# program_sequencer

==> program_sequencer/floorplan.png <==
Bar = 10 um. Pins as bars on the die edge.
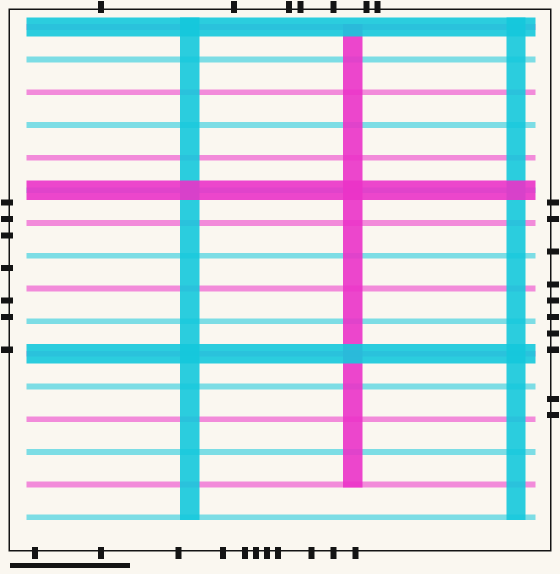
==> program_sequencer/clock_nets.png <==
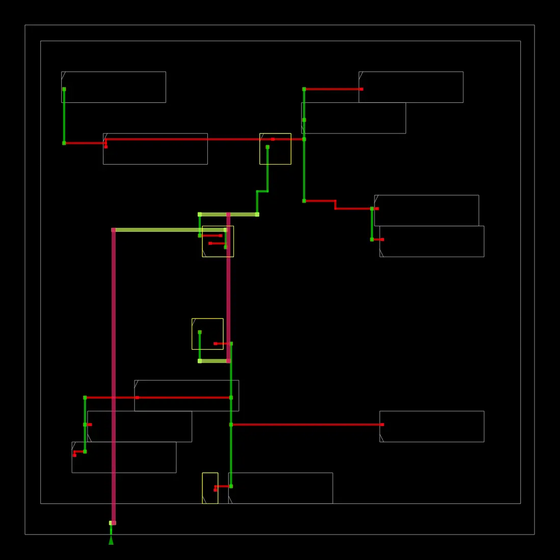
===== config.mk =====
export PLATFORM = sky130hd
export DESIGN_NAME = program_sequencer
export DESIGN_NICKNAME = d
export VERILOG_FILES = /design/src/rtl/ps_pkg.sv /design/src/rtl/ps_return_stack.sv /design/src/rtl/program_sequencer.sv
export SDC_FILE = /design/constraint.sdc
export NUM_CORES = 1
export LEC_CHECK = 0
export CORE_MARGIN = 1
export CORE_UTILIZATION = 40
export DETAILED_ROUTE_END_ITERATION = 8
export GPL_ROUTABILITY_DRIVEN = 0
export HOLD_SLACK_MARGIN = 0.02
export PLACE_DENSITY = 0.79
export SYNTH_ARGS = -nofsm -noshare
export SYNTH_HDL_FRONTEND = slang
export SYNTH_SLANG_ARGS = --single-unit
export TNS_END_PERCENT = 50

===== constraint.sdc =====
create_clock -name clk -period 2.5 [get_ports clk]
set_input_delay 0.5 -clock clk [delete_from_list [all_inputs] [get_ports clk]]
set_output_delay 0.5 -clock clk [all_outputs]
set_load 0.02 [all_outputs]

===== src/rtl/ps_pkg.sv =====
// Shared types and defaults for the program sequencer.
// The optional call/return stack is enabled by defining PS_STACK_EN.
package ps_pkg;

    localparam int DEF_PC_W        = 8;
    localparam int DEF_STACK_DEPTH = 4;

    localparam logic [7:0] RESET_ADDR = 8'h00;

    typedef enum logic [1:0] {
        S_START = 2'd0,
        S_RUN   = 2'd1,
        S_HALT  = 2'd2
    } ps_state_t;

endpackage


===== src/rtl/ps_return_stack.sv =====
// Return-address LIFO for call/ret; used only when PS_STACK_EN is defined.
// Push on full and pop on empty are ignored here; the caller flags them.
module ps_return_stack #(
    parameter int DEPTH = 4,
    parameter int W     = 8
) (
    input  logic         i_clk,
    input  logic         i_rst,
    input  logic         i_push,
    input  logic         i_pop,
    input  logic [W-1:0] i_din,
    output logic [W-1:0] o_top,
    output logic [3:0]   o_depth,
    output logic         o_full,
    output logic         o_empty
);
    localparam int AW = (DEPTH > 1) ? $clog2(DEPTH) : 1;

    logic [W-1:0]  r_mem [DEPTH];
    logic [3:0]    r_depth;
    logic [AW-1:0] w_wr;
    logic [AW-1:0] w_rd;

    assign w_wr    = r_depth[AW-1:0];
    assign w_rd    = w_wr - AW'(1);
    assign o_full  = (r_depth == 4'(DEPTH));
    assign o_empty = (r_depth == 4'd0);
    assign o_top   = o_empty ? '0 : r_mem[w_rd];
    assign o_depth = r_depth;

    always_ff @(posedge i_clk or posedge i_rst) begin
        if (i_rst) begin
            r_depth <= 4'd0;
        end else if (i_push && !o_full) begin
            r_depth <= r_depth + 4'd1;
        end else if (i_pop && !o_empty) begin
            r_depth <= r_depth - 4'd1;
        end
    end

    // Contents need no reset: depth alone decides what is valid.
    always_ff @(posedge i_clk) begin
        if (!i_rst && i_push && !o_full) begin
            r_mem[w_wr] <= i_din;
        end
    end

endmodule


===== src/rtl/program_sequencer.sv =====
// Fetch-address sequencer: jump, conditional jump, call/ret and halt.
// Define PS_STACK_EN for the return stack; without it call acts as jmp.
module program_sequencer
    import ps_pkg::*;
#(
    parameter int STACK_DEPTH = DEF_STACK_DEPTH,
    parameter int PC_W        = DEF_PC_W
) (
    input  logic            clk,
    input  logic            sync_reset,
    input  logic            hold,
    input  logic            jmp,
    input  logic            jmp_nz,
    input  logic            r_eq_0,
    input  logic            call,
    input  logic            ret,
    input  logic            halt,
    input  logic [3:0]      jmp_nibble,
    output logic [PC_W-1:0] pm_addr,
    output logic [PC_W-1:0] pc,
    output logic [3:0]      stack_depth,
    output logic            stack_err,
    output logic            halted
);
    ps_state_t       r_state;
    ps_state_t       w_state_nxt;
    logic [PC_W-1:0] r_pc;
    logic [PC_W-1:0] w_inc;
    logic [PC_W-1:0] w_tgt;
    logic            r_halted;
    logic            w_jump;

    assign w_inc  = r_pc + PC_W'(1);
    assign w_tgt  = {r_pc[PC_W-1:4], jmp_nibble};
    assign w_jump = jmp || (jmp_nz && !r_eq_0);

`ifdef PS_STACK_EN
    logic            w_push;
    logic            w_pop;
    logic            w_full;
    logic            w_empty;
    logic            w_err_set;
    logic            r_err;
    logic [PC_W-1:0] w_top;
    logic [3:0]      w_depth;

    ps_return_stack #(
        .DEPTH (STACK_DEPTH),
        .W     (PC_W)
    ) u_stack (
        .i_clk   (clk),
        .i_rst   (sync_reset),
        .i_push  (w_push),
        .i_pop   (w_pop),
        .i_din   (w_inc),
        .o_top   (w_top),
        .o_depth (w_depth),
        .o_full  (w_full),
        .o_empty (w_empty)
    );

    always_ff @(posedge clk or posedge sync_reset) begin
        if (sync_reset) begin
            r_err <= 1'b0;
        end else if (w_err_set) begin
            r_err <= 1'b1;
        end
    end

    assign stack_depth = w_depth;
    assign stack_err   = r_err;
`else
    logic w_unused;

    assign w_unused    = ret;
    assign stack_depth = 4'd0;
    assign stack_err   = 1'b0;
`endif

    always_comb begin
        w_state_nxt = r_state;
        pm_addr     = r_pc;
`ifdef PS_STACK_EN
        w_push      = 1'b0;
        w_pop       = 1'b0;
        w_err_set   = 1'b0;
`endif
        unique case (r_state)
            S_START: begin
                pm_addr     = PC_W'(RESET_ADDR);
                w_state_nxt = S_RUN;
            end
            S_RUN: begin
                if (!hold) begin
                    if (halt) w_state_nxt = S_HALT;
`ifdef PS_STACK_EN
                    if (ret) begin
                        if (w_empty) begin
                            pm_addr   = w_inc;
                            w_err_set = 1'b1;
                        end else begin
                            pm_addr = w_top;
                            w_pop   = 1'b1;
                        end
                    end else if (call) begin
                        pm_addr = w_tgt;
                        if (w_full) w_err_set = 1'b1;
                        else        w_push    = 1'b1;
                    end else if (w_jump) begin
                        pm_addr = w_tgt;
                    end else begin
                        pm_addr = w_inc;
                    end
`else
                    if (call || w_jump) pm_addr = w_tgt;
                    else                pm_addr = w_inc;
`endif
                end
            end
            S_HALT: begin
                w_state_nxt = S_HALT;
            end
            default: begin
                w_state_nxt = S_START;
            end
        endcase
    end

    always_ff @(posedge clk or posedge sync_reset) begin
        if (sync_reset) begin
            r_state  <= S_START;
            r_pc     <= PC_W'(RESET_ADDR);
            r_halted <= 1'b0;
        end else begin
            r_state  <= w_state_nxt;
            r_halted <= (w_state_nxt == S_HALT);
            if (r_state == S_START) begin
                r_pc <= PC_W'(RESET_ADDR);
            end else if (r_state == S_RUN && !hold) begin
                r_pc <= pm_addr;
            end
        end
    end

    assign pc     = r_pc;
    assign halted = r_halted;

endmodule


==> writeup.txt <==
The element type at the critical path start is a register. The run gives 1 as the number of endpoints failing setup at the final stage. The logs give 15 for the standard-cell row count and -25.79 ps for the setup TNS. The average size of a mapped cell works out to 8.987 um^2. The run gives 0.2531 for the total global-route track usage. The critical path goes through nand3_2, or4b_4, buf_6, o211a_1, a211o_1, buf_6. Critical path data arrival time: 2030 ps.

Basic-gate share of the synthesized area counting and, or, nand and nor cells: 0.2683. The dominant cell type by count on the critical path is sky130_fd_sc_hd__buf_6. For the finished layout, the period the worst path requires is 2526 ps. STA lists the maximum fanout along the critical path as 3. The detailed placer reported the number of placed instances as 148. The area fraction in full adders, half adders and majority gates was 0.01698. The cell type group with the largest total delay on the critical path is simple AND/OR/NAND/NOR gates.

The and-or/or-and share of the synthesized area works out to 0.2360. The via count of the first global-routing pass is 774, and the hold-fix buffer count after cts is 0. The slowest stage of the critical path is the sky130_fd_sc_hd__or4b_4 cell. Clock tree synthesis found a total of 11 sinks.

The number of max-slew violations in the final report is 0, and the met3 track utilization from global routing is 0.02400. The tools report the number of different library cells in the post-synthesis netlist as 31. The data required time reported for the critical path is 2000 ps.

The post-CTS resize count came out at 49. The met2 track demand over resource in global routing is 0.4667, and the synthesis-to-layout area growth is 64.86%. The logs give -25.79 ps for the post-layout worst setup margin and 0.0002854 W for the switching power. The most frequently used library cell after synthesis is sky130_fd_sc_hd__nand2_1. With the switching portion of total power at 0.3858, the core occupancy in the finished layout is 0.7036. Top logic cell by instance count in the layout: sky130_fd_sc_hd__buf_4. The number of storage elements in the synthesis netlist came out at 11.

Dividing the detail-routed wire length by the instance count gives 14.77 um. After legalization and detailed placement, the total HPWL measured 1.583 mm. The tools report the worst setup path endpoint as pm_addr[5]. Counting cells, the worst reg-to-reg path comes to 6. The start-to-end type of the worst setup path is register to output port. With the clock-pin transition on the worst setup and hold timing paths at 70 ps, the post-placement worst setup slack is -790.0 ps. The stat command in Yosys gives a chip area of 737.0 um^2. The detailed-routing iteration count for the pre-antenna-repair pass was 4; the clock network fraction of design power was 0.169.

The total of buffers placed on input and output ports was 28. Path category of the worst min-delay check: primary input to asynchronous set/reset pin. The final reports fail on setup timing. The worst register-to-register path ends at pc[5]$_DFFE_PP0P_. With the stage-log warning count at 29, the cell leakage power is 0.5920 nW. No sink is reached through more buffers than the 2 on the longest clock path.

Per the skew report, the later register of the worst-skew pair sees a clock latency of 270 ps. Yosys mapped a number of flops with a built-in enable equal to 0. On the worst path, the slowest cell contributes a delay of 550 ps. 35 I/O pins were placed.

The routing layer with the top usage in global route was met2. In this run the register-to-register setup slack is 630 ps. The share of total power in combinational logic is 0.519. From bottom edge to top edge, the die measures 44.93 um. The flow ran to the end, but the final reports show violations. Before any placement, the netlist area is recorded as 737.0 um^2. The share of synthesized area spent on multiplexers was 0.01358. Main kind of combinational logic by area: simple AND/OR/NAND/NOR gates.
## Picture notes: program_sequencer/floorplan.png
magenta -> VDD
cyan -> VSS
met1 rails = 16
met5 straps = 3
rows = 15
met4 straps = 3

## Picture notes: program_sequencer/clock_nets.png
number of CTS-inserted buffers: 3
number of clock-tree buffers in the layout: 4
Clock Skew: 4.031 ps
num sequential: 11

-- cell type report --
class	count	area [um^2]
multi-input cells	66	471.7
flip-flops and latches	11	275.3
clock buffers	4	26.28
inverters	2	7.507
fillers	151	511.7
well taps	25	31.28
repair buffers	46	402.9
-- power groups by stage --
stage	clock network, W	registers [W]	logic (W)
after detailed placement	0	0.000232	0.000379
after floorplan	0	0.000267	0.000157
after global placement	0	0.000230	0.000372
after global routing	0.000136	0.000235	0.000417
after CTS	0.000126	0.000231	0.000373
final	0.000125	0.000231	0.000384
-- registers in the layout, summed over array words and instances (netlist names) --
register,count
halted,1
pc,8
r_state,2

# spi_master

**src/rtl/spi_master.sv**
```systemverilog
// -----------------------------------------------------------------------------
// spi_master
//
// Full-duplex SPI master (mode 0, MSB first) that moves one KEY_LENGTH-bit
// frame per accepted start. SCLK idles low; MOSI is updated at frame start
// and on every SCLK falling edge except the last; MISO is sampled on the clk
// edge that drives SCLK high. Each SCLK phase lasts CLK_DIV clk cycles, so a
// frame completes 2*KEY_LENGTH*CLK_DIV cycles after the accepting edge.
//
// Parameters
//   KEY_LENGTH   frame length in bits (authentication key width)
//   CLK_DIV      SCLK half-period in clk cycles (>= 1)
//
// Ports
//   clk          system clock, rising edge
//   rst          asynchronous reset, active low
//   start        request a frame; only honoured in IDLE
//   abort        cancel the frame in progress (wins over start in IDLE)
//   dataToSend   frame to transmit, captured on the edge that accepts start
//   busy         high while a frame is being shifted
//   done         one-cycle pulse when a frame completes
//   dataReceived last fully received frame; held between done pulses
//   SCLK         SPI clock to the slave
//   MOSI         serial data to the slave (0 whenever busy is low)
//   MISO         serial data from the slave
// -----------------------------------------------------------------------------
module spi_master #(
    parameter int KEY_LENGTH = 512,
    parameter int CLK_DIV    = 4
) (
    input  logic                  clk,
    input  logic                  rst,
    input  logic                  start,
    input  logic                  abort,
    input  logic [KEY_LENGTH-1:0] dataToSend,
    output logic                  busy,
    output logic                  done,
    output logic [KEY_LENGTH-1:0] dataReceived,
    output logic                  SCLK,
    output logic                  MOSI,
    input  logic                  MISO
);

    // Phase counter runs 0..CLK_DIV-1; the bit counter must reach KEY_LENGTH
    // itself, so it gets one value more than the number of bits.
    localparam int DIV_W = (CLK_DIV > 1) ? $clog2(CLK_DIV) : 1;
    localparam int CNT_W = $clog2(KEY_LENGTH + 1);

    localparam logic [DIV_W-1:0] DIV_LAST = DIV_W'(CLK_DIV - 1);
    localparam logic [CNT_W-1:0] BIT_ALL  = CNT_W'(KEY_LENGTH);

    typedef enum logic [1:0] {
        IDLE      = 2'd0,
        SCLK_LOW  = 2'd1,
        SCLK_HIGH = 2'd2,
        DONE      = 2'd3
    } stateT;

    stateT                 state,            stateNext;
    logic [DIV_W-1:0]      divCnt,           divCntNext;
    logic [CNT_W-1:0]      bitCnt,           bitCntNext;
    logic [KEY_LENGTH-1:0] txShift,          txShiftNext;
    logic [KEY_LENGTH-1:0] rxShift,          rxShiftNext;
    logic [KEY_LENGTH-1:0] dataReceivedNext;
    logic                  sclkNext;
    logic                  mosiNext;
    logic                  busyNext;
    logic                  doneNext;

    // -------------------------------------------------------------------------
    // State and output registers
    // -------------------------------------------------------------------------
    always_ff @(posedge clk or negedge rst) begin
        if (!rst) begin
            state        <= IDLE;
            divCnt       <= '0;
            bitCnt       <= '0;
            txShift      <= '0;
            rxShift      <= '0;
            dataReceived <= '0;
            SCLK         <= 1'b0;
            MOSI         <= 1'b0;
            busy         <= 1'b0;
            done         <= 1'b0;
        end else begin
            state        <= stateNext;
            divCnt       <= divCntNext;
            bitCnt       <= bitCntNext;
            txShift      <= txShiftNext;
            rxShift      <= rxShiftNext;
            dataReceived <= dataReceivedNext;
            SCLK         <= sclkNext;
            MOSI         <= mosiNext;
            busy         <= busyNext;
            done         <= doneNext;
        end
    end

    // -------------------------------------------------------------------------
    // Next-state and next-output logic
    // -------------------------------------------------------------------------
    always_comb begin
        stateNext        = state;
        divCntNext       = divCnt;
        bitCntNext       = bitCnt;
        txShiftNext      = txShift;
        rxShiftNext      = rxShift;
        dataReceivedNext = dataReceived;
        sclkNext         = SCLK;
        mosiNext         = MOSI;
        busyNext         = busy;
        doneNext         = 1'b0;

        if (abort && (state == SCLK_LOW || state == SCLK_HIGH)) begin
            // Drop the frame: the bus returns to idle and dataReceived keeps
            // the previous complete frame.
            stateNext  = IDLE;
            divCntNext = '0;
            bitCntNext = '0;
            sclkNext   = 1'b0;
            mosiNext   = 1'b0;
            busyNext   = 1'b0;
        end else begin
            case (state)
                IDLE: begin
                    // abort has priority over start while idle
                    if (start && !abort) begin
                        stateNext   = SCLK_LOW;
                        divCntNext  = '0;
                        bitCntNext  = '0;
                        txShiftNext = dataToSend;
                        rxShiftNext = '0;
                        sclkNext    = 1'b0;
                        mosiNext    = dataToSend[KEY_LENGTH-1];
                        busyNext    = 1'b1;
                    end
                end

                SCLK_LOW: begin
                    if (divCnt == DIV_LAST) begin
                        // Rising SCLK edge: capture the MISO value present
                        // before this clk edge into the receive LSB.
                        stateNext   = SCLK_HIGH;
                        divCntNext  = '0;
                        sclkNext    = 1'b1;
                        rxShiftNext = (rxShift << 1) | KEY_LENGTH'(MISO);
                        bitCntNext  = bitCnt + 1'b1;
                    end else begin
                        divCntNext = divCnt + 1'b1;
                    end
                end

                SCLK_HIGH: begin
                    if (divCnt == DIV_LAST) begin
                        divCntNext = '0;
                        sclkNext   = 1'b0;
                        if (bitCnt == BIT_ALL) begin
                            // Last falling edge: publish the whole frame at once.
                            stateNext        = DONE;
                            mosiNext         = 1'b0;
                            busyNext         = 1'b0;
                            doneNext         = 1'b1;
                            dataReceivedNext = rxShift;
                        end else begin
                            stateNext   = SCLK_LOW;
                            txShiftNext = txShift << 1;
                            mosiNext    = txShiftNext[KEY_LENGTH-1];
                        end
                    end else begin
                        divCntNext = divCnt + 1'b1;
                    end
                end

                DONE: begin
                    // start and abort are both ignored here
                    stateNext = IDLE;
                end

                default: begin
                    stateNext = IDLE;
                end
            endcase
        end
    end

endmodule

```
**config.mk**
```make
export PLATFORM = sky130hd
export DESIGN_NAME = spi_master
export DESIGN_NICKNAME = d
export VERILOG_FILES = /design/src/rtl/spi_master.sv
export SDC_FILE = /design/constraint.sdc
export NUM_CORES = 2
export LEC_CHECK = 0
export CAP_MARGIN = 20
export CORE_AREA = 2 2 397 399
export DETAILED_ROUTE_END_ITERATION = 6
export DIE_AREA = 0 0 399 401
export DONT_BUFFER_PORTS = 1
export SLEW_MARGIN = 20
export SYNTH_ARGS = -nofsm -noshare
export SYNTH_HDL_FRONTEND = slang
export SYNTH_SLANG_ARGS = --single-unit
```
**constraint.sdc**
```tcl
create_clock -name clk -period 6.9 [get_ports clk]
set_input_delay 1.38 -clock clk [delete_from_list [all_inputs] [get_ports clk]]
set_output_delay 1.38 -clock clk [all_outputs]
set_load 0.01 [all_outputs]
```
==> spi_master/layers.png <==
Bar = 100 um. Only two layers are drawn.
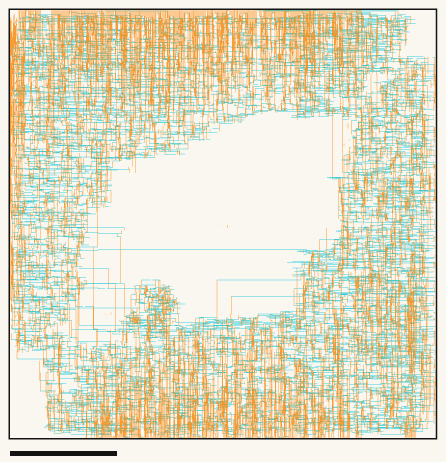
cyan -> M1  # wire length 63.0 mm
orange -> M2  # wire length 77.6 mm

==> spi_master/m2.png <==
Bar = 100 um.
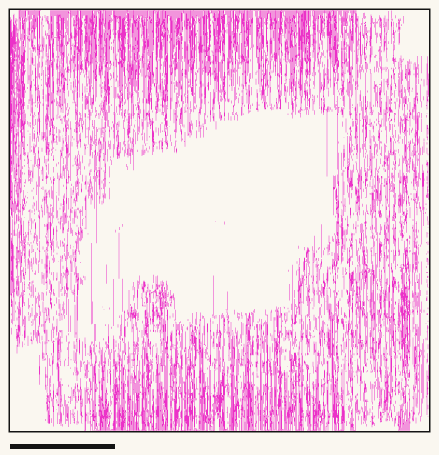
longest straight run = 157 um
nets with wire on the layer = 4112

==> writeup.txt <==
The core occupancy in the finished layout is 0.4657, and the basic-gate share of the synthesized area counting and, or, nand and nor cells is 0.005456. The share of final-layout standard cells stronger than drive strength 1 is 0.4560. Entering global routing, the biggest net connects 239 pins.

The run finished with clean final reports. The vertical die dimension reported for this design is 401 um. In this run the remaining antenna-violating nets after routing total 0. With the critical path required time at 7740 ps, the synthesized-area fraction occupied by xor and xnor cells is 0. The total chip power was 0.02540 W. Signal routing reaches up to met5. After synthesis, the chip area reported by Yosys is 65130 um^2. The run gives 0.1962 for the total global-route track usage. The run gives 0.3165 as the met2 track demand over resource in global routing. The overall die size recorded for this design is 160000 um^2.

The tools report the number of different library cells in the post-synthesis netlist as 46. In the final layout, flip-flops and latches occupy 38860 um^2. The number of storage elements in the synthesis netlist is 1553. sky130_fd_sc_hd__dfrtp_1 takes more of the synthesized area than any other cell. The routed via count was 33.91k. Setup slack closes at 2238 ps.

The routed wirelength on the met1 layer is recorded as 62.96 mm. Summed over all nets, wire length on met3 after detailed routing comes to 14.75 mm. Width of the die: 399 um. The start-to-end type of the worst setup path was primary input to asynchronous set/reset pin.

The detailed-routing iteration count for the pre-antenna-repair pass is 5, and the area fraction in full adders, half adders and majority gates is 0.001537. The run gives 0.5967 as the share of the yosys chip area belonging to registers.
==> spi_master/clock_nets.png <==
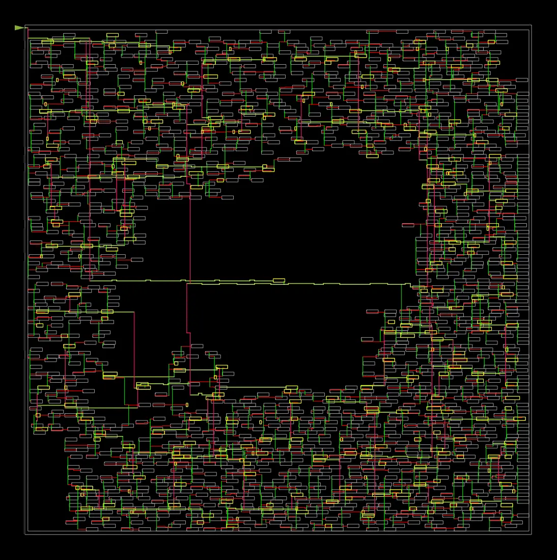
clk sink count: 1553
clock insertion delay at the later pin of the skew report: 810 ps

## worst paths after layout
path                                                endpoint  slack, ps  cells past startpoint
worst min register to register      rxShift[411]$_DFFE_PN0P_        480                      1
min in group clk                    rxShift[411]$_DFFE_PN0P_        480                      1
worst max register to register      txShift[198]$_DFFE_PN0P_       3220                      6
worst min-delay path            dataReceived[79]$_DFFE_PN0P_        260                      0
worst max-delay path                txShift[117]$_DFFE_PN0P_       2240                      7
max in group clk                    txShift[198]$_DFFE_PN0P_       3220                      6

# machine_top

==> machine_top/clock_nets.png <==
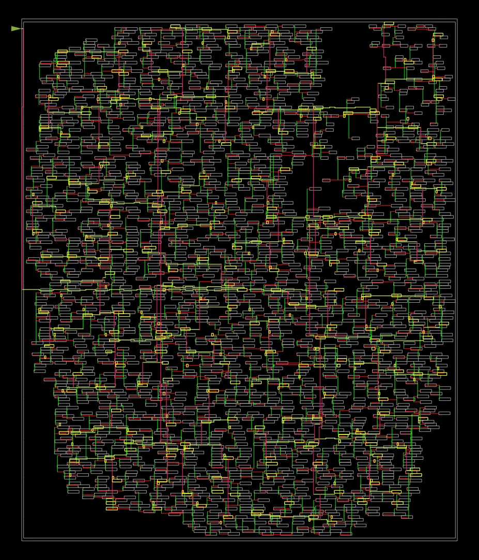
==> machine_top/floorplan.png <==
Bar = 100 um. Pins as bars on the die edge.
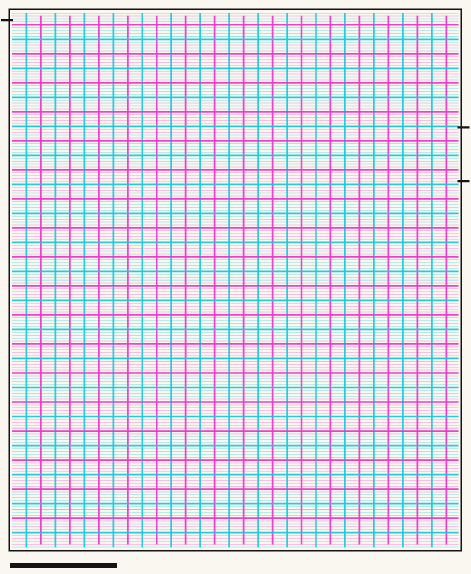
`src/rtl/machine_top.sv`:
```
// Small 8-bit accumulator machine: 256x8 RAM, eight registers,
// FETCH/OPERAND/EXEC/HALT sequencer with ALU flags Z and C.

module machine_ram (
    input  logic       clk,
    input  logic       we,
    input  logic [7:0] addr,
    input  logic [7:0] wdata,
    output logic [7:0] rdata
);
    logic [7:0] mem [0:255];

    assign rdata = mem[addr];

    // Synchronous write port; contents survive reset.
    always_ff @(posedge clk) begin
        if (we) mem[addr] <= wdata;
    end
endmodule

module machine_registers (
    input  logic       clk,
    input  logic       reset,
    input  logic       we,
    input  logic [2:0] waddr,
    input  logic [7:0] wdata,
    input  logic [2:0] raddr,
    output logic [7:0] rdata,
    output logic [7:0] a_val
);
    logic [7:0] rega, regb, regc, regd;
    logic [7:0] rege, regf, regg, regt;

    assign a_val = rega;

    // Register file write port with synchronous clear.
    always_ff @(posedge clk) begin
        if (reset) begin
            rega <= '0; regb <= '0; regc <= '0; regd <= '0;
            rege <= '0; regf <= '0; regg <= '0; regt <= '0;
        end else if (we) begin
            unique case (waddr)
                3'd0: rega <= wdata;
                3'd1: regb <= wdata;
                3'd2: regc <= wdata;
                3'd3: regd <= wdata;
                3'd4: rege <= wdata;
                3'd5: regf <= wdata;
                3'd6: regg <= wdata;
                3'd7: regt <= wdata;
            endcase
        end
    end

    // Single combinational read port selected by the instruction low bits.
    always_comb begin
        rdata = '0;
        unique case (raddr)
            3'd0: rdata = rega;
            3'd1: rdata = regb;
            3'd2: rdata = regc;
            3'd3: rdata = regd;
            3'd4: rdata = rege;
            3'd5: rdata = regf;
            3'd6: rdata = regg;
            3'd7: rdata = regt;
        endcase
    end
endmodule

module machine_cpu (
    input  logic       clk,
    input  logic       reset,
    input  logic [7:0] mem_rdata,
    output logic [7:0] mem_addr,
    output logic       mem_we,
    output logic [7:0] mem_wdata,
    output logic       halted
);
    typedef enum logic [1:0] {FETCH, OPERAND, EXEC, HALT} state_t;

    state_t     state_q, state_d;
    logic [7:0] pc, pc_d;
    logic [7:0] ir, ir_d;
    logic [7:0] opnd, opnd_d;
    logic       z_flag, z_d;
    logic       c_flag, c_d;
    logic       halted_d;

    logic       reg_we;
    logic [2:0] reg_waddr;
    logic [7:0] reg_wdata;
    logic [7:0] reg_rdata;
    logic [7:0] a_val;

    logic [7:0] alu_res;
    logic       alu_c;
    logic [8:0] wide;

    logic is_hlt, is_mov, is_ldi, is_ld, is_st, is_jmp, is_alu;
    logic jmp_take;

    machine_registers m_registers (
        .clk   (clk),
        .reset (reset),
        .we    (reg_we),
        .waddr (reg_waddr),
        .wdata (reg_wdata),
        .raddr (ir[2:0]),
        .rdata (reg_rdata),
        .a_val (a_val)
    );

    // Jumps with ccc above 100 are undefined and therefore 1-byte NOPs.
    function automatic logic two_byte(input logic [7:0] op);
        return (op[7:3] == 5'b00010) || (op[7:3] == 5'b00011) ||
               (op[7:3] == 5'b00100) ||
               ((op[7:3] == 5'b00101) && (op[2:0] <= 3'd4));
    endfunction

    assign is_hlt = (ir == 8'h01);
    assign is_mov = (ir[7:6] == 2'b01);
    assign is_ldi = (ir[7:3] == 5'b00010);
    assign is_ld  = (ir[7:3] == 5'b00011);
    assign is_st  = (ir[7:3] == 5'b00100);
    assign is_jmp = (ir[7:3] == 5'b00101) && (ir[2:0] <= 3'd4);
    assign is_alu = (ir[7:6] == 2'b10);

    // Jump condition from the latched flags.
    always_comb begin
        jmp_take = 1'b0;
        unique case (ir[2:0])
            3'd0: jmp_take = 1'b1;
            3'd1: jmp_take = z_flag;
            3'd2: jmp_take = !z_flag;
            3'd3: jmp_take = c_flag;
            3'd4: jmp_take = !c_flag;
            default: jmp_take = 1'b0;
        endcase
    end

    // ALU: A op r, carry is carry-out for ADD and borrow for SUB/CMP.
    always_comb begin
        alu_res = '0;
        alu_c   = 1'b0;
        wide    = '0;
        unique case (ir[5:3])
            3'd0: begin
                wide    = {1'b0, a_val} + {1'b0, reg_rdata};
                alu_res = wide[7:0];
                alu_c   = wide[8];
            end
            3'd1, 3'd7: begin
                wide    = {1'b0, a_val} - {1'b0, reg_rdata};
                alu_res = wide[7:0];
                alu_c   = wide[8];
            end
            3'd2: alu_res = a_val & reg_rdata;
            3'd3: alu_res = a_val | reg_rdata;
            3'd4: alu_res = a_val ^ reg_rdata;
            3'd5: begin
                alu_res = {a_val[6:0], 1'b0};
                alu_c   = a_val[7];
            end
            3'd6: begin
                alu_res = {1'b0, a_val[7:1]};
                alu_c   = a_val[0];
            end
        endcase
    end

    // Sequencer next-state, datapath control and memory port steering.
    always_comb begin
        state_d   = state_q;
        pc_d      = pc;
        ir_d      = ir;
        opnd_d    = opnd;
        z_d       = z_flag;
        c_d       = c_flag;
        halted_d  = halted;
        mem_addr  = pc;
        mem_we    = 1'b0;
        mem_wdata = reg_rdata;
        reg_we    = 1'b0;
        reg_waddr = ir[2:0];
        reg_wdata = opnd;
        unique case (state_q)
            FETCH: begin
                ir_d    = mem_rdata;
                pc_d    = pc + 8'd1;
                state_d = two_byte(mem_rdata) ? OPERAND : EXEC;
            end
            OPERAND: begin
                opnd_d  = mem_rdata;
                pc_d    = pc + 8'd1;
                state_d = EXEC;
            end
            EXEC: begin
                state_d = FETCH;
                unique case (1'b1)
                    is_hlt: begin
                        halted_d = 1'b1;
                        state_d  = HALT;
                    end
                    is_mov: begin
                        reg_we    = 1'b1;
                        reg_waddr = ir[5:3];
                        reg_wdata = reg_rdata;
                    end
                    is_ldi: reg_we = 1'b1;
                    is_ld: begin
                        mem_addr  = opnd;
                        reg_we    = 1'b1;
                        reg_wdata = mem_rdata;
                    end
                    is_st: begin
                        mem_addr = opnd;
                        mem_we   = 1'b1;
                    end
                    is_jmp: begin
                        if (jmp_take) pc_d = opnd;
                    end
                    is_alu: begin
                        z_d = (alu_res == 8'h00);
                        c_d = alu_c;
                        if (ir[5:3] != 3'd7) begin
                            reg_we    = 1'b1;
                            reg_waddr = 3'd0;
                            reg_wdata = alu_res;
                        end
                    end
                    default: ;
                endcase
            end
            HALT: state_d = HALT;
            default: state_d = FETCH;
        endcase
    end

    // Architectural state register with synchronous clear.
    always_ff @(posedge clk) begin
        if (reset) begin
            state_q <= FETCH;
            pc      <= '0;
            ir      <= '0;
            opnd    <= '0;
            z_flag  <= 1'b0;
            c_flag  <= 1'b0;
            halted  <= 1'b0;
        end else begin
            state_q <= state_d;
            pc      <= pc_d;
            ir      <= ir_d;
            opnd    <= opnd_d;
            z_flag  <= z_d;
            c_flag  <= c_d;
            halted  <= halted_d;
        end
    end
endmodule

module machine_top (
    input  logic clk,
    input  logic reset,
    output logic halted
);
    logic [7:0] mem_addr;
    logic [7:0] mem_wdata;
    logic [7:0] mem_rdata;
    logic       mem_we;

    machine_ram m_ram (
        .clk   (clk),
        .we    (mem_we),
        .addr  (mem_addr),
        .wdata (mem_wdata),
        .rdata (mem_rdata)
    );

    machine_cpu m_cpu (
        .clk       (clk),
        .reset     (reset),
        .mem_rdata (mem_rdata),
        .mem_addr  (mem_addr),
        .mem_we    (mem_we),
        .mem_wdata (mem_wdata),
        .halted    (halted)
    );
endmodule

```
`config.mk`:
```
export PLATFORM = sky130hd
export DESIGN_NAME = machine_top
export DESIGN_NICKNAME = d
export VERILOG_FILES = /design/src/rtl/machine_top.sv
export SDC_FILE = /design/constraint.sdc
export NUM_CORES = 2
export LEC_CHECK = 0
export CAP_MARGIN = 20
export CORE_ASPECT_RATIO = 1.2
export CORE_MARGIN = 1.5
export CORE_UTILIZATION = 40
export DETAILED_ROUTE_END_ITERATION = 10
export PLACE_DENSITY_LB_ADDON = 0.05
export SYNTH_ARGS = -nofsm -noshare
export SYNTH_HDL_FRONTEND = slang
export SYNTH_HIERARCHICAL = 1
export SYNTH_SLANG_ARGS = --single-unit
```
`constraint.sdc`:
```
create_clock -name clk -period 10 [get_ports clk]
set_clock_uncertainty 0.2 [all_clocks]
set_input_delay 2 -clock clk [delete_from_list [all_inputs] [get_ports clk]]
set_output_delay 2 -clock clk [all_outputs]
set_load 0.05 [all_outputs]
```
==> writeup.txt <==
The placement report lists the number of port buffers as 2. The non-clock buffer contribution to total cell area is 0.01335, and the count of clock-net buffers in the final layout is 282. The run finished with clean final reports.

On the critical path the data arrives at 8290 ps. Met3 track utilization from global routing: 0.02754. TritonCTS built the clock tree. Synthesis handed over a netlist of 4293 instances.

The layout has 17.91k filler cells. Dominant kind of cell: flip-flops and latches. The placement stage leaves a total instance area of 87930 um^2. With the cell count after placement at 6929, the detailed-routed wire length on met2 is 115.3 mm. The number of levels in the clock H-tree was 4.

The average size of a mapped cell is 19.66 um^2. With the width of the die at 422.3 um, the stage-log warning count is 54. Detailed routing inserted a total of 41.70k vias. Antenna diode count: 2. The flow inserted 2790 tap cells.

The kind of capture point of the worst setup path was a register. Summed over all cells, the static leakage comes to 28.73 nW. Per the layout area report, the combinational gate area comes to 19730 um^2.

The share of final-layout standard cells stronger than drive strength 1 is 0.2256. Hold timing on the final database bottoms out at a slack of 247.7 ps. The final timing report lists a max-slew violation count of 0. The met2 track demand over resource in global routing was 0.3612; the slew at the pin with the worst max-slew slack was 1326 ps. The script logs the ratio of routed vias to standard cells as 5.681. With the routability congestion estimate from global placement at 0.7907, the net count of the finished layout is 4394.

Uppermost signal routing layer after detailed routing: met4.
## Picture notes: machine_top/clock_nets.png
num sequential: 2141
number of CTS-inserted buffers: 218
clock distribution power: 0.00792 W
clk sink count: 2141
clock insertion delay at the later pin of the skew report: 850 ps

## Picture notes: machine_top/floorplan.png
cyan -> VSS
magenta -> VDD
met4 straps = 30
met5 straps = 36

## path summary, 6_finish.rpt
kind                                                  start                     endpoint
worst max register to register  m_cpu/state_q[1]$_SDFF_PP0_  m_cpu/state_q[0]$_SDFF_PP0_
worst max-delay path            m_cpu/state_q[1]$_SDFF_PP0_  m_cpu/state_q[0]$_SDFF_PP0_
worst min-delay path              m_cpu/halted$_SDFFE_PP0P_    m_cpu/halted$_SDFFE_PP0P_
worst min register to register    m_cpu/halted$_SDFFE_PP0P_    m_cpu/halted$_SDFFE_PP0P_

# mesh_controller

==> mesh_controller/m3.png <==
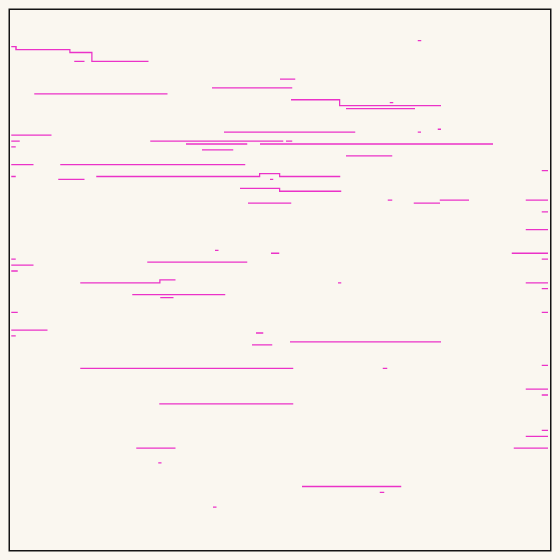
==> mesh_controller/layers.png <==
Bar = 20 um. Only two layers are drawn.
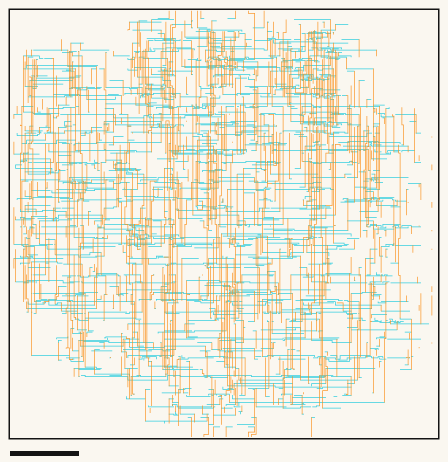
==> config.mk <==
export PLATFORM = sky130hd
export DESIGN_NAME = mesh_controller
export DESIGN_NICKNAME = d
export VERILOG_FILES = /design/src/rtl/mesh_controller.sv
export SDC_FILE = /design/constraint.sdc
export NUM_CORES = 1
export LEC_CHECK = 0
export CORE_MARGIN = 1.5
export CORE_UTILIZATION = 55
export DETAILED_ROUTE_END_ITERATION = 12
export GPL_TIMING_DRIVEN = 0
export PLACE_DENSITY = 0.77
export SYNTH_ARGS = -nofsm -noshare
export SYNTH_HDL_FRONTEND = slang
export SYNTH_SLANG_ARGS = --single-unit
==> constraint.sdc <==
create_clock -name neu_clk -period 2.95 [get_ports neu_clk]
set_input_delay 0.7375 -clock neu_clk [delete_from_list [all_inputs] [get_ports neu_clk]]
set_output_delay 0.7375 -clock neu_clk [all_outputs]
set_load 0.01 [all_outputs]
==> src/rtl/mesh_controller.sv <==
// Ingress controller between a mesh router port and the neuron core: assembles
// 4-bit flits into 32-bit spike packets, buffers them, and paces their dispatch.
module mesh_controller #(
    parameter int FIFO_DEPTH      = 4,
    parameter int DISPATCH_CYCLES = 16
) (
    input  logic        neu_clk,
    input  logic        rst_n,
    input  logic        write_enable,
    input  logic [3:0]  packet_in,
    output logic        receive_full,
    output logic [31:0] spike_packet,
    output logic        write_req,
    output logic        start
);
    localparam int         PW        = $clog2(FIFO_DEPTH);
    localparam logic [7:0] HOLD_LOAD = 8'(DISPATCH_CYCLES - 2);

    typedef enum logic [1:0] {IDLE, SEND, HOLD, DONE} state_t;

    state_t        state_q, state_d;
    logic [2:0]    nibCnt_q, nibCnt_d;
    logic [27:0]   asm_q, asm_d;
    logic [31:0]   mem_q [FIFO_DEPTH];
    logic [PW-1:0] wrPtr_q, rdPtr_q;
    logic [PW:0]   count_q, count_d;
    logic [31:0]   spike_q, spike_d;
    logic [7:0]    holdCnt_q, holdCnt_d;
    logic          dispatched_q, dispatched_d;
    logic          accept, push, pop, empty;
    logic [31:0]   pushWord;

    assign receive_full = (count_q == (PW+1)'(FIFO_DEPTH));
    assign empty        = (count_q == '0);
    assign spike_packet = spike_q;
    assign write_req    = (state_q == SEND);
    assign start        = (state_q == DONE);

    // Only the first seven nibbles are stored; the eighth completes the word on the push edge.
    always_comb begin
        accept   = write_enable && !receive_full;
        push     = accept && (nibCnt_q == 3'd7);
        pushWord = {asm_q, packet_in};
        asm_d    = accept ? pushWord[27:0] : asm_q;
        nibCnt_d = accept ? nibCnt_q + 3'd1 : nibCnt_q;
        count_d  = count_q;
        case ({push, pop})
            2'b10:   count_d = count_q + 1'b1;
            2'b01:   count_d = count_q - 1'b1;
            default: count_d = count_q;
        endcase
    end

    // SEND and the final IDLE cycle each take one slot of the period, so HOLD covers the rest.
    always_comb begin
        state_d      = state_q;
        spike_d      = spike_q;
        holdCnt_d    = holdCnt_q;
        dispatched_d = dispatched_q;
        pop          = 1'b0;
        case (state_q)
            IDLE: begin
                if (!empty) begin
                    pop          = 1'b1;
                    spike_d      = mem_q[rdPtr_q];
                    dispatched_d = 1'b1;
                    state_d      = SEND;
                end else if (dispatched_q && (nibCnt_q == 3'd0) && !write_enable) begin
                    state_d = DONE;
                end
            end
            SEND: begin
                holdCnt_d = HOLD_LOAD;
                state_d   = (HOLD_LOAD == 8'd0) ? IDLE : HOLD;
            end
            HOLD: begin
                holdCnt_d = holdCnt_q - 8'd1;
                if (holdCnt_q == 8'd1) state_d = IDLE;
            end
            DONE: begin
                dispatched_d = 1'b0;
                state_d      = IDLE;
            end
            default: state_d = IDLE;
        endcase
    end

    always_ff @(posedge neu_clk) begin
        if (push) mem_q[wrPtr_q] <= pushWord;
    end

    always_ff @(posedge neu_clk or negedge rst_n) begin
        if (!rst_n) begin
            state_q      <= IDLE;
            nibCnt_q     <= '0;
            asm_q        <= '0;
            wrPtr_q      <= '0;
            rdPtr_q      <= '0;
            count_q      <= '0;
            spike_q      <= '0;
            holdCnt_q    <= '0;
            dispatched_q <= 1'b0;
        end else begin
            state_q      <= state_d;
            nibCnt_q     <= nibCnt_d;
            asm_q        <= asm_d;
            count_q      <= count_d;
            spike_q      <= spike_d;
            holdCnt_q    <= holdCnt_d;
            dispatched_q <= dispatched_d;
            if (push) wrPtr_q <= wrPtr_q + 1'b1;
            if (pop)  rdPtr_q <= rdPtr_q + 1'b1;
        end
    end
endmodule

==> writeup.txt <==
The run gives 0.0005460 V as the peak supply drop. Dividing the detail-routed wire length by the instance count gives 19.34 um. The internal portion of the total power is 0.005405 W. The async set-reset flop share out of synthesis was 0.3876. The root cell of the clock tree is sky130_fd_sc_hd__clkbuf_16.

With the global routing met1 resource utilization at 0.2617, the total global-route track usage is 0.1944. The half-perimeter wire length after detailed placement was 8.665 mm. By count the netlist is led by 128 x sky130_fd_sc_hd__edfxtp_1, 103 x sky130_fd_sc_hd__nand2_1, 81 x sky130_fd_sc_hd__dfrtp_1. Number of levels in the clock H-tree: 1.

The register with the most flip-flops is mem_q. The flow reports power dissipated in sequential cells as 0.00399 W. The worst-path cell with the longest stage delay is sky130_fd_sc_hd__and3_2. Clock-pin slew was measured on the worst setup and hold paths at 60 ps. Total power normalized to cell area comes to 751.0 nW/um^2. The met2 track demand over resource in global routing is 0.3339, and the number of cells in the finished layout apart from fillers is 738. Among all stages on the critical path, the maximum delay recorded is 840 ps. The most frequently used library cell after synthesis is sky130_fd_sc_hd__edfxtp_1.

The tools report the number of max-slew violations in the final report as 0. The net count of the finished layout was 563. The cell leakage power was 3.627 nW. Setup repair after global routing left no endpoint under its margin.

The flow ran to the end, and the final reports show no timing, DRC or antenna violations. The buffer and inverter count on the worst path works out to 3. The tools report the kind of capture point of the worst setup path as a register. TritonCTS built the clock tree. The cell accounting for the most synthesized area was sky130_fd_sc_hd__edfxtp_1. According to the I/O placement log, the pin count is 42.

The run gives 0.1376 for the share of synthesized area spent on multiplexers. The initial antenna violation count is 0. Per STA, the worst path accumulates the most delay in the family buffers and inverters. Based on the critical path, the design can be clocked at up to 386.5 MHz.
## Picture notes: mesh_controller/m3.png
nets with wire on the layer = 49
wire length on this layer = 744 um
longest straight run = 53.4 um
main direction = horizontal
share of all routed wire = 5.2%

## Picture notes: mesh_controller/layers.png
orange -> M2  # wire length 7300 um
cyan -> M1  # wire length 5890 um

==> area by class of cell <==
| type | count | area, um^2 | share of cell area |
|---|---|---|---|
| plain buffers | 20 | 142.6 | 0.01515 |
| flip-flops and latches | 209 | 5871 | 0.6234 |
| inverters | 10 | 37.54 | 0.003986 |
| multi-input cells | 236 | 2056 | 0.2183 |
| repair buffers | 42 | 435.4 | 0.04624 |
| well taps | 184 | 230.2 | 0.02445 |
| clock buffers | 30 | 609.3 | 0.06471 |
| clock inverters | 7 | 35.03 | 0.003720 |

# cmd_dispatch_queue_flat

File: config.mk
export PLATFORM = sky130hd
export DESIGN_NAME = cmd_dispatch_queue_flat
export DESIGN_NICKNAME = d
export VERILOG_FILES = /design/src/rtl/cmd_dispatch_queue_if.sv /design/src/rtl/cmd_dispatch_queue.sv /design/src/flat_wrapper.sv
export SDC_FILE = /design/constraint.sdc
export NUM_CORES = 2
export LEC_CHECK = 0
export CAP_MARGIN = 25
export CORE_ASPECT_RATIO = 1.25
export CORE_MARGIN = 2
export CORE_UTILIZATION = 40
export DETAILED_ROUTE_END_ITERATION = 6
export PLACE_DENSITY = 0.58
export SYNTH_ARGS = -nofsm -noshare
export SYNTH_HDL_FRONTEND = slang
export SYNTH_SLANG_ARGS = --single-unit
File: constraint.sdc
create_clock -name clk -period 9.1 [get_ports clk]
set_clock_uncertainty 0.15 [all_clocks]
set_input_delay 0.91 -clock clk [delete_from_list [all_inputs] [get_ports clk]]
set_output_delay 0.91 -clock clk [all_outputs]
set_load 0.005 [all_outputs]
File: src/rtl/cmd_dispatch_queue_if.sv
// Core-to-dispatch-queue bundle: master is the processor core, slave is cmd_dispatch_queue.
// issued_count/late_count are present only when DISPATCH_STATS_EN is defined.
interface cmd_dispatch_queue_if #(
  parameter int CMD_WIDTH  = 128,
  parameter int TIME_WIDTH = 32
);
  logic [CMD_WIDTH-1:0]  cmd_in;
  logic                  cstrobe_in;
  logic [TIME_WIDTH-1:0] qclk_in;
  logic                  clear_err;
  logic [CMD_WIDTH-1:0]  cmd_out;
  logic                  cmd_valid;
  logic                  fifo_full;
  logic                  fifo_empty;
  logic                  overflow_err;
  logic                  late_err;
`ifdef DISPATCH_STATS_EN
  logic [31:0]           issued_count;
  logic [31:0]           late_count;

  modport master (
    output cmd_in, cstrobe_in, qclk_in, clear_err,
    input  cmd_out, cmd_valid, fifo_full, fifo_empty, overflow_err, late_err,
    input  issued_count, late_count
  );
  modport slave (
    input  cmd_in, cstrobe_in, qclk_in, clear_err,
    output cmd_out, cmd_valid, fifo_full, fifo_empty, overflow_err, late_err,
    output issued_count, late_count
  );
`else
  modport master (
    output cmd_in, cstrobe_in, qclk_in, clear_err,
    input  cmd_out, cmd_valid, fifo_full, fifo_empty, overflow_err, late_err
  );
  modport slave (
    input  cmd_in, cstrobe_in, qclk_in, clear_err,
    output cmd_out, cmd_valid, fifo_full, fifo_empty, overflow_err, late_err
  );
`endif
endinterface

File: src/rtl/cmd_dispatch_queue.sv
// Timed command FIFO: issues the head one cycle after qclk reaches its timestamp (push-to-issue >= 2 cycles);
// core must not strobe while fifo_full, dropped pushes set overflow_err. DISPATCH_STATS_EN adds issue/late counters.
module cmd_dispatch_queue #(
  parameter int CMD_WIDTH  = 128,
  parameter int TIME_WIDTH = 32,
  parameter int DEPTH_LOG2 = 4
) (
  input  logic                 clk,
  input  logic                 reset,
  cmd_dispatch_queue_if.slave  bus
);
  localparam int DEPTH = 2**DEPTH_LOG2;
  localparam logic [DEPTH_LOG2:0] LP_FULL = {1'b1, {DEPTH_LOG2{1'b0}}};

  typedef enum logic [1:0] {S_EMPTY, S_WAIT, S_ISSUE} state_t;

  logic [CMD_WIDTH-1:0]  r_mem [DEPTH];
  logic [CMD_WIDTH-1:0]  r_head;
  logic [CMD_WIDTH-1:0]  r_cmd_out;
  logic [DEPTH_LOG2-1:0] r_wr_ptr;
  logic [DEPTH_LOG2-1:0] r_rd_ptr;
  logic [DEPTH_LOG2-1:0] w_rd_ptr_nxt;
  logic [DEPTH_LOG2:0]   r_count;
  logic [DEPTH_LOG2:0]   w_count_nxt;
  logic                  r_cmd_valid;
  logic                  r_fifo_full;
  logic                  r_fifo_empty;
  logic                  r_overflow_err;
  logic                  r_late_err;
  state_t                r_state;
  state_t                w_state;
  state_t                w_state_nxt;
  logic [TIME_WIDTH-1:0] w_delta;
  logic                  w_pop;
  logic                  w_push;
  logic                  w_late;
  logic                  w_ovf;

  // Modular difference; its MSB is the sign of delta, so wrap-around is handled for free.
  assign w_delta = bus.qclk_in - r_head[TIME_WIDTH-1:0];

  always_ff @(posedge clk or posedge reset) begin
    if (reset) r_state <= S_EMPTY;
    else       r_state <= w_state_nxt;
  end

  // ISSUE comes from the live qclk compare and resolves on the closing edge,
  // so the state register itself only ever holds EMPTY or WAIT.
  always_comb begin
    w_state     = r_state;
    w_state_nxt = S_EMPTY;
    if (r_state == S_WAIT && !w_delta[TIME_WIDTH-1]) w_state = S_ISSUE;
    case (w_state)
      S_EMPTY: w_state_nxt = (r_count != '0) ? S_WAIT : S_EMPTY;
      S_ISSUE: w_state_nxt = (r_count > (DEPTH_LOG2+1)'(1)) ? S_WAIT : S_EMPTY;
      default: w_state_nxt = S_WAIT;
    endcase
  end

  always_comb begin
    w_pop        = (w_state == S_ISSUE);
    w_late       = w_pop && (w_delta != '0);
    w_ovf        = bus.cstrobe_in && (r_count == LP_FULL) && !w_pop;
    w_push       = bus.cstrobe_in && !w_ovf;
    w_rd_ptr_nxt = w_pop ? r_rd_ptr + DEPTH_LOG2'(1) : r_rd_ptr;
    w_count_nxt  = r_count;
    if (w_push && !w_pop)      w_count_nxt = r_count + (DEPTH_LOG2+1)'(1);
    else if (w_pop && !w_push) w_count_nxt = r_count - (DEPTH_LOG2+1)'(1);
  end

  always_ff @(posedge clk) begin
    if (w_push) r_mem[r_wr_ptr] <= bus.cmd_in;
  end

  always_ff @(posedge clk or posedge reset) begin
    if (reset) begin
      r_wr_ptr       <= '0;
      r_rd_ptr       <= '0;
      r_count        <= '0;
      r_head         <= '0;
      r_cmd_out      <= '0;
      r_cmd_valid    <= 1'b0;
      r_fifo_full    <= 1'b0;
      r_fifo_empty   <= 1'b1;
      r_overflow_err <= 1'b0;
      r_late_err     <= 1'b0;
    end else begin
      if (w_push) r_wr_ptr <= r_wr_ptr + DEPTH_LOG2'(1);
      r_rd_ptr     <= w_rd_ptr_nxt;
      r_count      <= w_count_nxt;
      // Entries written on this edge are not visible yet; this is what gives the two-cycle minimum latency.
      r_head       <= r_mem[w_rd_ptr_nxt];
      r_cmd_valid  <= w_pop;
      if (w_pop) r_cmd_out <= r_head;
      r_fifo_full  <= (w_count_nxt == LP_FULL);
      r_fifo_empty <= (w_count_nxt == '0);
      if (w_ovf)              r_overflow_err <= 1'b1;
      else if (bus.clear_err) r_overflow_err <= 1'b0;
      if (w_late)             r_late_err <= 1'b1;
      else if (bus.clear_err) r_late_err <= 1'b0;
    end
  end

  assign bus.cmd_out      = r_cmd_out;
  assign bus.cmd_valid    = r_cmd_valid;
  assign bus.fifo_full    = r_fifo_full;
  assign bus.fifo_empty   = r_fifo_empty;
  assign bus.overflow_err = r_overflow_err;
  assign bus.late_err     = r_late_err;

`ifdef DISPATCH_STATS_EN
  logic [31:0] r_issued_count;
  logic [31:0] r_late_count;

  always_ff @(posedge clk or posedge reset) begin
    if (reset) begin
      r_issued_count <= '0;
      r_late_count   <= '0;
    end else begin
      if (w_pop && r_issued_count != '1) r_issued_count <= r_issued_count + 32'd1;
      if (w_late && r_late_count != '1)  r_late_count   <= r_late_count + 32'd1;
    end
  end

  assign bus.issued_count = r_issued_count;
  assign bus.late_count   = r_late_count;
`endif
endmodule

File: src/flat_wrapper.sv
// flat-port wrapper written by rule: the top's interface ports become plain ports
module cmd_dispatch_queue_flat 
#(
  parameter int CMD_WIDTH  = 128,
  parameter int TIME_WIDTH = 32,
  parameter int DEPTH_LOG2 = 4
)
  (clk, reset, bus_cmd_in, bus_cstrobe_in, bus_qclk_in, bus_clear_err, bus_cmd_out, bus_cmd_valid, bus_fifo_full, bus_fifo_empty, bus_overflow_err, bus_late_err);
  cmd_dispatch_queue_if #(.CMD_WIDTH(CMD_WIDTH), .TIME_WIDTH(TIME_WIDTH)) bus_i ();
  input  logic clk;
  input  logic reset;
  input wire logic [$bits(bus_i.cmd_in)-1:0] bus_cmd_in;
  input wire logic [$bits(bus_i.cstrobe_in)-1:0] bus_cstrobe_in;
  input wire logic [$bits(bus_i.qclk_in)-1:0] bus_qclk_in;
  input wire logic [$bits(bus_i.clear_err)-1:0] bus_clear_err;
  output wire logic [$bits(bus_i.cmd_out)-1:0] bus_cmd_out;
  output wire logic [$bits(bus_i.cmd_valid)-1:0] bus_cmd_valid;
  output wire logic [$bits(bus_i.fifo_full)-1:0] bus_fifo_full;
  output wire logic [$bits(bus_i.fifo_empty)-1:0] bus_fifo_empty;
  output wire logic [$bits(bus_i.overflow_err)-1:0] bus_overflow_err;
  output wire logic [$bits(bus_i.late_err)-1:0] bus_late_err;
  assign bus_i.cmd_in = bus_cmd_in;
  assign bus_i.cstrobe_in = bus_cstrobe_in;
  assign bus_i.qclk_in = bus_qclk_in;
  assign bus_i.clear_err = bus_clear_err;
  assign bus_cmd_out = bus_i.cmd_out;
  assign bus_cmd_valid = bus_i.cmd_valid;
  assign bus_fifo_full = bus_i.fifo_full;
  assign bus_fifo_empty = bus_i.fifo_empty;
  assign bus_overflow_err = bus_i.overflow_err;
  assign bus_late_err = bus_i.late_err;
  cmd_dispatch_queue #(.CMD_WIDTH(CMD_WIDTH), .TIME_WIDTH(TIME_WIDTH), .DEPTH_LOG2(DEPTH_LOG2)) u_core (.clk(clk), .reset(reset), .bus(bus_i));
endmodule
==> cmd_dispatch_queue_flat/floorplan.png <==
Bar = 100 um. Pins as bars on the die edge.
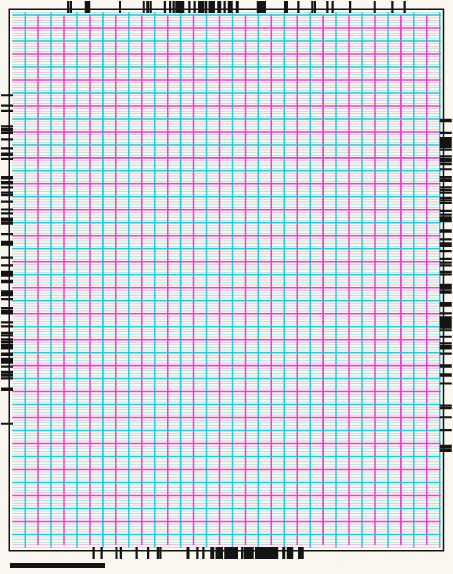
cyan -> VSS
magenta -> VDD
met4 straps = 33
rows = 206
signal pins = 297
met1 rails = 207

==> writeup.txt <==
The flow ran to the end, and the final reports show no timing, DRC or antenna violations. For the worst hold slack, the log shows 291.3 ps. STA lists the startpoint of the worst hold path as u_core.r_head[52]$_DFF_PP0_.

According to the report, the first pass of detailed routing completed in 6 iterations. Entering global routing, the biggest net connects 157 pins. For reference, the top cells by count after synthesis are 2048 x sky130_fd_sc_hd__edfxtp_1, 1173 x sky130_fd_sc_hd__mux2i_1, 768 x sky130_fd_sc_hd__nand2_1.

With the average size of a mapped cell at 15.79 um^2, the height of the die is 565.6 um. For the detailed-routed wire length on met2, the log shows 147.0 mm. The signal on the critical path passes through inv_1, ha_1, a21oi_1, o211ai_1, o211ai_1, nand3_1, a211o_1, nor4_4, nor2_4, buf_4, a21oi_1, nand2_1, nor2_1, and2_4, buf_4. The logic depth of the worst setup path including buffers is 15, and the floorplan core area is 251600 um^2. The peak clock frequency supported by timing was 155.8 MHz; the total chip power was 0.04584 W. The run gives 0 as the number of nets with antenna violations after routing.

The clock-pin transition on the worst setup and hold timing paths was 60 ps; the cell area after placement was 107700 um^2. Among all cell types in the netlist, the one instantiated most often is sky130_fd_sc_hd__edfxtp_1. The total global-route track usage came out at 0.2244. The core occupancy in the finished layout came out at 0.4585. Max fanout on the critical path was recorded as 44. Power attributed to combinational cells is 0.0221 W.

The number of enable-type register cells in the synthesized netlist is 2048. Across the whole layout, storage elements account for 68390 um^2. The destination of the worst hold path was u_core.bus.cmd_out[52]$_DFFE_PP0N_.

The run gives 3570 as the number of multi-input combinational cells in the layout. Leaving out buffers and inverters, the combinational logic in the layout accounts for 30500 um^2. For the worst setup path, the data arrival time is 6740 ps. The die covers 256400 um^2.

More flip-flops sit in one register than any other, and that register is u_core.r_mem. The report puts the cell count of the worst reg-to-reg path at 15.
==> cmd_dispatch_queue_flat/clock_nets.png <==
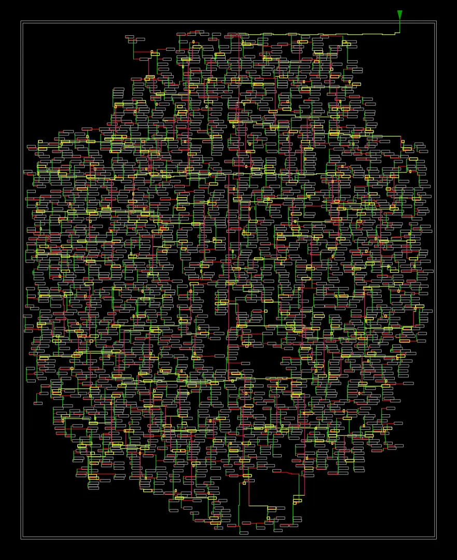
clock insertion delay at the later pin of the skew report: 920 ps
clock distribution power: 0.00954 W
num sequential: 2323

## logic make-up (layout without fill, tap and decap cells)
family / after synthesis / count (layout) / synth area share
muxes: 1497 / 1497 / 0.1771
adders and majority gates: 40 / 40 / 0.005033
DFF: 2323 / 2323 / 0.6775
AOI/OAI and AO/OA: 1011 / 1011 / 0.07436
xor gates and xnor gates: 28 / 28 / 0.002616
buffers and inverters: 499 / 902 / 0.02179
other: 0 / 11 / 0
and+or+nand+nor: 994 / 994 / 0.04155

# pl_fetch_stage

==> src/rtl/pl_fetch_stage_pkg.sv <==
// ============================================================================
// Module      : pl_fetch_stage_pkg
// Description : Shared fetch-stage definitions: datapath width, default reset
//               PC, FSM state encodings and PC increment helper.
// Revision    : 1.0 - initial release
// ============================================================================
`default_nettype none

package pl_fetch_stage_pkg;

    localparam int unsigned       c_XLEN     = 32;
    localparam logic [c_XLEN-1:0] c_RESET_PC = 32'h0000_0000;

    localparam logic [1:0] c_ST_IDLE = 2'd0;
    localparam logic [1:0] c_ST_REQ  = 2'd1;
    localparam logic [1:0] c_ST_WAIT = 2'd2;
    localparam logic [1:0] c_ST_HOLD = 2'd3;

    typedef enum logic [1:0] {
        ST_IDLE = c_ST_IDLE,
        ST_REQ  = c_ST_REQ,
        ST_WAIT = c_ST_WAIT,
        ST_HOLD = c_ST_HOLD
    } fetch_state_e;

    function automatic logic [c_XLEN-1:0] pc_inc(input logic [c_XLEN-1:0] pc);
        return pc + 32'd4;
    endfunction

endpackage

`default_nettype wire

==> src/rtl/pl_fetch_stage_pc_reg.sv <==
// ============================================================================
// Module      : pl_pc_reg
// Description : Program counter register with load enable and next-PC select
//               between sequential (PC+4) and redirect target.
// Revision    : 1.0 - initial release
// ============================================================================
`default_nettype none

module pl_pc_reg
    import pl_fetch_stage_pkg::*;
#(
    parameter logic [c_XLEN-1:0] RESET_PC = c_RESET_PC
) (
    input  logic              clk,
    input  logic              rst_n,
    input  logic              load_en,
    input  logic              sel_target,
    input  logic [c_XLEN-1:0] target,
    output logic [c_XLEN-1:0] pc,
    output logic [c_XLEN-1:0] pc_plus4,
    output logic [c_XLEN-1:0] pc_d
);

    logic [c_XLEN-1:0] r_pc;
    logic [c_XLEN-1:0] w_pc_plus4;

    assign w_pc_plus4 = pc_inc(r_pc);

    // pc_d is the value the register holds after the coming edge
    always_comb begin
        pc_d = r_pc;
        if (load_en) begin
            pc_d = sel_target ? target : w_pc_plus4;
        end
    end

    always_ff @(posedge clk or negedge rst_n) begin
        if (!rst_n) begin
            r_pc <= RESET_PC;
        end else begin
            r_pc <= pc_d;
        end
    end

    assign pc       = r_pc;
    assign pc_plus4 = w_pc_plus4;

endmodule

`default_nettype wire

==> src/rtl/pl_fetch_stage.sv <==
// ============================================================================
// Module      : pl_fetch_stage
// Description : Pipeline fetch stage with single-outstanding instruction
//               memory requests, stall hold buffer and redirect squashing.
//               Optional performance counters when FETCH_PERF_EN is defined.
// Revision    : 1.0 - initial release
// ============================================================================
`default_nettype none

module pl_fetch_stage
    import pl_fetch_stage_pkg::*;
#(
    parameter logic [c_XLEN-1:0] RESET_PC = c_RESET_PC
) (
    input  logic              clk,
    input  logic              rst_n,
    input  logic              StallF,
    input  logic              PCSrcE,
    input  logic [c_XLEN-1:0] PCTargetE,
    output logic              imem_req_valid,
    output logic [c_XLEN-1:0] imem_req_addr,
    input  logic              imem_req_ready,
    input  logic              imem_rsp_valid,
    input  logic [c_XLEN-1:0] imem_rsp_data,
    output logic [c_XLEN-1:0] InstrF,
    output logic [c_XLEN-1:0] PCF,
    output logic [c_XLEN-1:0] PCPlus4F,
    output logic              InstrValidF
`ifdef FETCH_PERF_EN
    ,
    output logic [31:0]       perf_fetch_cnt,
    output logic [31:0]       perf_squash_cnt
`endif
);

    fetch_state_e      r_state;
    fetch_state_e      w_state_nxt;
    logic [c_XLEN-1:0] r_addr;
    logic [c_XLEN-1:0] r_hold;
    logic              r_squash;
    logic              w_squash_nxt;
    logic              w_hold_load;
    logic              w_addr_load;
    logic              w_discard;
    logic              w_instr_valid;
    logic              w_consume;
    logic [c_XLEN-1:0] w_pc_d;

    pl_pc_reg #(
        .RESET_PC (RESET_PC)
    ) u_pc_reg (
        .clk        (clk),
        .rst_n      (rst_n),
        .load_en    (w_consume | PCSrcE),
        .sel_target (PCSrcE),
        .target     (PCTargetE),
        .pc         (PCF),
        .pc_plus4   (PCPlus4F),
        .pc_d       (w_pc_d)
    );

    always_ff @(posedge clk or negedge rst_n) begin
        if (!rst_n) begin
            r_state <= ST_IDLE;
        end else begin
            r_state <= w_state_nxt;
        end
    end

    // A redirect never yields a valid instruction, so every valid path below
    // is guarded by !PCSrcE.
    always_comb begin
        w_state_nxt    = r_state;
        w_squash_nxt   = r_squash;
        w_hold_load    = 1'b0;
        w_addr_load    = 1'b0;
        w_discard      = 1'b0;
        w_instr_valid  = 1'b0;
        imem_req_valid = 1'b0;
        case (r_state)
            ST_IDLE: begin
                w_addr_load = 1'b1;
                w_state_nxt = ST_REQ;
            end
            ST_REQ: begin
                imem_req_valid = 1'b1;
                if (PCSrcE) begin
                    w_squash_nxt = 1'b1;
                end
                if (imem_req_ready) begin
                    w_state_nxt = ST_WAIT;
                end
            end
            ST_WAIT: begin
                if (imem_rsp_valid) begin
                    if (r_squash || PCSrcE) begin
                        w_squash_nxt = 1'b0;
                        w_discard    = 1'b1;
                        w_addr_load  = 1'b1;
                        w_state_nxt  = ST_REQ;
                    end else begin
                        w_instr_valid = 1'b1;
                        if (StallF) begin
                            w_hold_load = 1'b1;
                            w_state_nxt = ST_HOLD;
                        end else begin
                            w_addr_load = 1'b1;
                            w_state_nxt = ST_REQ;
                        end
                    end
                end else if (PCSrcE) begin
                    w_squash_nxt = 1'b1;
                end
            end
            ST_HOLD: begin
                if (PCSrcE) begin
                    w_discard   = 1'b1;
                    w_addr_load = 1'b1;
                    w_state_nxt = ST_REQ;
                end else begin
                    w_instr_valid = 1'b1;
                    if (!StallF) begin
                        w_addr_load = 1'b1;
                        w_state_nxt = ST_REQ;
                    end
                end
            end
            default: begin
                w_state_nxt = ST_IDLE;
            end
        endcase
    end

    assign w_consume   = w_instr_valid & ~StallF;
    assign InstrValidF = w_instr_valid;
    assign InstrF      = !w_instr_valid      ? '0     :
                         (r_state == ST_HOLD) ? r_hold : imem_rsp_data;
    assign imem_req_addr = r_addr;

    always_ff @(posedge clk or negedge rst_n) begin
        if (!rst_n) begin
            r_addr   <= RESET_PC;
            r_hold   <= '0;
            r_squash <= 1'b0;
        end else begin
            r_squash <= w_squash_nxt;
            if (w_addr_load) begin
                r_addr <= w_pc_d;
            end
            if (w_hold_load) begin
                r_hold <= imem_rsp_data;
            end
        end
    end

`ifdef FETCH_PERF_EN
    logic [31:0] r_perf_fetch;
    logic [31:0] r_perf_squash;

    always_ff @(posedge clk or negedge rst_n) begin
        if (!rst_n) begin
            r_perf_fetch  <= '0;
            r_perf_squash <= '0;
        end else begin
            if (w_consume) begin
                r_perf_fetch <= r_perf_fetch + 32'd1;
            end
            if (w_discard) begin
                r_perf_squash <= r_perf_squash + 32'd1;
            end
        end
    end

    assign perf_fetch_cnt  = r_perf_fetch;
    assign perf_squash_cnt = r_perf_squash;
`endif

endmodule

`default_nettype wire

==> config.mk <==
export PLATFORM = sky130hd
export DESIGN_NAME = pl_fetch_stage
export DESIGN_NICKNAME = d
export VERILOG_FILES = /design/src/rtl/pl_fetch_stage_pkg.sv /design/src/rtl/pl_fetch_stage_pc_reg.sv /design/src/rtl/pl_fetch_stage.sv
export SDC_FILE = /design/constraint.sdc
export NUM_CORES = 1
export LEC_CHECK = 0
export CORE_MARGIN = 3
export CORE_UTILIZATION = 45
export CTS_CLUSTER_DIAMETER = 30
export DETAILED_ROUTE_END_ITERATION = 12
export PLACE_DENSITY = 0.82
export SLEW_MARGIN = 20
export SYNTH_ARGS = -nofsm -noshare
export SYNTH_HDL_FRONTEND = slang
export SYNTH_SLANG_ARGS = --single-unit
export TNS_END_PERCENT = 30
==> constraint.sdc <==
create_clock -name clk -period 7.85 [get_ports clk]
set_input_delay 1.9625 -clock clk [delete_from_list [all_inputs] [get_ports clk]]
set_output_delay 1.9625 -clock clk [all_outputs]
set_load 0.05 [all_outputs]
==> writeup.txt <==
Per the placement report, the placed cell count is 876. Ranked by total cell area, the synthesized netlist is headed by sky130_fd_sc_hd__dfrtp_1 45%, sky130_fd_sc_hd__mux2_2 12%, sky130_fd_sc_hd__mux2i_1 5.9%. The destination of the worst hold path is imem_req_addr[1]$_DFFE_PN0P_. Per the power-grid run, VDD falls by no more than 0.0001330 V.

The core occupancy in the finished layout is 0.6729, and the slew at the pin with the worst max-slew slack is 1054 ps. Timing analysis after detailed placement gives a worst setup slack of 1150 ps. The maximum fanout count along the critical path came out at 33. After clock tree synthesis, the flow added hold-fix buffers numbering 0. The biggest cell delay along the critical path works out to 840 ps. Fill cells in the final layout number 936. The warning tally printed by Yosys for this design is 0.

The run gives 0 as the post-CTS resize count. Per the repair_timing log after CTS, setup buffers inserted total 0. The first global-routing pass estimated 25.26 mm of wire. The tools report the first-iteration detailed-routing DRC count as 341.

In the final layout, the multi-input gates occupy 2895 um^2. For the switching power, the log shows 0.001079 W. With the synthesis-to-layout area growth at 42.45%, the standard-cell row count is 39. Tightest slew margin relative to the limit: 0.2958.

For the clock latency reported for the late side of the worst-skew pair, the log shows 340 ps. Listed in order, past its start point the critical path passes clkdlybuf4s50_1, and3b_1, or2_2, nand2_1, nor2_1, clkdlybuf4s50_1. The post-synth count of flops with an enable pin is 0. The and-or/or-and share of the synthesized area is 0.09189, and the number of nets with antenna violations after routing is 0. The run gives 0.317 for the sequential power share. The run finished with clean final reports. The run gives 1136 ps as the post-layout worst setup margin. The areal power density over the cells was 306.0 nW/um^2. The share of synthesized area spent on multiplexers was 0.1858.
power groups by stage:
stage                     registers, W  logic [W]  clock network, W
after floorplan                0.00109   0.000511                 0
after global placement        0.000764    0.00124                 0
after detailed placement      0.000774    0.00125                 0
after CTS                     0.000765    0.00126          0.000413
after global routing          0.000787    0.00131          0.000438
final                         0.000767    0.00125          0.000407
routing by layer:
| layer | share of wire | global-route usage |
|---|---|---|
| met4 | 0.012 | 0.05505 |
| met2 | 0.49 | 0.3864 |
| met5 | 0 | 0 |
| met3 | 0.081 | 0.05861 |
| met1 | 0.41 | 0.3056 |
==> pl_fetch_stage/clock_nets.png <==
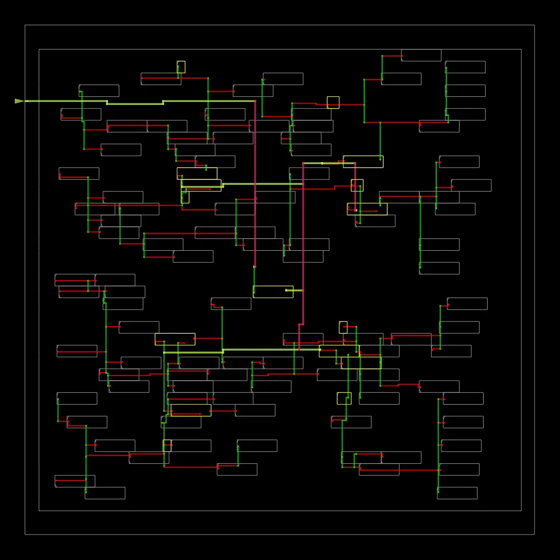
clock distribution power: 0.000407 W
number of CTS-inserted buffers: 9
num sequential: 99
number of clock-tree buffers in the layout: 9

==> pl_fetch_stage/floorplan.png <==
Bar = 20 um. Pins as bars on the die edge.
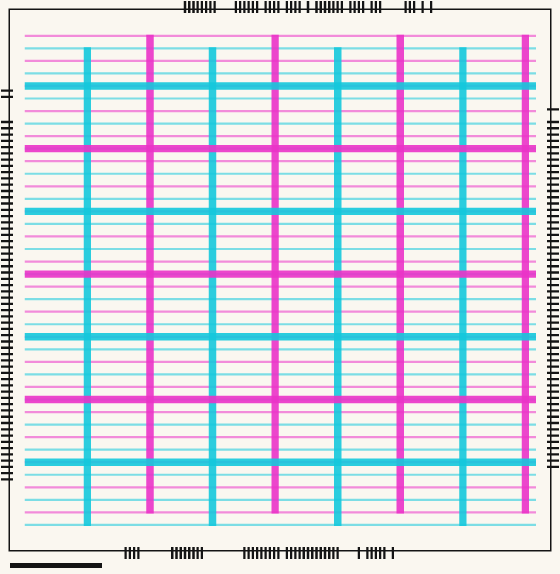
cyan -> VSS
magenta -> VDD
rows = 39
met1 rails = 40
met4 straps = 8


# muldiv_hilo

==> src/rtl/muldiv_hilo.sv <==
// Iterative multiply/divide unit with architectural HI/LO registers.
// One multiplier or quotient bit per cycle; MTHI/MTLO and divide-by-zero finish in one cycle.
module muldiv_hilo #(
   parameter int unsigned WIDTH = 32
) (
   input  logic             clk,
   input  logic             rst,
   input  logic             start_i,
   input  logic [5:0]       op_i,
   input  logic [WIDTH-1:0] regaData,
   input  logic [WIDTH-1:0] regbData,
   input  logic             flush_i,
   output logic             busy_o,
   output logic             done_o,
   output logic             div_zero_o,
   output logic [WIDTH-1:0] hi_o,
   output logic [WIDTH-1:0] lo_o
);

   localparam int unsigned CW = $clog2(WIDTH + 1);

   localparam logic [5:0] OpMthi  = 6'h11;
   localparam logic [5:0] OpMtlo  = 6'h13;
   localparam logic [5:0] OpMult  = 6'h18;
   localparam logic [5:0] OpMultu = 6'h19;
   localparam logic [5:0] OpDiv   = 6'h1a;
   localparam logic [5:0] OpDivu  = 6'h1b;

   typedef enum logic {StIdle, StRun} state_e;

   state_e                 r_state;
   logic [CW-1:0]          r_cnt;
   logic [2*WIDTH-1:0]     r_acc;
   logic [WIDTH-1:0]       r_opb;
   logic                   r_is_div;
   logic                   r_neg_q;
   logic                   r_neg_r;
   logic                   r_done;
   logic                   r_dz;
   logic [WIDTH-1:0]       r_hi;
   logic [WIDTH-1:0]       r_lo;

   logic                   w_op_div;
   logic                   w_signed;
   logic                   w_a_neg;
   logic                   w_b_neg;
   logic [WIDTH-1:0]       w_a_abs;
   logic [WIDTH-1:0]       w_b_abs;
   logic [WIDTH:0]         w_sum;
   logic [WIDTH:0]         w_trial;
   logic [2*WIDTH-1:0]     w_acc_next;
   logic [2*WIDTH-1:0]     w_prod;
   logic [WIDTH-1:0]       w_quo;
   logic [WIDTH-1:0]       w_rem;
   logic [WIDTH-1:0]       w_wb_hi;
   logic [WIDTH-1:0]       w_wb_lo;

   always_comb begin
      w_op_div = (op_i == OpDiv) || (op_i == OpDivu);
      w_signed = (op_i == OpMult) || (op_i == OpDiv);
      w_a_neg  = w_signed & regaData[WIDTH-1];
      w_b_neg  = w_signed & regbData[WIDTH-1];
      w_a_abs  = w_a_neg ? (~regaData + 1'b1) : regaData;
      w_b_abs  = w_b_neg ? (~regbData + 1'b1) : regbData;
   end

   // Multiply: accumulator holds {partial product, remaining multiplier bits}.
   // Divide: accumulator holds {partial remainder, dividend/quotient bits}.
   always_comb begin
      w_sum   = {1'b0, r_acc[2*WIDTH-1:WIDTH]} + (r_acc[0] ? {1'b0, r_opb} : '0);
      w_trial = r_acc[2*WIDTH-1:WIDTH-1] - {1'b0, r_opb};
      if (r_is_div) begin
         if (!w_trial[WIDTH]) begin
            w_acc_next = {w_trial[WIDTH-1:0], r_acc[WIDTH-2:0], 1'b1};
         end else begin
            w_acc_next = {r_acc[2*WIDTH-2:0], 1'b0};
         end
      end else begin
         w_acc_next = {w_sum, r_acc[WIDTH-1:1]};
      end
   end

   always_comb begin
      w_prod  = r_neg_q ? (~w_acc_next + 1'b1) : w_acc_next;
      w_quo   = r_neg_q ? (~w_acc_next[WIDTH-1:0] + 1'b1) : w_acc_next[WIDTH-1:0];
      w_rem   = r_neg_r ? (~w_acc_next[2*WIDTH-1:WIDTH] + 1'b1)
                        : w_acc_next[2*WIDTH-1:WIDTH];
      w_wb_hi = r_is_div ? w_rem : w_prod[2*WIDTH-1:WIDTH];
      w_wb_lo = r_is_div ? w_quo : w_prod[WIDTH-1:0];
   end

   always_ff @(posedge clk or posedge rst) begin
      if (rst) begin
         r_state  <= StIdle;
         r_cnt    <= '0;
         r_acc    <= '0;
         r_opb    <= '0;
         r_is_div <= 1'b0;
         r_neg_q  <= 1'b0;
         r_neg_r  <= 1'b0;
         r_done   <= 1'b0;
         r_dz     <= 1'b0;
         r_hi     <= '0;
         r_lo     <= '0;
      end else begin
         r_done <= 1'b0;
         r_dz   <= 1'b0;
         if (r_state == StIdle) begin
            if (start_i && !flush_i) begin
               case (op_i)
                  OpMthi: begin
                     r_hi   <= regaData;
                     r_done <= 1'b1;
                  end
                  OpMtlo: begin
                     r_lo   <= regaData;
                     r_done <= 1'b1;
                  end
                  OpMult, OpMultu, OpDiv, OpDivu: begin
                     if (w_op_div && (regbData == '0)) begin
                        r_hi   <= regaData;
                        r_lo   <= '1;
                        r_done <= 1'b1;
                        r_dz   <= 1'b1;
                     end else begin
                        r_acc    <= w_op_div ? {{WIDTH{1'b0}}, w_a_abs}
                                             : {{WIDTH{1'b0}}, w_b_abs};
                        r_opb    <= w_op_div ? w_b_abs : w_a_abs;
                        r_is_div <= w_op_div;
                        r_neg_q  <= w_a_neg ^ w_b_neg;
                        r_neg_r  <= w_a_neg;
                        r_cnt    <= CW'(WIDTH);
                        r_state  <= StRun;
                     end
                  end
                  default: ;
               endcase
            end
         end else begin
            if (flush_i) begin
               r_state <= StIdle;
               r_cnt   <= '0;
            end else begin
               r_acc <= w_acc_next;
               r_cnt <= r_cnt - 1'b1;
               if (r_cnt == CW'(1)) begin
                  r_hi    <= w_wb_hi;
                  r_lo    <= w_wb_lo;
                  r_done  <= 1'b1;
                  r_state <= StIdle;
               end
            end
         end
      end
   end

   assign busy_o     = (r_state == StRun);
   assign done_o     = r_done;
   assign div_zero_o = r_dz;
   assign hi_o       = r_hi;
   assign lo_o       = r_lo;

endmodule

==> config.mk <==
export PLATFORM = sky130hd
export DESIGN_NAME = muldiv_hilo
export DESIGN_NICKNAME = d
export VERILOG_FILES = /design/src/rtl/muldiv_hilo.sv
export SDC_FILE = /design/constraint.sdc
export NUM_CORES = 1
export LEC_CHECK = 0
export CORE_AREA = 2 2 206 208
export CTS_CLUSTER_DIAMETER = 120
export DETAILED_ROUTE_END_ITERATION = 16
export DIE_AREA = 0 0 208 210
export PLACE_DENSITY = 0.58
export SETUP_SLACK_MARGIN = 0.3
export SYNTH_ARGS = -nofsm -noshare
export SYNTH_HDL_FRONTEND = slang
export SYNTH_SLANG_ARGS = --single-unit
==> constraint.sdc <==
create_clock -name clk -period 14.54 [get_ports clk]
set_input_delay 4.362 -clock clk [delete_from_list [all_inputs] [get_ports clk]]
set_output_delay 4.362 -clock clk [all_outputs]
set_load 0.005 [all_outputs]
==> muldiv_hilo/m3.png <==
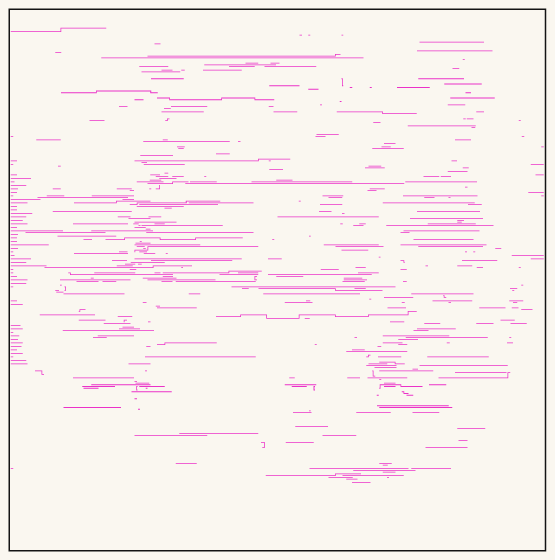
wire length on this layer = 4500 um
main direction = horizontal

layer usage:
layer	wire length [um]	global-route usage	up-vias
met5	0	0	-
met4	2235	0.1044	0
met3	4501	0.04738	115
met2	31030	0.4914	716
met1	27760	0.3849	8336
li1	-	-	8042
logic make-up (layout without fill, tap and decap cells):
family,count (synthesis),after routing
XOR/XNOR,147,147
multiplexers,84,84
other,0,1
adder cells (fa/ha/maj),72,72
AND-OR/OR-AND,700,700
AND/OR/NAND/NOR,821,821
flip-flops,172,172
buffers and inverters,207,264
==> writeup.txt <==
The flow ran to the end, and the final reports show no timing, DRC or antenna violations. With the number of nets with antenna violations after routing at 0, the number of failing hold endpoints at the final stage is 0. In this run the standard cell core region covers 41480 um^2.

The global-route wire length before repair came out at 98.76 mm. In the layout the commonest cells are 284 x sky130_fd_sc_hd__nand2_1, 236 x sky130_fd_sc_hd__o21ai_0, 206 x sky130_fd_sc_hd__nor2_1, 170 x sky130_fd_sc_hd__dfrtp_1, 166 x sky130_fd_sc_hd__a21oi_1. At the end of routability-driven placement, the weighted congestion stood at 0.9730.

The storage element area was 4312 um^2; the basic-gate share of the synthesized area counting and, or, nand and nor cells was 0.2372. The number of inverters outside the clock class in the layout was 75. The worst hold path terminates at lo_o[25]$_DFFE_PP0P_. The filler cell count in the final layout was 4201. The cell accounting for the most synthesized area was sky130_fd_sc_hd__dfrtp_1. The number of buffers inserted to repair setup after CTS is 0, and the biggest cell delay along the critical path is 800 ps. In the final report, the number of endpoints failing setup comes to 0.

Counting every net in the synthesized netlist gives 2349. In this run the most critical hold path is launched from lo_o[25]$_DFFE_PP0P_. Maximum fanout count along the critical path: 25. For the critical path required time, the log shows 14880 ps. Number of tap cells inserted: 539. Per the run report, area growth between synthesis and finish was 13.82%. The run gives 18750 um^2 for the post-layout instance area. The commonest register cell after synthesis was sky130_fd_sc_hd__dfrtp_1. Standard-cell row count: 75.

For the via count of the first global-routing pass, the log shows 15.95k. The tools report the reported clock group power as 0.000464 W. The share of final-layout standard cells stronger than drive strength 1 came out at 0.04336. The run gives 1 as the antenna diode count.

Share of synthesized area spent on multiplexers: 0.05173. With the count of yosys warnings during synthesis at 0, the width of the die is 208 um. With the non-clock buffer total of the final layout at 159, the net count of the finished layout is 2395.

The clock network fraction of design power is 0.186. Setup repair after global routing left no endpoint under its margin. STA lists the startpoint of the worst register-to-register path as r_acc[31]$_DFFE_PP0P_. The run gives 2769 as the cell count after placement. In the routed layout, each cell is associated on average with a via count of 6.146. Per STA, the worst path accumulates the most delay in the family simple AND/OR/NAND/NOR gates. Measured along the y axis, the die boundary spans 210 um.

141 I/O pins were placed. The run gives 0.294 for the sequential power share. The non-clock buffer contribution to total cell area was 0.08236. The flop count was 172.

The share of total power in combinational logic was 0.520; the cell leakage power was 7.826 nW.

# alu_exec_unit

$ cat config.mk
export PLATFORM = sky130hd
export DESIGN_NAME = alu_exec_unit
export DESIGN_NICKNAME = d
export VERILOG_FILES = /design/src/rtl/alu_exec_unit_pkg.sv /design/src/rtl/alu_exec_unit_alu_op_decoder.sv /design/src/rtl/alu_exec_unit.sv
export SDC_FILE = /design/constraint.sdc
export NUM_CORES = 1
export LEC_CHECK = 0
export CAP_MARGIN = 10
export CORE_ASPECT_RATIO = 1.75
export CORE_MARGIN = 5
export CORE_UTILIZATION = 32
export CTS_CLUSTER_DIAMETER = 150
export DETAILED_ROUTE_END_ITERATION = 8
export PLACE_DENSITY = 0.64
export RECOVER_POWER = 50
export SETUP_SLACK_MARGIN = 0.3
export SLEW_MARGIN = 10
export SYNTH_ARGS = -nofsm -noshare
export SYNTH_HDL_FRONTEND = slang
export SYNTH_SLANG_ARGS = --single-unit
$ cat constraint.sdc
create_clock -name Clock -period 6 [get_ports Clock]
set_input_delay 0.6 -clock Clock [delete_from_list [all_inputs] [get_ports Clock]]
set_output_delay 0.6 -clock Clock [all_outputs]
set_load 0.01 [all_outputs]
$ cat src/rtl/alu_exec_unit_pkg.sv
// Shared RV32I opcode/funct3 constants and the 4-bit ALU operation encoding.
package alu_exec_unit_pkg;

  localparam logic [6:0] OPC_LUI       = 7'b0110111;
  localparam logic [6:0] OPC_AUIPC     = 7'b0010111;
  localparam logic [6:0] OPC_JAL       = 7'b1101111;
  localparam logic [6:0] OPC_JALR      = 7'b1100111;
  localparam logic [6:0] OPC_BRANCH    = 7'b1100011;
  localparam logic [6:0] OPC_LOAD      = 7'b0000011;
  localparam logic [6:0] OPC_STORE     = 7'b0100011;
  localparam logic [6:0] OPC_ARI_ITYPE = 7'b0010011;
  localparam logic [6:0] OPC_ARI_RTYPE = 7'b0110011;

  localparam logic [2:0] FNC_ADD_SUB = 3'b000;
  localparam logic [2:0] FNC_SLL     = 3'b001;
  localparam logic [2:0] FNC_SLT     = 3'b010;
  localparam logic [2:0] FNC_SLTU    = 3'b011;
  localparam logic [2:0] FNC_XOR     = 3'b100;
  localparam logic [2:0] FNC_SRL_SRA = 3'b101;
  localparam logic [2:0] FNC_OR      = 3'b110;
  localparam logic [2:0] FNC_AND     = 3'b111;

  localparam logic FNC2_SRL = 1'b0;
  localparam logic FNC2_SRA = 1'b1;

  typedef enum logic [3:0] {
    ALU_ADD    = 4'd0,
    ALU_SUB    = 4'd1,
    ALU_SLL    = 4'd2,
    ALU_SLT    = 4'd3,
    ALU_SLTU   = 4'd4,
    ALU_XOR    = 4'd5,
    ALU_SRL    = 4'd6,
    ALU_SRA    = 4'd7,
    ALU_OR     = 4'd8,
    ALU_AND    = 4'd9,
    ALU_COPY_B = 4'd10,
    ALU_NOP    = 4'd15
  } alu_op_e;

endpackage

$ cat src/rtl/alu_exec_unit_alu_op_decoder.sv
// Combinational opcode/funct3/bit30 -> ALU operation decoder.
// Shift encodings decode to NOP unless ALU_SHIFT_EN is defined.
module alu_op_decoder
  import alu_exec_unit_pkg::*;
(
  input  logic [6:0] opcode,
  input  logic [2:0] funct,
  input  logic       add_rshift_type,
  output alu_op_e    alu_op
);

  always_comb begin
    alu_op = ALU_NOP;
    case (opcode)
      OPC_LUI: alu_op = ALU_COPY_B;
      OPC_AUIPC, OPC_JAL, OPC_JALR, OPC_BRANCH, OPC_LOAD, OPC_STORE:
        alu_op = ALU_ADD;
      OPC_ARI_ITYPE, OPC_ARI_RTYPE: begin
        case (funct)
          // Immediate forms have no SUBI: bit 30 is part of the immediate there.
          FNC_ADD_SUB: alu_op = (opcode == OPC_ARI_RTYPE && add_rshift_type) ? ALU_SUB : ALU_ADD;
          FNC_SLT:     alu_op = ALU_SLT;
          FNC_SLTU:    alu_op = ALU_SLTU;
          FNC_XOR:     alu_op = ALU_XOR;
          FNC_OR:      alu_op = ALU_OR;
          FNC_AND:     alu_op = ALU_AND;
`ifdef ALU_SHIFT_EN
          FNC_SLL:     alu_op = ALU_SLL;
          FNC_SRL_SRA: alu_op = (add_rshift_type == FNC2_SRA) ? ALU_SRA : ALU_SRL;
`else
          FNC_SLL:     alu_op = ALU_NOP;
          FNC_SRL_SRA: alu_op = ALU_NOP;
`endif
          default:     alu_op = ALU_NOP;
        endcase
      end
      default: alu_op = ALU_NOP;
    endcase
  end

endmodule

$ cat src/rtl/alu_exec_unit.sv
// RV32I execute block: decoder, combinational ALU and one-cycle result register.
// Optional barrel shifter enabled by defining ALU_SHIFT_EN.
module alu_exec_unit
  import alu_exec_unit_pkg::*;
#(
  parameter int DATA_WIDTH = 32
) (
  input  logic                  Clock,
  input  logic                  Reset,
  input  logic [6:0]            opcode,
  input  logic [2:0]            funct,
  input  logic                  add_rshift_type,
  input  logic [DATA_WIDTH-1:0] A,
  input  logic [DATA_WIDTH-1:0] B,
  output logic [3:0]            ALUop,
  output logic [DATA_WIDTH-1:0] Out,
  output logic                  Zero,
  output logic [DATA_WIDTH-1:0] OutReg,
  output logic                  ZeroReg
);

  alu_op_e                      alu_op;
  logic signed [DATA_WIDTH-1:0] a_s;
  logic signed [DATA_WIDTH-1:0] b_s;
`ifdef ALU_SHIFT_EN
  logic [4:0]                   shamt;
  assign shamt = B[4:0];
`endif

  alu_op_decoder u_dec (
    .opcode          (opcode),
    .funct           (funct),
    .add_rshift_type (add_rshift_type),
    .alu_op          (alu_op)
  );

  assign ALUop = alu_op;
  assign a_s   = A;
  assign b_s   = B;

  // Stage 0: combinational datapath; unused codes 11-14 fall to zero like NOP.
  always_comb begin
    Out = '0;
    case (alu_op)
      ALU_ADD:    Out = A + B;
      ALU_SUB:    Out = A - B;
      ALU_SLT:    Out = {{(DATA_WIDTH-1){1'b0}}, (a_s < b_s)};
      ALU_SLTU:   Out = {{(DATA_WIDTH-1){1'b0}}, (A < B)};
      ALU_XOR:    Out = A ^ B;
      ALU_OR:     Out = A | B;
      ALU_AND:    Out = A & B;
      ALU_COPY_B: Out = B;
`ifdef ALU_SHIFT_EN
      ALU_SLL:    Out = A << shamt;
      ALU_SRL:    Out = A >> shamt;
      ALU_SRA:    Out = $unsigned(a_s >>> shamt);
`endif
      default:    Out = '0;
    endcase
  end

  assign Zero = (Out == '0);

  // Stage 1: writeback copy; reset value mirrors a zero result.
  always_ff @(posedge Clock or posedge Reset) begin
    if (Reset) begin
      OutReg  <= '0;
      ZeroReg <= 1'b1;
    end else begin
      OutReg  <= Out;
      ZeroReg <= Zero;
    end
  end

endmodule

==> writeup.txt <==
Per the final report, max-transition violations number 34. The number of maximum-capacitance violations came out at 1. The kind of capture point of the worst setup path is an output port. Yosys reports that the most numerous cell types are 98 x sky130_fd_sc_hd__inv_1, 97 x sky130_fd_sc_hd__ha_1, 82 x sky130_fd_sc_hd__a21oi_1.

In this run the standard cell core region covers 21020 um^2. The finished cells cover 9288 um^2. The count of yosys warnings during synthesis is 0. Entering global routing, the biggest net connects 34 pins. Buffers inserted to repair hold after CTS numbered 0. The layout has 236 buffers outside the clock class. Yosys attributes the largest share of cell area to sky130_fd_sc_hd__ha_1 18%, sky130_fd_sc_hd__dfrtp_1 12%, sky130_fd_sc_hd__a21oi_1 6.0%. The synthesis report names the predominant flop master as sky130_fd_sc_hd__dfrtp_1.

Data arrives at the worst endpoint at 4970 ps. For the via count of the first global-routing pass, the log shows 8585. The dominant cell type by count on the critical path is sky130_fd_sc_hd__inv_1. The checks that failed: capacitance limit, slew limit. The CTS report gives the tree buffer count as 5. The basic-gate share of the synthesized area counting and, or, nand and nor cells came out at 0.2051.

Dominant kind of cell: multi-input combinational cells. The longest incremental delay of any stage on the critical path is reported as 610 ps. The non-clock buffer contribution to total cell area is 0.2327. Per the cell usage report, the commonest logic cells after layout are 110 x sky130_fd_sc_hd__clkdlybuf4s50_1, 98 x sky130_fd_sc_hd__inv_1, 96 x sky130_fd_sc_hd__ha_1, 87 x sky130_fd_sc_hd__buf_4, 79 x sky130_fd_sc_hd__a21oi_1. The run finished, with violations left. The total global-route track usage was 0.2710.
how the worst max path moves through the flow:
stage	slack, ps	depth (start not counted)	end	from
CTS	300	17	Zero	B[1]
global placement	-140	16	Zero	B[1]
detailed placement	-100	16	Zero	B[1]
floorplan	1800	15	Zero	A[0]
finish	430	15	Out[29]	B[1]
global route	260	15	Out[29]	B[1]
critical path, delay by kind of cell:
| kind | cells | cell delay [ps] |
|---|---|---|
| AND-OR/OR-AND | 8 | 2340 |
| adder cells (fa/ha/maj) | 1 | 350 |
| buffers and inverters | 5 | 1530 |
| XOR/XNOR | 1 | 140 |
==> alu_exec_unit/m2.png <==
Bar = 20 um.
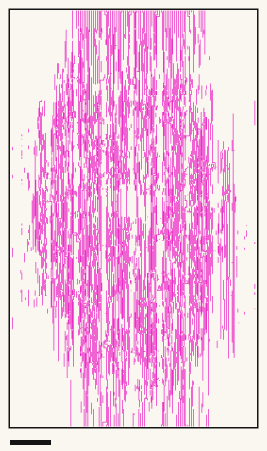
longest straight run = 117 um
share of all routed wire = 53%
nets with wire on the layer = 1093
wire length on this layer = 18100 um

==> alu_exec_unit/m3.png <==
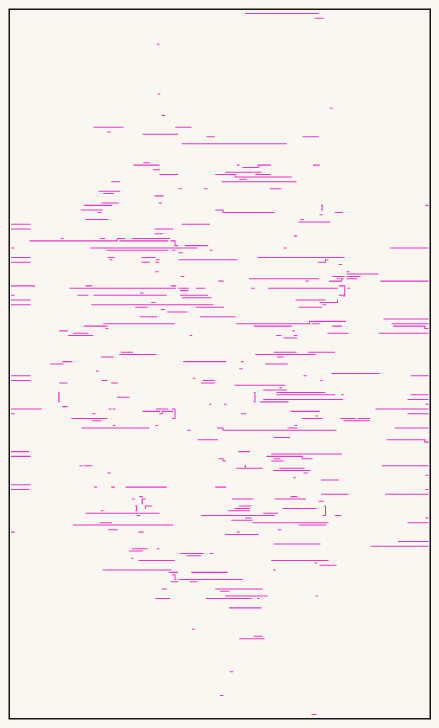
longest straight run = 34.7 um
wire length on this layer = 1830 um
share of all routed wire = 5.3%
main direction = horizontal
nets with wire on the layer = 199


# relay_rr_arbiter

==> relay_rr_arbiter/floorplan.png <==
Bar = 10 um. Pins as bars on the die edge.
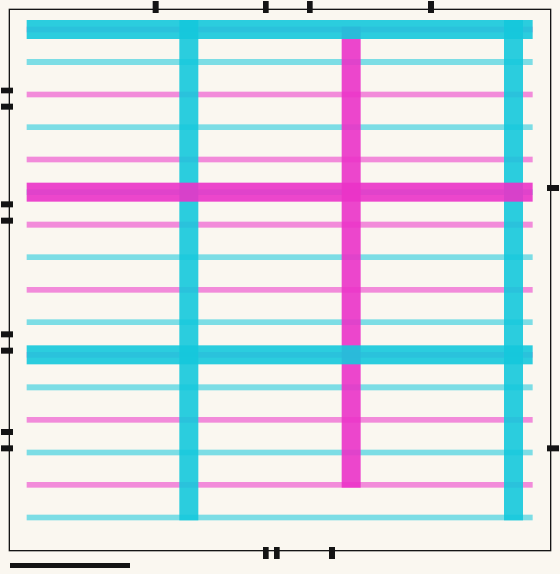
==> relay_rr_arbiter/clock_nets.png <==
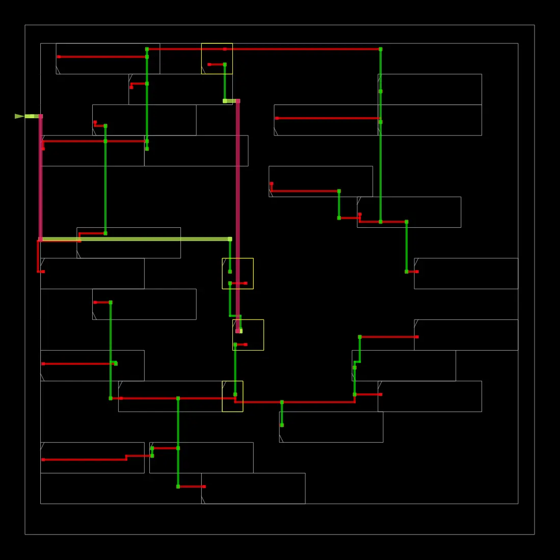
File: src/rtl/relay_rr_arbiter.sv
// Round-robin arbiter that shares one two-phase relay stage between N two-phase requesters.
// Handshake inputs are double-synchronised and every output is registered.
module relay_rr_arbiter #(
    parameter int N     = 4,
    parameter int SEL_W = 2
) (
    input  logic             clk,
    input  logic             rst,
    input  logic [N-1:0]     inR,
    output logic [N-1:0]     inA,
    output logic             outR,
    input  logic             outA,
    output logic [SEL_W-1:0] sel,
    output logic             fire,
    output logic             busy,
    output logic             err
);

    localparam int IDX_W = SEL_W + 1;

    typedef enum logic [0:0] {
        IDLE = 1'b0,
        WAIT = 1'b1
    } arbState_e;

    logic [N-1:0]     inRMeta_r;
    logic [N-1:0]     inR_s;
    logic             outAMeta_r;
    logic             outA_s;

    arbState_e        state_r;
    arbState_e        stateNext_s;
    logic [SEL_W-1:0] ptr_r;
    logic [SEL_W-1:0] ptrNext_s;
    logic [SEL_W-1:0] sel_r;
    logic [SEL_W-1:0] selNext_s;
    logic             outR_r;
    logic             outRNext_s;
    logic [N-1:0]     inA_r;
    logic [N-1:0]     inANext_s;
    logic             fire_r;
    logic             fireNext_s;
    logic             busy_r;
    logic             busyNext_s;
    logic             err_r;
    logic             errNext_s;

    logic [N-1:0]     pending_s;
    logic             anyPending_s;
    logic [SEL_W-1:0] winner_s;
    logic [IDX_W-1:0] idx_s;
    logic [SEL_W-1:0] selInc_s;
    logic [N-1:0]     grantMask_s;

    // Two-flop synchronisers for the asynchronous handshake inputs
    always_ff @(posedge clk or posedge rst) begin
        if (rst) begin
            inRMeta_r  <= {N{1'b0}};
            inR_s      <= {N{1'b0}};
            outAMeta_r <= 1'b0;
            outA_s     <= 1'b0;
        end else begin
            inRMeta_r  <= inR;
            inR_s      <= inRMeta_r;
            outAMeta_r <= outA;
            outA_s     <= outAMeta_r;
        end
    end

    assign pending_s   = inR_s ^ inA_r;
    assign selInc_s    = (sel_r == SEL_W'(N - 1)) ? {SEL_W{1'b0}} : sel_r + SEL_W'(1);
    assign grantMask_s = {{(N-1){1'b0}}, 1'b1} << sel_r;

    // Round-robin search: first pending requester starting at ptr, wrapping modulo N
    always_comb begin
        anyPending_s = 1'b0;
        winner_s     = {SEL_W{1'b0}};
        idx_s        = {IDX_W{1'b0}};
        for (int k = 0; k < N; k++) begin
            idx_s = {1'b0, ptr_r} + IDX_W'(k);
            idx_s = (idx_s >= IDX_W'(N)) ? idx_s - IDX_W'(N) : idx_s;
            winner_s = (!anyPending_s && pending_s[idx_s[SEL_W-1:0]]) ? idx_s[SEL_W-1:0] : winner_s;
            anyPending_s = anyPending_s | pending_s[idx_s[SEL_W-1:0]];
        end
    end

    // Next-state and next-output logic for the grant/wait handshake
    always_comb begin
        stateNext_s = state_r;
        ptrNext_s   = ptr_r;
        selNext_s   = sel_r;
        outRNext_s  = outR_r;
        inANext_s   = inA_r;
        fireNext_s  = 1'b0;
        busyNext_s  = busy_r;
        errNext_s   = err_r;
        case (state_r)
            IDLE: begin
                // An acknowledge phase change with nothing outstanding is a protocol error
                if (outA_s != outR_r) begin
                    errNext_s = 1'b1;
                end else begin
                    errNext_s = err_r;
                end
                if (anyPending_s) begin
                    selNext_s   = winner_s;
                    outRNext_s  = ~outR_r;
                    fireNext_s  = 1'b1;
                    busyNext_s  = 1'b1;
                    stateNext_s = WAIT;
                end else begin
                    stateNext_s = IDLE;
                end
            end
            WAIT: begin
                if (outA_s == outR_r) begin
                    inANext_s   = inA_r ^ grantMask_s;
                    ptrNext_s   = selInc_s;
                    busyNext_s  = 1'b0;
                    stateNext_s = IDLE;
                end else begin
                    stateNext_s = WAIT;
                end
            end
            default: begin
                stateNext_s = IDLE;
            end
        endcase
    end

    // State and output registers
    always_ff @(posedge clk or posedge rst) begin
        if (rst) begin
            state_r <= IDLE;
            ptr_r   <= {SEL_W{1'b0}};
            sel_r   <= {SEL_W{1'b0}};
            outR_r  <= 1'b0;
            inA_r   <= {N{1'b0}};
            fire_r  <= 1'b0;
            busy_r  <= 1'b0;
            err_r   <= 1'b0;
        end else begin
            state_r <= stateNext_s;
            ptr_r   <= ptrNext_s;
            sel_r   <= selNext_s;
            outR_r  <= outRNext_s;
            inA_r   <= inANext_s;
            fire_r  <= fireNext_s;
            busy_r  <= busyNext_s;
            err_r   <= errNext_s;
        end
    end

    assign inA  = inA_r;
    assign outR = outR_r;
    assign sel  = sel_r;
    assign fire = fire_r;
    assign busy = busy_r;
    assign err  = err_r;

endmodule

File: config.mk
export PLATFORM = sky130hd
export DESIGN_NAME = relay_rr_arbiter
export DESIGN_NICKNAME = d
export VERILOG_FILES = /design/src/rtl/relay_rr_arbiter.sv
export SDC_FILE = /design/constraint.sdc
export NUM_CORES = 1
export LEC_CHECK = 0
export CORE_UTILIZATION = 50
export DETAILED_ROUTE_END_ITERATION = 8
export MAX_ROUTING_LAYER = met4
export PLACE_DENSITY = 0.77
export SKIP_LAST_GASP = 1
export SLEW_MARGIN = 20
export SYNTH_ARGS = -nofsm -noshare
export SYNTH_HDL_FRONTEND = slang
export SYNTH_SLANG_ARGS = --single-unit
File: constraint.sdc
create_clock -name clk -period 2.7 [get_ports clk]
set_clock_uncertainty 0.05 [all_clocks]
set_input_delay 0.405 -clock clk [delete_from_list [all_inputs] [get_ports clk]]
set_output_delay 0.405 -clock clk [all_outputs]
set_load 0.1 [all_outputs]
==> writeup.txt <==
The final layout reports a setup TNS of 0 ps. The tools report the launch point of the critical path as sel[0]$_DFFE_PP0P_. Timing would allow up to 645.7 MHz. The logs give 9 for the first-iteration detailed-routing DRC count and 606 um for the detailed-routed wire length on met2. Share of final-layout standard cells stronger than drive strength 1: 0.2065.

The Yosys chip area is 930.9 um^2. The final layout contains 104 nets. Looking at the clock tree report, the maximum root-to-sink buffer count equals 2. The placement summary gives the final routability congestion estimate as 0.7929.

With the async set-reset flop share out of synthesis at 1.000, the cell count after placement is 113. Once routing completed, OpenROAD measured the worst setup slack at 1151 ps. STA lists the endpoint of the worst register-to-register path as outR$_DFFE_PP0P_.

The worst setup path is captured at an output port. Per the synth stats, the flop cell with the highest instance count is sky130_fd_sc_hd__dfrtp_1.

The flow ran to the end, and the final reports show no timing, DRC or antenna violations. For reference, the placement row count at floorplan is 15. The number of levels in the clock H-tree was 1. With the share of the yosys chip area belonging to registers at 0.6183, the critical path data arrival time is 1090 ps. For the pin with the worst max-slew slack, the measured transition is 823.9 ps. In this run the count of I/O pins placed on the die edge is 17. The run gives 0.6493 as the core occupancy in the finished layout. The and-or/or-and share of the synthesized area works out to 0.1183. The routed design could run at a clock period as short as 1549 ps.

OpenSTA lists the critical path endpoint as sel[0]. For the area occupied by multi-input gates, the log shows 336.6 um^2. The run gives 3 for the worst-case reg-to-reg path depth. The basic-gate share of the synthesized area counting and, or, nand and nor cells was 0.07527; the average wire length per cell after detail routing was 12.24 um. With the detailed-routing iteration count for the pre-antenna-repair pass at 4, the die outline area is 2039 um^2. After synthesis, the netlist uses 22 different library cells. The run gives 1.001 mm for the half-perimeter wire length after detailed placement. Per the final timing report, the hold violations number 0. Timing analysis after detailed placement gives a worst setup slack of 1169 ps. The run gives 84 for the number of nets produced by synthesis. The cell type group with the largest total delay on the critical path was flip-flops. The storage element area came out at 575.6 um^2. The tools report the via count of the first global-routing pass as 501.

The effective utilization at floorplan was 0.5391. The final max-slew violation count recorded for this run is 0. The first global-routing pass estimated 2.380 mm of wire. The logic depth of the worst setup path including buffers is 1.

The average size of a mapped cell works out to 12.75 um^2.
About relay_rr_arbiter/floorplan.png:
cyan -> VSS
magenta -> VDD
met4 straps = 3
signal pins = 17
met1 rails = 16
met5 straps = 3
rows = 15

About relay_rr_arbiter/clock_nets.png:
clock insertion delay at the later pin of the skew report: 320 ps
number of clock-tree buffers in the layout: 3

==> area by class of cell <==
| type | instances | share of cell area |
|---|---|---|
| Multi-Input combinational cell | 45 | 0.3002 |
| Sequential cell | 23 | 0.5134 |
| Inverter | 4 | 0.01339 |
| Clock buffer | 3 | 0.02009 |
| Tap cell | 25 | 0.02790 |
| Timing Repair Buffer | 16 | 0.1205 |
| Clock inverter | 1 | 0.004464 |

# tile_scheduler

==> src/rtl/tile_sched_pkg.sv <==
// rtl/tile_sched_pkg.sv - shared widths, layer-type codes, FSM states and record types for the tile scheduler
//
// Purpose: single home for the datapath widths and types used by tile_scheduler and
// tile_addr_gen. Widths are tuned here rather than per instance so the packed
// structs below always agree with the port widths.
//   ADDR_W  DRAM address width
//   DIM_W   channel-count width (in_D, out_K)
//   TILE_W  tile-size width (tile_D, tile_K)
//   HW_W    feature-map plane-size width (R*C)
//   DW_KSZ  depthwise weight bytes per channel (3x3)
package tile_sched_pkg;

  localparam int ADDR_W = 32;
  localparam int DIM_W  = 11;
  localparam int TILE_W = 7;
  localparam int HW_W   = 14;
  localparam int DW_KSZ = 9;

  localparam logic [1:0] LT_POINTWISE = 2'd0;
  localparam logic [1:0] LT_DEPTHWISE = 2'd1;

  typedef enum logic [2:0] {
    IDLE  = 3'd0,
    SETUP = 3'd1,
    ISSUE = 3'd2,
    WAIT  = 3'd3,
    ADV   = 3'd4,
    DONE  = 3'd5
  } state_t;

  typedef struct packed {
    logic [DIM_W-1:0]  d_idx;
    logic [DIM_W-1:0]  k_idx;
    logic [TILE_W-1:0] d_size;
    logic [TILE_W-1:0] k_size;
    logic              psum_first;
    logic              psum_last;
  } tile_desc_t;

  typedef struct packed {
    logic              is_dw;
    logic [DIM_W-1:0]  in_d;
    logic [DIM_W-1:0]  out_k;
    logic [TILE_W-1:0] tile_d;
    logic [TILE_W-1:0] tile_k;
    logic [TILE_W-1:0] tile_d_f;
    logic [TILE_W-1:0] tile_k_f;
    logic [HW_W-1:0]   in_hw;
    logic [HW_W-1:0]   out_hw;
    logic [ADDR_W-1:0] base_ifmap;
    logic [ADDR_W-1:0] base_weight;
    logic [ADDR_W-1:0] base_ofmap;
  } layer_cfg_t;

endpackage

==> src/rtl/tile_addr_gen.sv <==
// rtl/tile_addr_gen.sv - stride registers and incremental DRAM address accumulators
//
// Purpose: computes the per-tile ifmap/weight/ofmap addresses. All multiplies happen
// once in setup_i; each advance is a plain add (modulo 2^ADDR_W).
// Ports:
//   clk, rst_n        clock, asynchronous active-low reset
//   setup_i           load strides and reset accumulators to the bases
//   adv_i             step to the next tile
//   is_dw_i           depthwise layer (single D loop)
//   d_wrap_i          pointwise: current tile was the last D tile (step K instead of D)
//   tile_d_i/tile_k_i nominal tile sizes
//   in_d_i            input channel count (weight row pitch for pointwise)
//   in_hw_i/out_hw_i  ifmap / ofmap plane sizes
//   base_*_i          layer base addresses
//   *_addr_o          current tile addresses
module tile_addr_gen
  import tile_sched_pkg::*;
(
  input  logic              clk,
  input  logic              rst_n,
  input  logic              setup_i,
  input  logic              adv_i,
  input  logic              is_dw_i,
  input  logic              d_wrap_i,
  input  logic [TILE_W-1:0] tile_d_i,
  input  logic [TILE_W-1:0] tile_k_i,
  input  logic [DIM_W-1:0]  in_d_i,
  input  logic [HW_W-1:0]   in_hw_i,
  input  logic [HW_W-1:0]   out_hw_i,
  input  logic [ADDR_W-1:0] base_ifmap_i,
  input  logic [ADDR_W-1:0] base_weight_i,
  input  logic [ADDR_W-1:0] base_ofmap_i,
  output logic [ADDR_W-1:0] ifmap_addr_o,
  output logic [ADDR_W-1:0] weight_addr_o,
  output logic [ADDR_W-1:0] ofmap_addr_o
);

  logic [ADDR_W-1:0] stride_if_q,  stride_if_d;
  logic [ADDR_W-1:0] stride_wk_q,  stride_wk_d;
  logic [ADDR_W-1:0] stride_ofk_q, stride_ofk_d;
  logic [ADDR_W-1:0] stride_ofd_q, stride_ofd_d;
  logic [ADDR_W-1:0] stride_dw_q,  stride_dw_d;
  logic [ADDR_W-1:0] ifmap_q,  ifmap_d;
  logic [ADDR_W-1:0] weight_q, weight_d;
  logic [ADDR_W-1:0] ofmap_q,  ofmap_d;
  // Weight address of the first D tile of the current K group.
  logic [ADDR_W-1:0] kbase_q,  kbase_d;

  always_comb begin
    stride_if_d  = stride_if_q;
    stride_wk_d  = stride_wk_q;
    stride_ofk_d = stride_ofk_q;
    stride_ofd_d = stride_ofd_q;
    stride_dw_d  = stride_dw_q;
    ifmap_d      = ifmap_q;
    weight_d     = weight_q;
    ofmap_d      = ofmap_q;
    kbase_d      = kbase_q;
    if (setup_i) begin
      stride_if_d  = ADDR_W'(tile_d_i) * ADDR_W'(in_hw_i);
      stride_wk_d  = ADDR_W'(tile_k_i) * ADDR_W'(in_d_i);
      stride_ofk_d = ADDR_W'(tile_k_i) * ADDR_W'(out_hw_i);
      stride_ofd_d = ADDR_W'(tile_d_i) * ADDR_W'(out_hw_i);
      stride_dw_d  = ADDR_W'(tile_d_i) * ADDR_W'(DW_KSZ);
      ifmap_d      = base_ifmap_i;
      weight_d     = base_weight_i;
      kbase_d      = base_weight_i;
      ofmap_d      = base_ofmap_i;
    end else if (adv_i) begin
      if (is_dw_i) begin
        ifmap_d  = ifmap_q + stride_if_q;
        weight_d = weight_q + stride_dw_q;
        ofmap_d  = ofmap_q + stride_ofd_q;
      end else if (!d_wrap_i) begin
        ifmap_d  = ifmap_q + stride_if_q;
        weight_d = weight_q + ADDR_W'(tile_d_i);
      end else begin
        ifmap_d  = base_ifmap_i;
        kbase_d  = kbase_q + stride_wk_q;
        weight_d = kbase_q + stride_wk_q;
        ofmap_d  = ofmap_q + stride_ofk_q;
      end
    end
  end

  always_ff @(posedge clk or negedge rst_n) begin
    if (!rst_n) begin
      stride_if_q  <= '0;
      stride_wk_q  <= '0;
      stride_ofk_q <= '0;
      stride_ofd_q <= '0;
      stride_dw_q  <= '0;
      ifmap_q      <= '0;
      weight_q     <= '0;
      ofmap_q      <= '0;
      kbase_q      <= '0;
    end else begin
      stride_if_q  <= stride_if_d;
      stride_wk_q  <= stride_wk_d;
      stride_ofk_q <= stride_ofk_d;
      stride_ofd_q <= stride_ofd_d;
      stride_dw_q  <= stride_dw_d;
      ifmap_q      <= ifmap_d;
      weight_q     <= weight_d;
      ofmap_q      <= ofmap_d;
      kbase_q      <= kbase_d;
    end
  end

  assign ifmap_addr_o  = ifmap_q;
  assign weight_addr_o = weight_q;
  assign ofmap_addr_o  = ofmap_q;

endmodule

==> src/rtl/tile_scheduler.sv <==
// rtl/tile_scheduler.sv - sequences one layer's tile loop into a valid/ready descriptor stream
//
// Purpose: on start_i, walks the tile loop (pointwise: K outer, D inner; depthwise: D only),
// issuing one registered descriptor per tile and waiting for tile_done_i before advancing.
// Ports:
//   clk, rst_n                  clock, asynchronous active-low reset
//   start_i                     begin a layer (config inputs valid this cycle)
//   layer_type_i ... base_*_i   layer configuration
//   busy_o                      layer in progress
//   tile_valid_o / tile_ready_i descriptor handshake
//   tile_*_o, *_addr_o, psum_*  descriptor fields
//   tile_done_i                 issued tile fully processed
//   layer_done_o                one-cycle pulse after the last tile
module tile_scheduler
  import tile_sched_pkg::*;
(
  input  logic              clk,
  input  logic              rst_n,
  input  logic              start_i,
  input  logic [1:0]        layer_type_i,
  input  logic [DIM_W-1:0]  in_D_i,
  input  logic [DIM_W-1:0]  out_K_i,
  input  logic [TILE_W-1:0] tile_D_i,
  input  logic [TILE_W-1:0] tile_K_i,
  input  logic [TILE_W-1:0] tile_D_f_i,
  input  logic [TILE_W-1:0] tile_K_f_i,
  input  logic [HW_W-1:0]   in_HW_i,
  input  logic [HW_W-1:0]   out_HW_i,
  input  logic [ADDR_W-1:0] base_ifmap_i,
  input  logic [ADDR_W-1:0] base_weight_i,
  input  logic [ADDR_W-1:0] base_ofmap_i,
  output logic              busy_o,
  output logic              tile_valid_o,
  input  logic              tile_ready_i,
  output logic [DIM_W-1:0]  tile_d_idx_o,
  output logic [DIM_W-1:0]  tile_k_idx_o,
  output logic [TILE_W-1:0] tile_d_size_o,
  output logic [TILE_W-1:0] tile_k_size_o,
  output logic [ADDR_W-1:0] ifmap_addr_o,
  output logic [ADDR_W-1:0] weight_addr_o,
  output logic [ADDR_W-1:0] ofmap_addr_o,
  output logic              psum_first_o,
  output logic              psum_last_o,
  input  logic              tile_done_i,
  output logic              layer_done_o
);

  state_t     state_q, state_d;
  layer_cfg_t cfg_q, cfg_d;
  tile_desc_t desc_q, desc_d;
  // d_last of the current tile (drives the D/K step in ADV), and whether it is the final tile.
  logic d_last_q, d_last_d;
  logic last_tile_q, last_tile_d;

  logic              load_desc, addr_setup, addr_adv, cfg_empty;
  logic [DIM_W-1:0]  nxt_d, nxt_k;
  logic [DIM_W:0]    d_end, k_end;
  logic              nxt_d_last, nxt_k_last;

  assign cfg_empty = (cfg_q.in_d == '0) || (cfg_q.tile_d == '0) ||
                     (!cfg_q.is_dw && ((cfg_q.out_k == '0) || (cfg_q.tile_k == '0)));

  // Indices of the tile about to be loaded: zero in SETUP, stepped in ADV.
  always_comb begin
    nxt_d = '0;
    nxt_k = '0;
    if (state_q == ADV) begin
      if (cfg_q.is_dw) begin
        nxt_d = desc_q.d_idx + DIM_W'(cfg_q.tile_d);
        nxt_k = nxt_d;
      end else if (!d_last_q) begin
        nxt_d = desc_q.d_idx + DIM_W'(cfg_q.tile_d);
        nxt_k = desc_q.k_idx;
      end else begin
        nxt_d = '0;
        nxt_k = desc_q.k_idx + DIM_W'(cfg_q.tile_k);
      end
    end
    // One extra bit so idx+tile cannot wrap before the compare.
    d_end      = {1'b0, nxt_d} + (DIM_W+1)'(cfg_q.tile_d);
    k_end      = {1'b0, nxt_k} + (DIM_W+1)'(cfg_q.tile_k);
    nxt_d_last = (d_end >= {1'b0, cfg_q.in_d});
    nxt_k_last = (k_end >= {1'b0, cfg_q.out_k});
  end

  always_comb begin
    state_d     = state_q;
    cfg_d       = cfg_q;
    desc_d      = desc_q;
    d_last_d    = d_last_q;
    last_tile_d = last_tile_q;
    load_desc   = 1'b0;
    addr_setup  = 1'b0;
    addr_adv    = 1'b0;
    case (state_q)
      IDLE: begin
        if (start_i) begin
          cfg_d.is_dw       = (layer_type_i == LT_DEPTHWISE);
          cfg_d.in_d        = in_D_i;
          cfg_d.out_k       = out_K_i;
          cfg_d.tile_d      = tile_D_i;
          cfg_d.tile_k      = tile_K_i;
          cfg_d.tile_d_f    = tile_D_f_i;
          cfg_d.tile_k_f    = tile_K_f_i;
          cfg_d.in_hw       = in_HW_i;
          cfg_d.out_hw      = out_HW_i;
          cfg_d.base_ifmap  = base_ifmap_i;
          cfg_d.base_weight = base_weight_i;
          cfg_d.base_ofmap  = base_ofmap_i;
          state_d           = SETUP;
        end
      end
      SETUP: begin
        load_desc  = 1'b1;
        addr_setup = 1'b1;
        state_d    = cfg_empty ? DONE : ISSUE;
      end
      ISSUE: if (tile_ready_i) state_d = WAIT;
      WAIT:  if (tile_done_i) state_d = last_tile_q ? DONE : ADV;
      ADV: begin
        load_desc = 1'b1;
        addr_adv  = 1'b1;
        state_d   = ISSUE;
      end
      DONE:    state_d = IDLE;
      default: state_d = IDLE;
    endcase
    if (load_desc) begin
      desc_d.d_idx      = nxt_d;
      desc_d.k_idx      = nxt_k;
      desc_d.d_size     = nxt_d_last ? cfg_q.tile_d_f : cfg_q.tile_d;
      desc_d.k_size     = cfg_q.is_dw ? desc_d.d_size
                                      : (nxt_k_last ? cfg_q.tile_k_f : cfg_q.tile_k);
      desc_d.psum_first = cfg_q.is_dw | (nxt_d == '0);
      desc_d.psum_last  = cfg_q.is_dw | nxt_d_last;
      d_last_d          = nxt_d_last;
      last_tile_d       = nxt_d_last & (cfg_q.is_dw | nxt_k_last);
    end
  end

  always_ff @(posedge clk or negedge rst_n) begin
    if (!rst_n) begin
      state_q     <= IDLE;
      cfg_q       <= '0;
      desc_q      <= '0;
      d_last_q    <= 1'b0;
      last_tile_q <= 1'b0;
    end else begin
      state_q     <= state_d;
      cfg_q       <= cfg_d;
      desc_q      <= desc_d;
      d_last_q    <= d_last_d;
      last_tile_q <= last_tile_d;
    end
  end

  tile_addr_gen u_addr_gen (
    .clk           (clk),
    .rst_n         (rst_n),
    .setup_i       (addr_setup),
    .adv_i         (addr_adv),
    .is_dw_i       (cfg_q.is_dw),
    .d_wrap_i      (d_last_q),
    .tile_d_i      (cfg_q.tile_d),
    .tile_k_i      (cfg_q.tile_k),
    .in_d_i        (cfg_q.in_d),
    .in_hw_i       (cfg_q.in_hw),
    .out_hw_i      (cfg_q.out_hw),
    .base_ifmap_i  (cfg_q.base_ifmap),
    .base_weight_i (cfg_q.base_weight),
    .base_ofmap_i  (cfg_q.base_ofmap),
    .ifmap_addr_o  (ifmap_addr_o),
    .weight_addr_o (weight_addr_o),
    .ofmap_addr_o  (ofmap_addr_o)
  );

  assign busy_o        = (state_q != IDLE);
  assign tile_valid_o  = (state_q == ISSUE);
  assign layer_done_o  = (state_q == DONE);
  assign tile_d_idx_o  = desc_q.d_idx;
  assign tile_k_idx_o  = desc_q.k_idx;
  assign tile_d_size_o = desc_q.d_size;
  assign tile_k_size_o = desc_q.k_size;
  assign psum_first_o  = desc_q.psum_first;
  assign psum_last_o   = desc_q.psum_last;

endmodule

==> config.mk <==
export PLATFORM = sky130hd
export DESIGN_NAME = tile_scheduler
export DESIGN_NICKNAME = d
export VERILOG_FILES = /design/src/rtl/tile_sched_pkg.sv /design/src/rtl/tile_addr_gen.sv /design/src/rtl/tile_scheduler.sv
export SDC_FILE = /design/constraint.sdc
export NUM_CORES = 2
export LEC_CHECK = 0
export CAP_MARGIN = 15
export CORE_MARGIN = 2
export CORE_UTILIZATION = 60
export DETAILED_ROUTE_END_ITERATION = 16
export PLACE_DENSITY = 0.83
export SETUP_SLACK_MARGIN = 0.15
export SLEW_MARGIN = 0
export SYNTH_ARGS = -nofsm -noshare
export SYNTH_HDL_FRONTEND = slang
export SYNTH_SLANG_ARGS = --single-unit
==> constraint.sdc <==
create_clock -name clk -period 6.69 [get_ports clk]
set_input_delay 1.338 -clock clk [delete_from_list [all_inputs] [get_ports clk]]
set_output_delay 1.338 -clock clk [all_outputs]
set_load 0.005 [all_outputs]
==> tile_scheduler/clock_nets.png <==
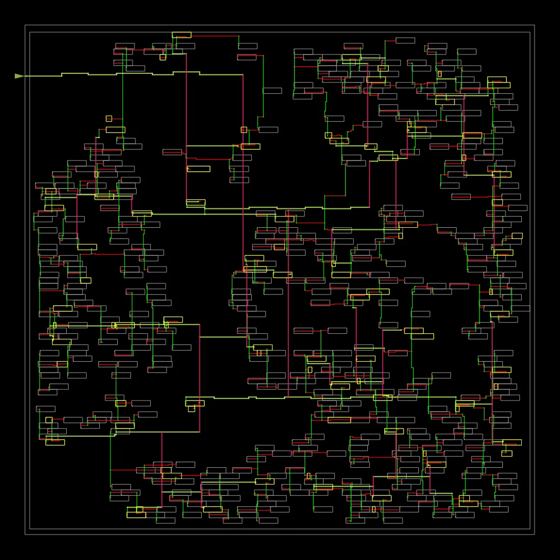
clock insertion delay at the later pin of the skew report: 620 ps
number of clock-tree buffers in the layout: 70
Clock Skew: 30.11 ps
num sequential: 438

==> writeup.txt <==
The flow ran to the end, and the final reports show no timing, DRC or antenna violations. Yosys attributes the largest share of cell area to sky130_fd_sc_hd__dfrtp_1 31%, sky130_fd_sc_hd__fa_1 13%, sky130_fd_sc_hd__ha_1 10%. The synthesized-area fraction occupied by xor and xnor cells works out to 0.04766.

The critical path goes through buf_4, ha_1, o21a_2, o31a_4, o21ai_0, nand2b_1, xnor2_1, nor2_1, ha_1, nor2_1, nor2_1, o41ai_1, or4_4, xor2_1, ha_1, o2111a_1, a221oi_1, o41a_1, mux2i_1, o2bb2ai_1, o21ai_1. Once layout is complete, the cells apart from fillers number 4916. The number of gates resized after CTS was 0. After global routing the overflow that remains totals 0. The summed instance area of the synthesized netlist is 35810 um^2. The buffer and inverter count on the worst path is 1. Counting cells, the worst reg-to-reg path comes to 21.

The most numerous cell in the Yosys netlist is sky130_fd_sc_hd__nand2_1. The run gives 976.6 ps for the post-layout worst setup margin. Detailed routing inserted a total of 30.24k vias. The launch point of the critical path was cfg_q[148]$_DFFE_PN0P_. The share of final-layout standard cells stronger than drive strength 1 was 0.08474; the number of levels in the clock H-tree was 2. Leaving out fill and tap cells, the most frequent cells in the layout are 598 x sky130_fd_sc_hd__nand2_1, 437 x sky130_fd_sc_hd__dfrtp_1, 316 x sky130_fd_sc_hd__clkdlybuf4s50_1, 289 x sky130_fd_sc_hd__ha_1, 277 x sky130_fd_sc_hd__inv_1.

Synthesis inferred 438 register bits. Filler cell count in the final layout: 4395. Looking at the global route congestion table, the highest-usage layer is met2. For the effective utilization at floorplan, the log shows 0.6067. The slowest stage of the critical path is the sky130_fd_sc_hd__dfrtp_1 cell. The clock tree has to reach 438 sinks. Clock period minus worst slack: 5713 ps. Dividing the synthesized area by the synthesized cell count gives 9.238 um^2. The library cell used most frequently in the layout, excluding fill and tap cells, is sky130_fd_sc_hd__nand2_1.

The run gives 0.3061 as the share of the yosys chip area belonging to registers. Counting instances in the post-synthesis netlist gives the leading cell types as 600 x sky130_fd_sc_hd__nand2_1, 438 x sky130_fd_sc_hd__dfrtp_1, 289 x sky130_fd_sc_hd__ha_1. With the portion of the clock cycle consumed by the worst path in the final layout at 0.8540, the via count of the first global-routing pass is 30.17k. The worst hold slack is 466.4 ps.

The transition time recorded at the tightest slew-check pin is 1091 ps. Setup repair after global routing left no endpoint under its margin. In the detailed route, the total length drawn on met2 is 47.26 mm. The area fraction in full adders, half adders and majority gates came out at 0.2301. On the critical path the largest part of the delay comes from AND-OR/OR-AND gates. Launch point of the worst hold path: u_addr_gen.stride_ofd_q[0]$_DFFE_PN0P_. Tightest slew margin relative to the limit: 0.2699. The post-placement worst setup slack is 1064 ps, and the met2 track demand over resource in global routing is 0.5363.

The average wire length per cell after detail routing came out at 20.30 um. The core occupancy in the finished layout is 0.7020. Yosys chip area: 35810 um^2.

STA classifies the critical path startpoint as a register. The number of buffers inserted to repair setup after CTS is 0, and the routability congestion estimate from global placement is 0.9526. The number of maximum-capacitance violations is 0, and the synthesis-to-layout area growth is 15.70%. For this block, the initial DRC count from the detailed router was 2704. Per the detailed-route log, wirelength across all metal layers totals 99.78 mm. The count of nets left with antenna violations once routing finished came out at 0. The layout stage reports a final design area of 41430 um^2.
-- area by class of cell --
class / count / area, um^2 / area share
Multi-Input combinational cell: 2966 / 23110 / 0.5577
Sequential cell: 438 / 10960 / 0.2646
Timing Repair Buffer: 366 / 3608 / 0.08710
Clock buffer: 70 / 1436 / 0.03467
Inverter: 279 / 1047 / 0.02528
Tap cell: 773 / 967.2 / 0.02334
Clock inverter: 23 / 299.0 / 0.007218
Antenna cell: 1 / 2.502 / 0.00006040


==> layout pictures side by side <==
Power grid.
shot_01.png
Bar = 100 um. Pins as bars on the die edge.
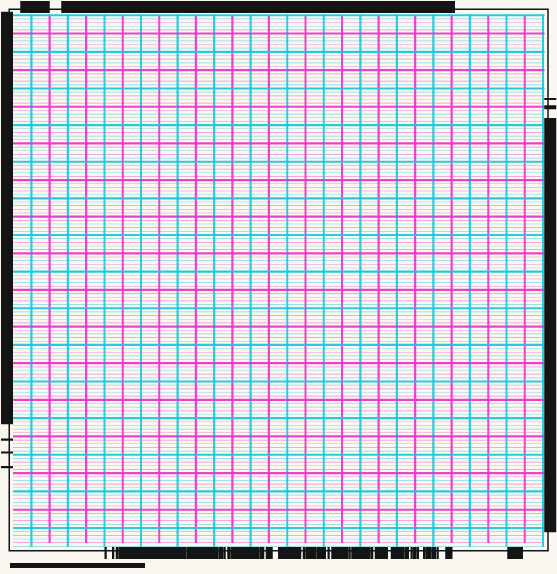
shot_02.png
Bar = 20 um. Pins as bars on the die edge.
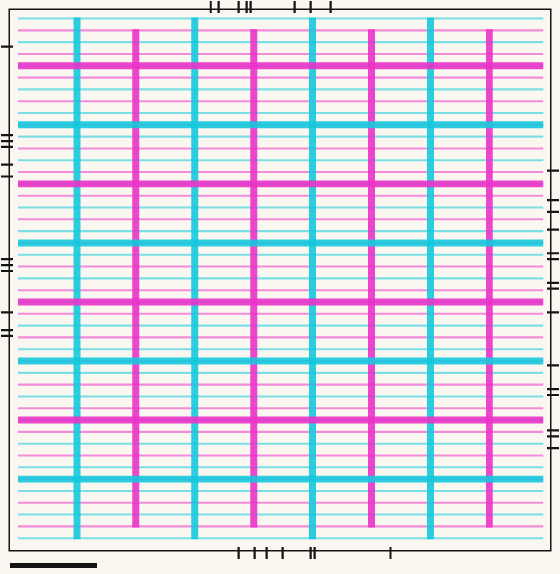
shot_03.png
Bar = 20 um. Pins as bars on the die edge.
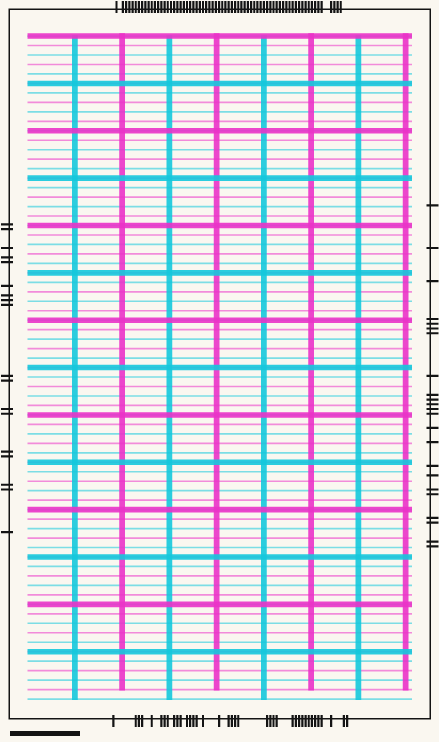
shot_04.png
Bar = 50 um. Pins as bars on the die edge.
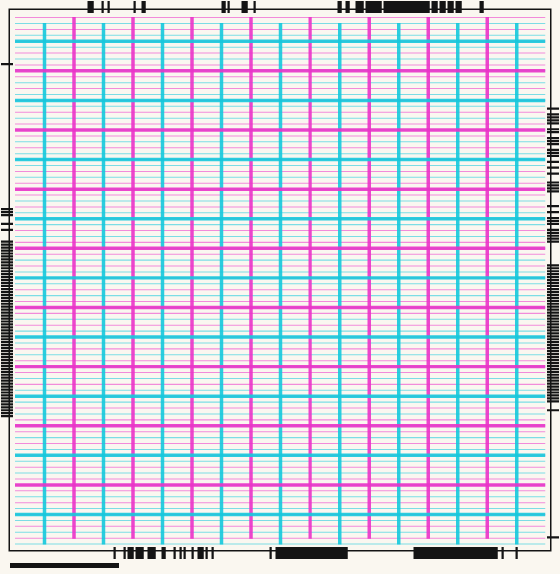
shot_05.png
Bar = 50 um. Pins as bars on the die edge.
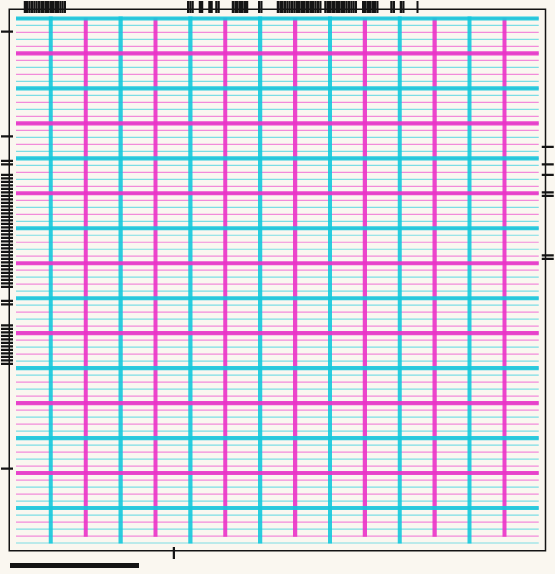
Of these, fewest pins: shot_02.png
Of these, most pins: shot_01.png
| picture | from |
|---|---|
| shot_04.png | tile_scheduler |
| shot_05.png | muldiv_hilo |
| shot_01.png | spi_master |
| shot_02.png | mesh_controller |
| shot_03.png | alu_exec_unit |


==> notes/layouts.md <==
Pictures saved along the way, in no particular order.

Clock routing.
image #1
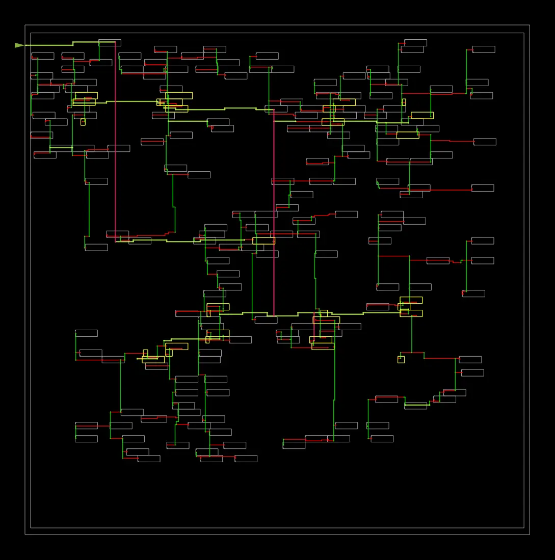
image #2
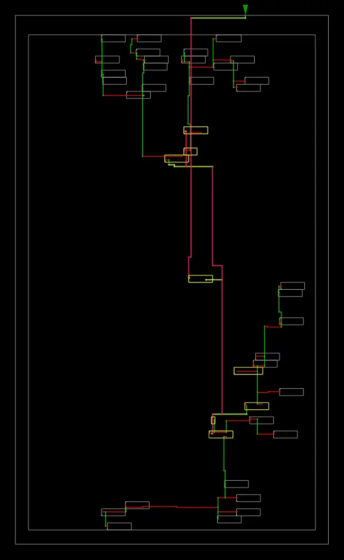
image #3
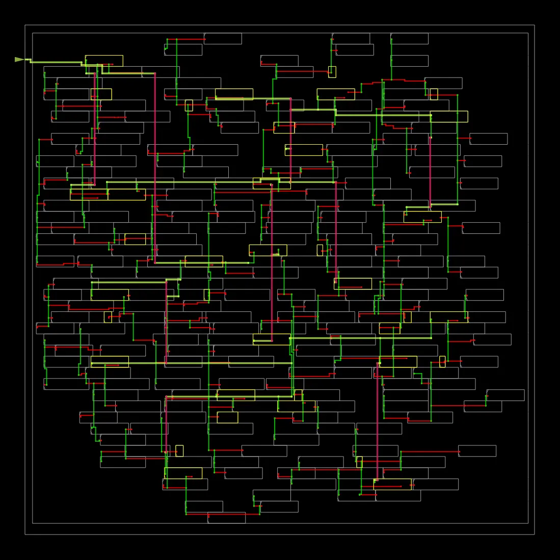
Image #3 comes from mesh_controller.
Image #2 comes from alu_exec_unit.
Image #1 comes from muldiv_hilo.

Power and IR drop assume default switching activity.
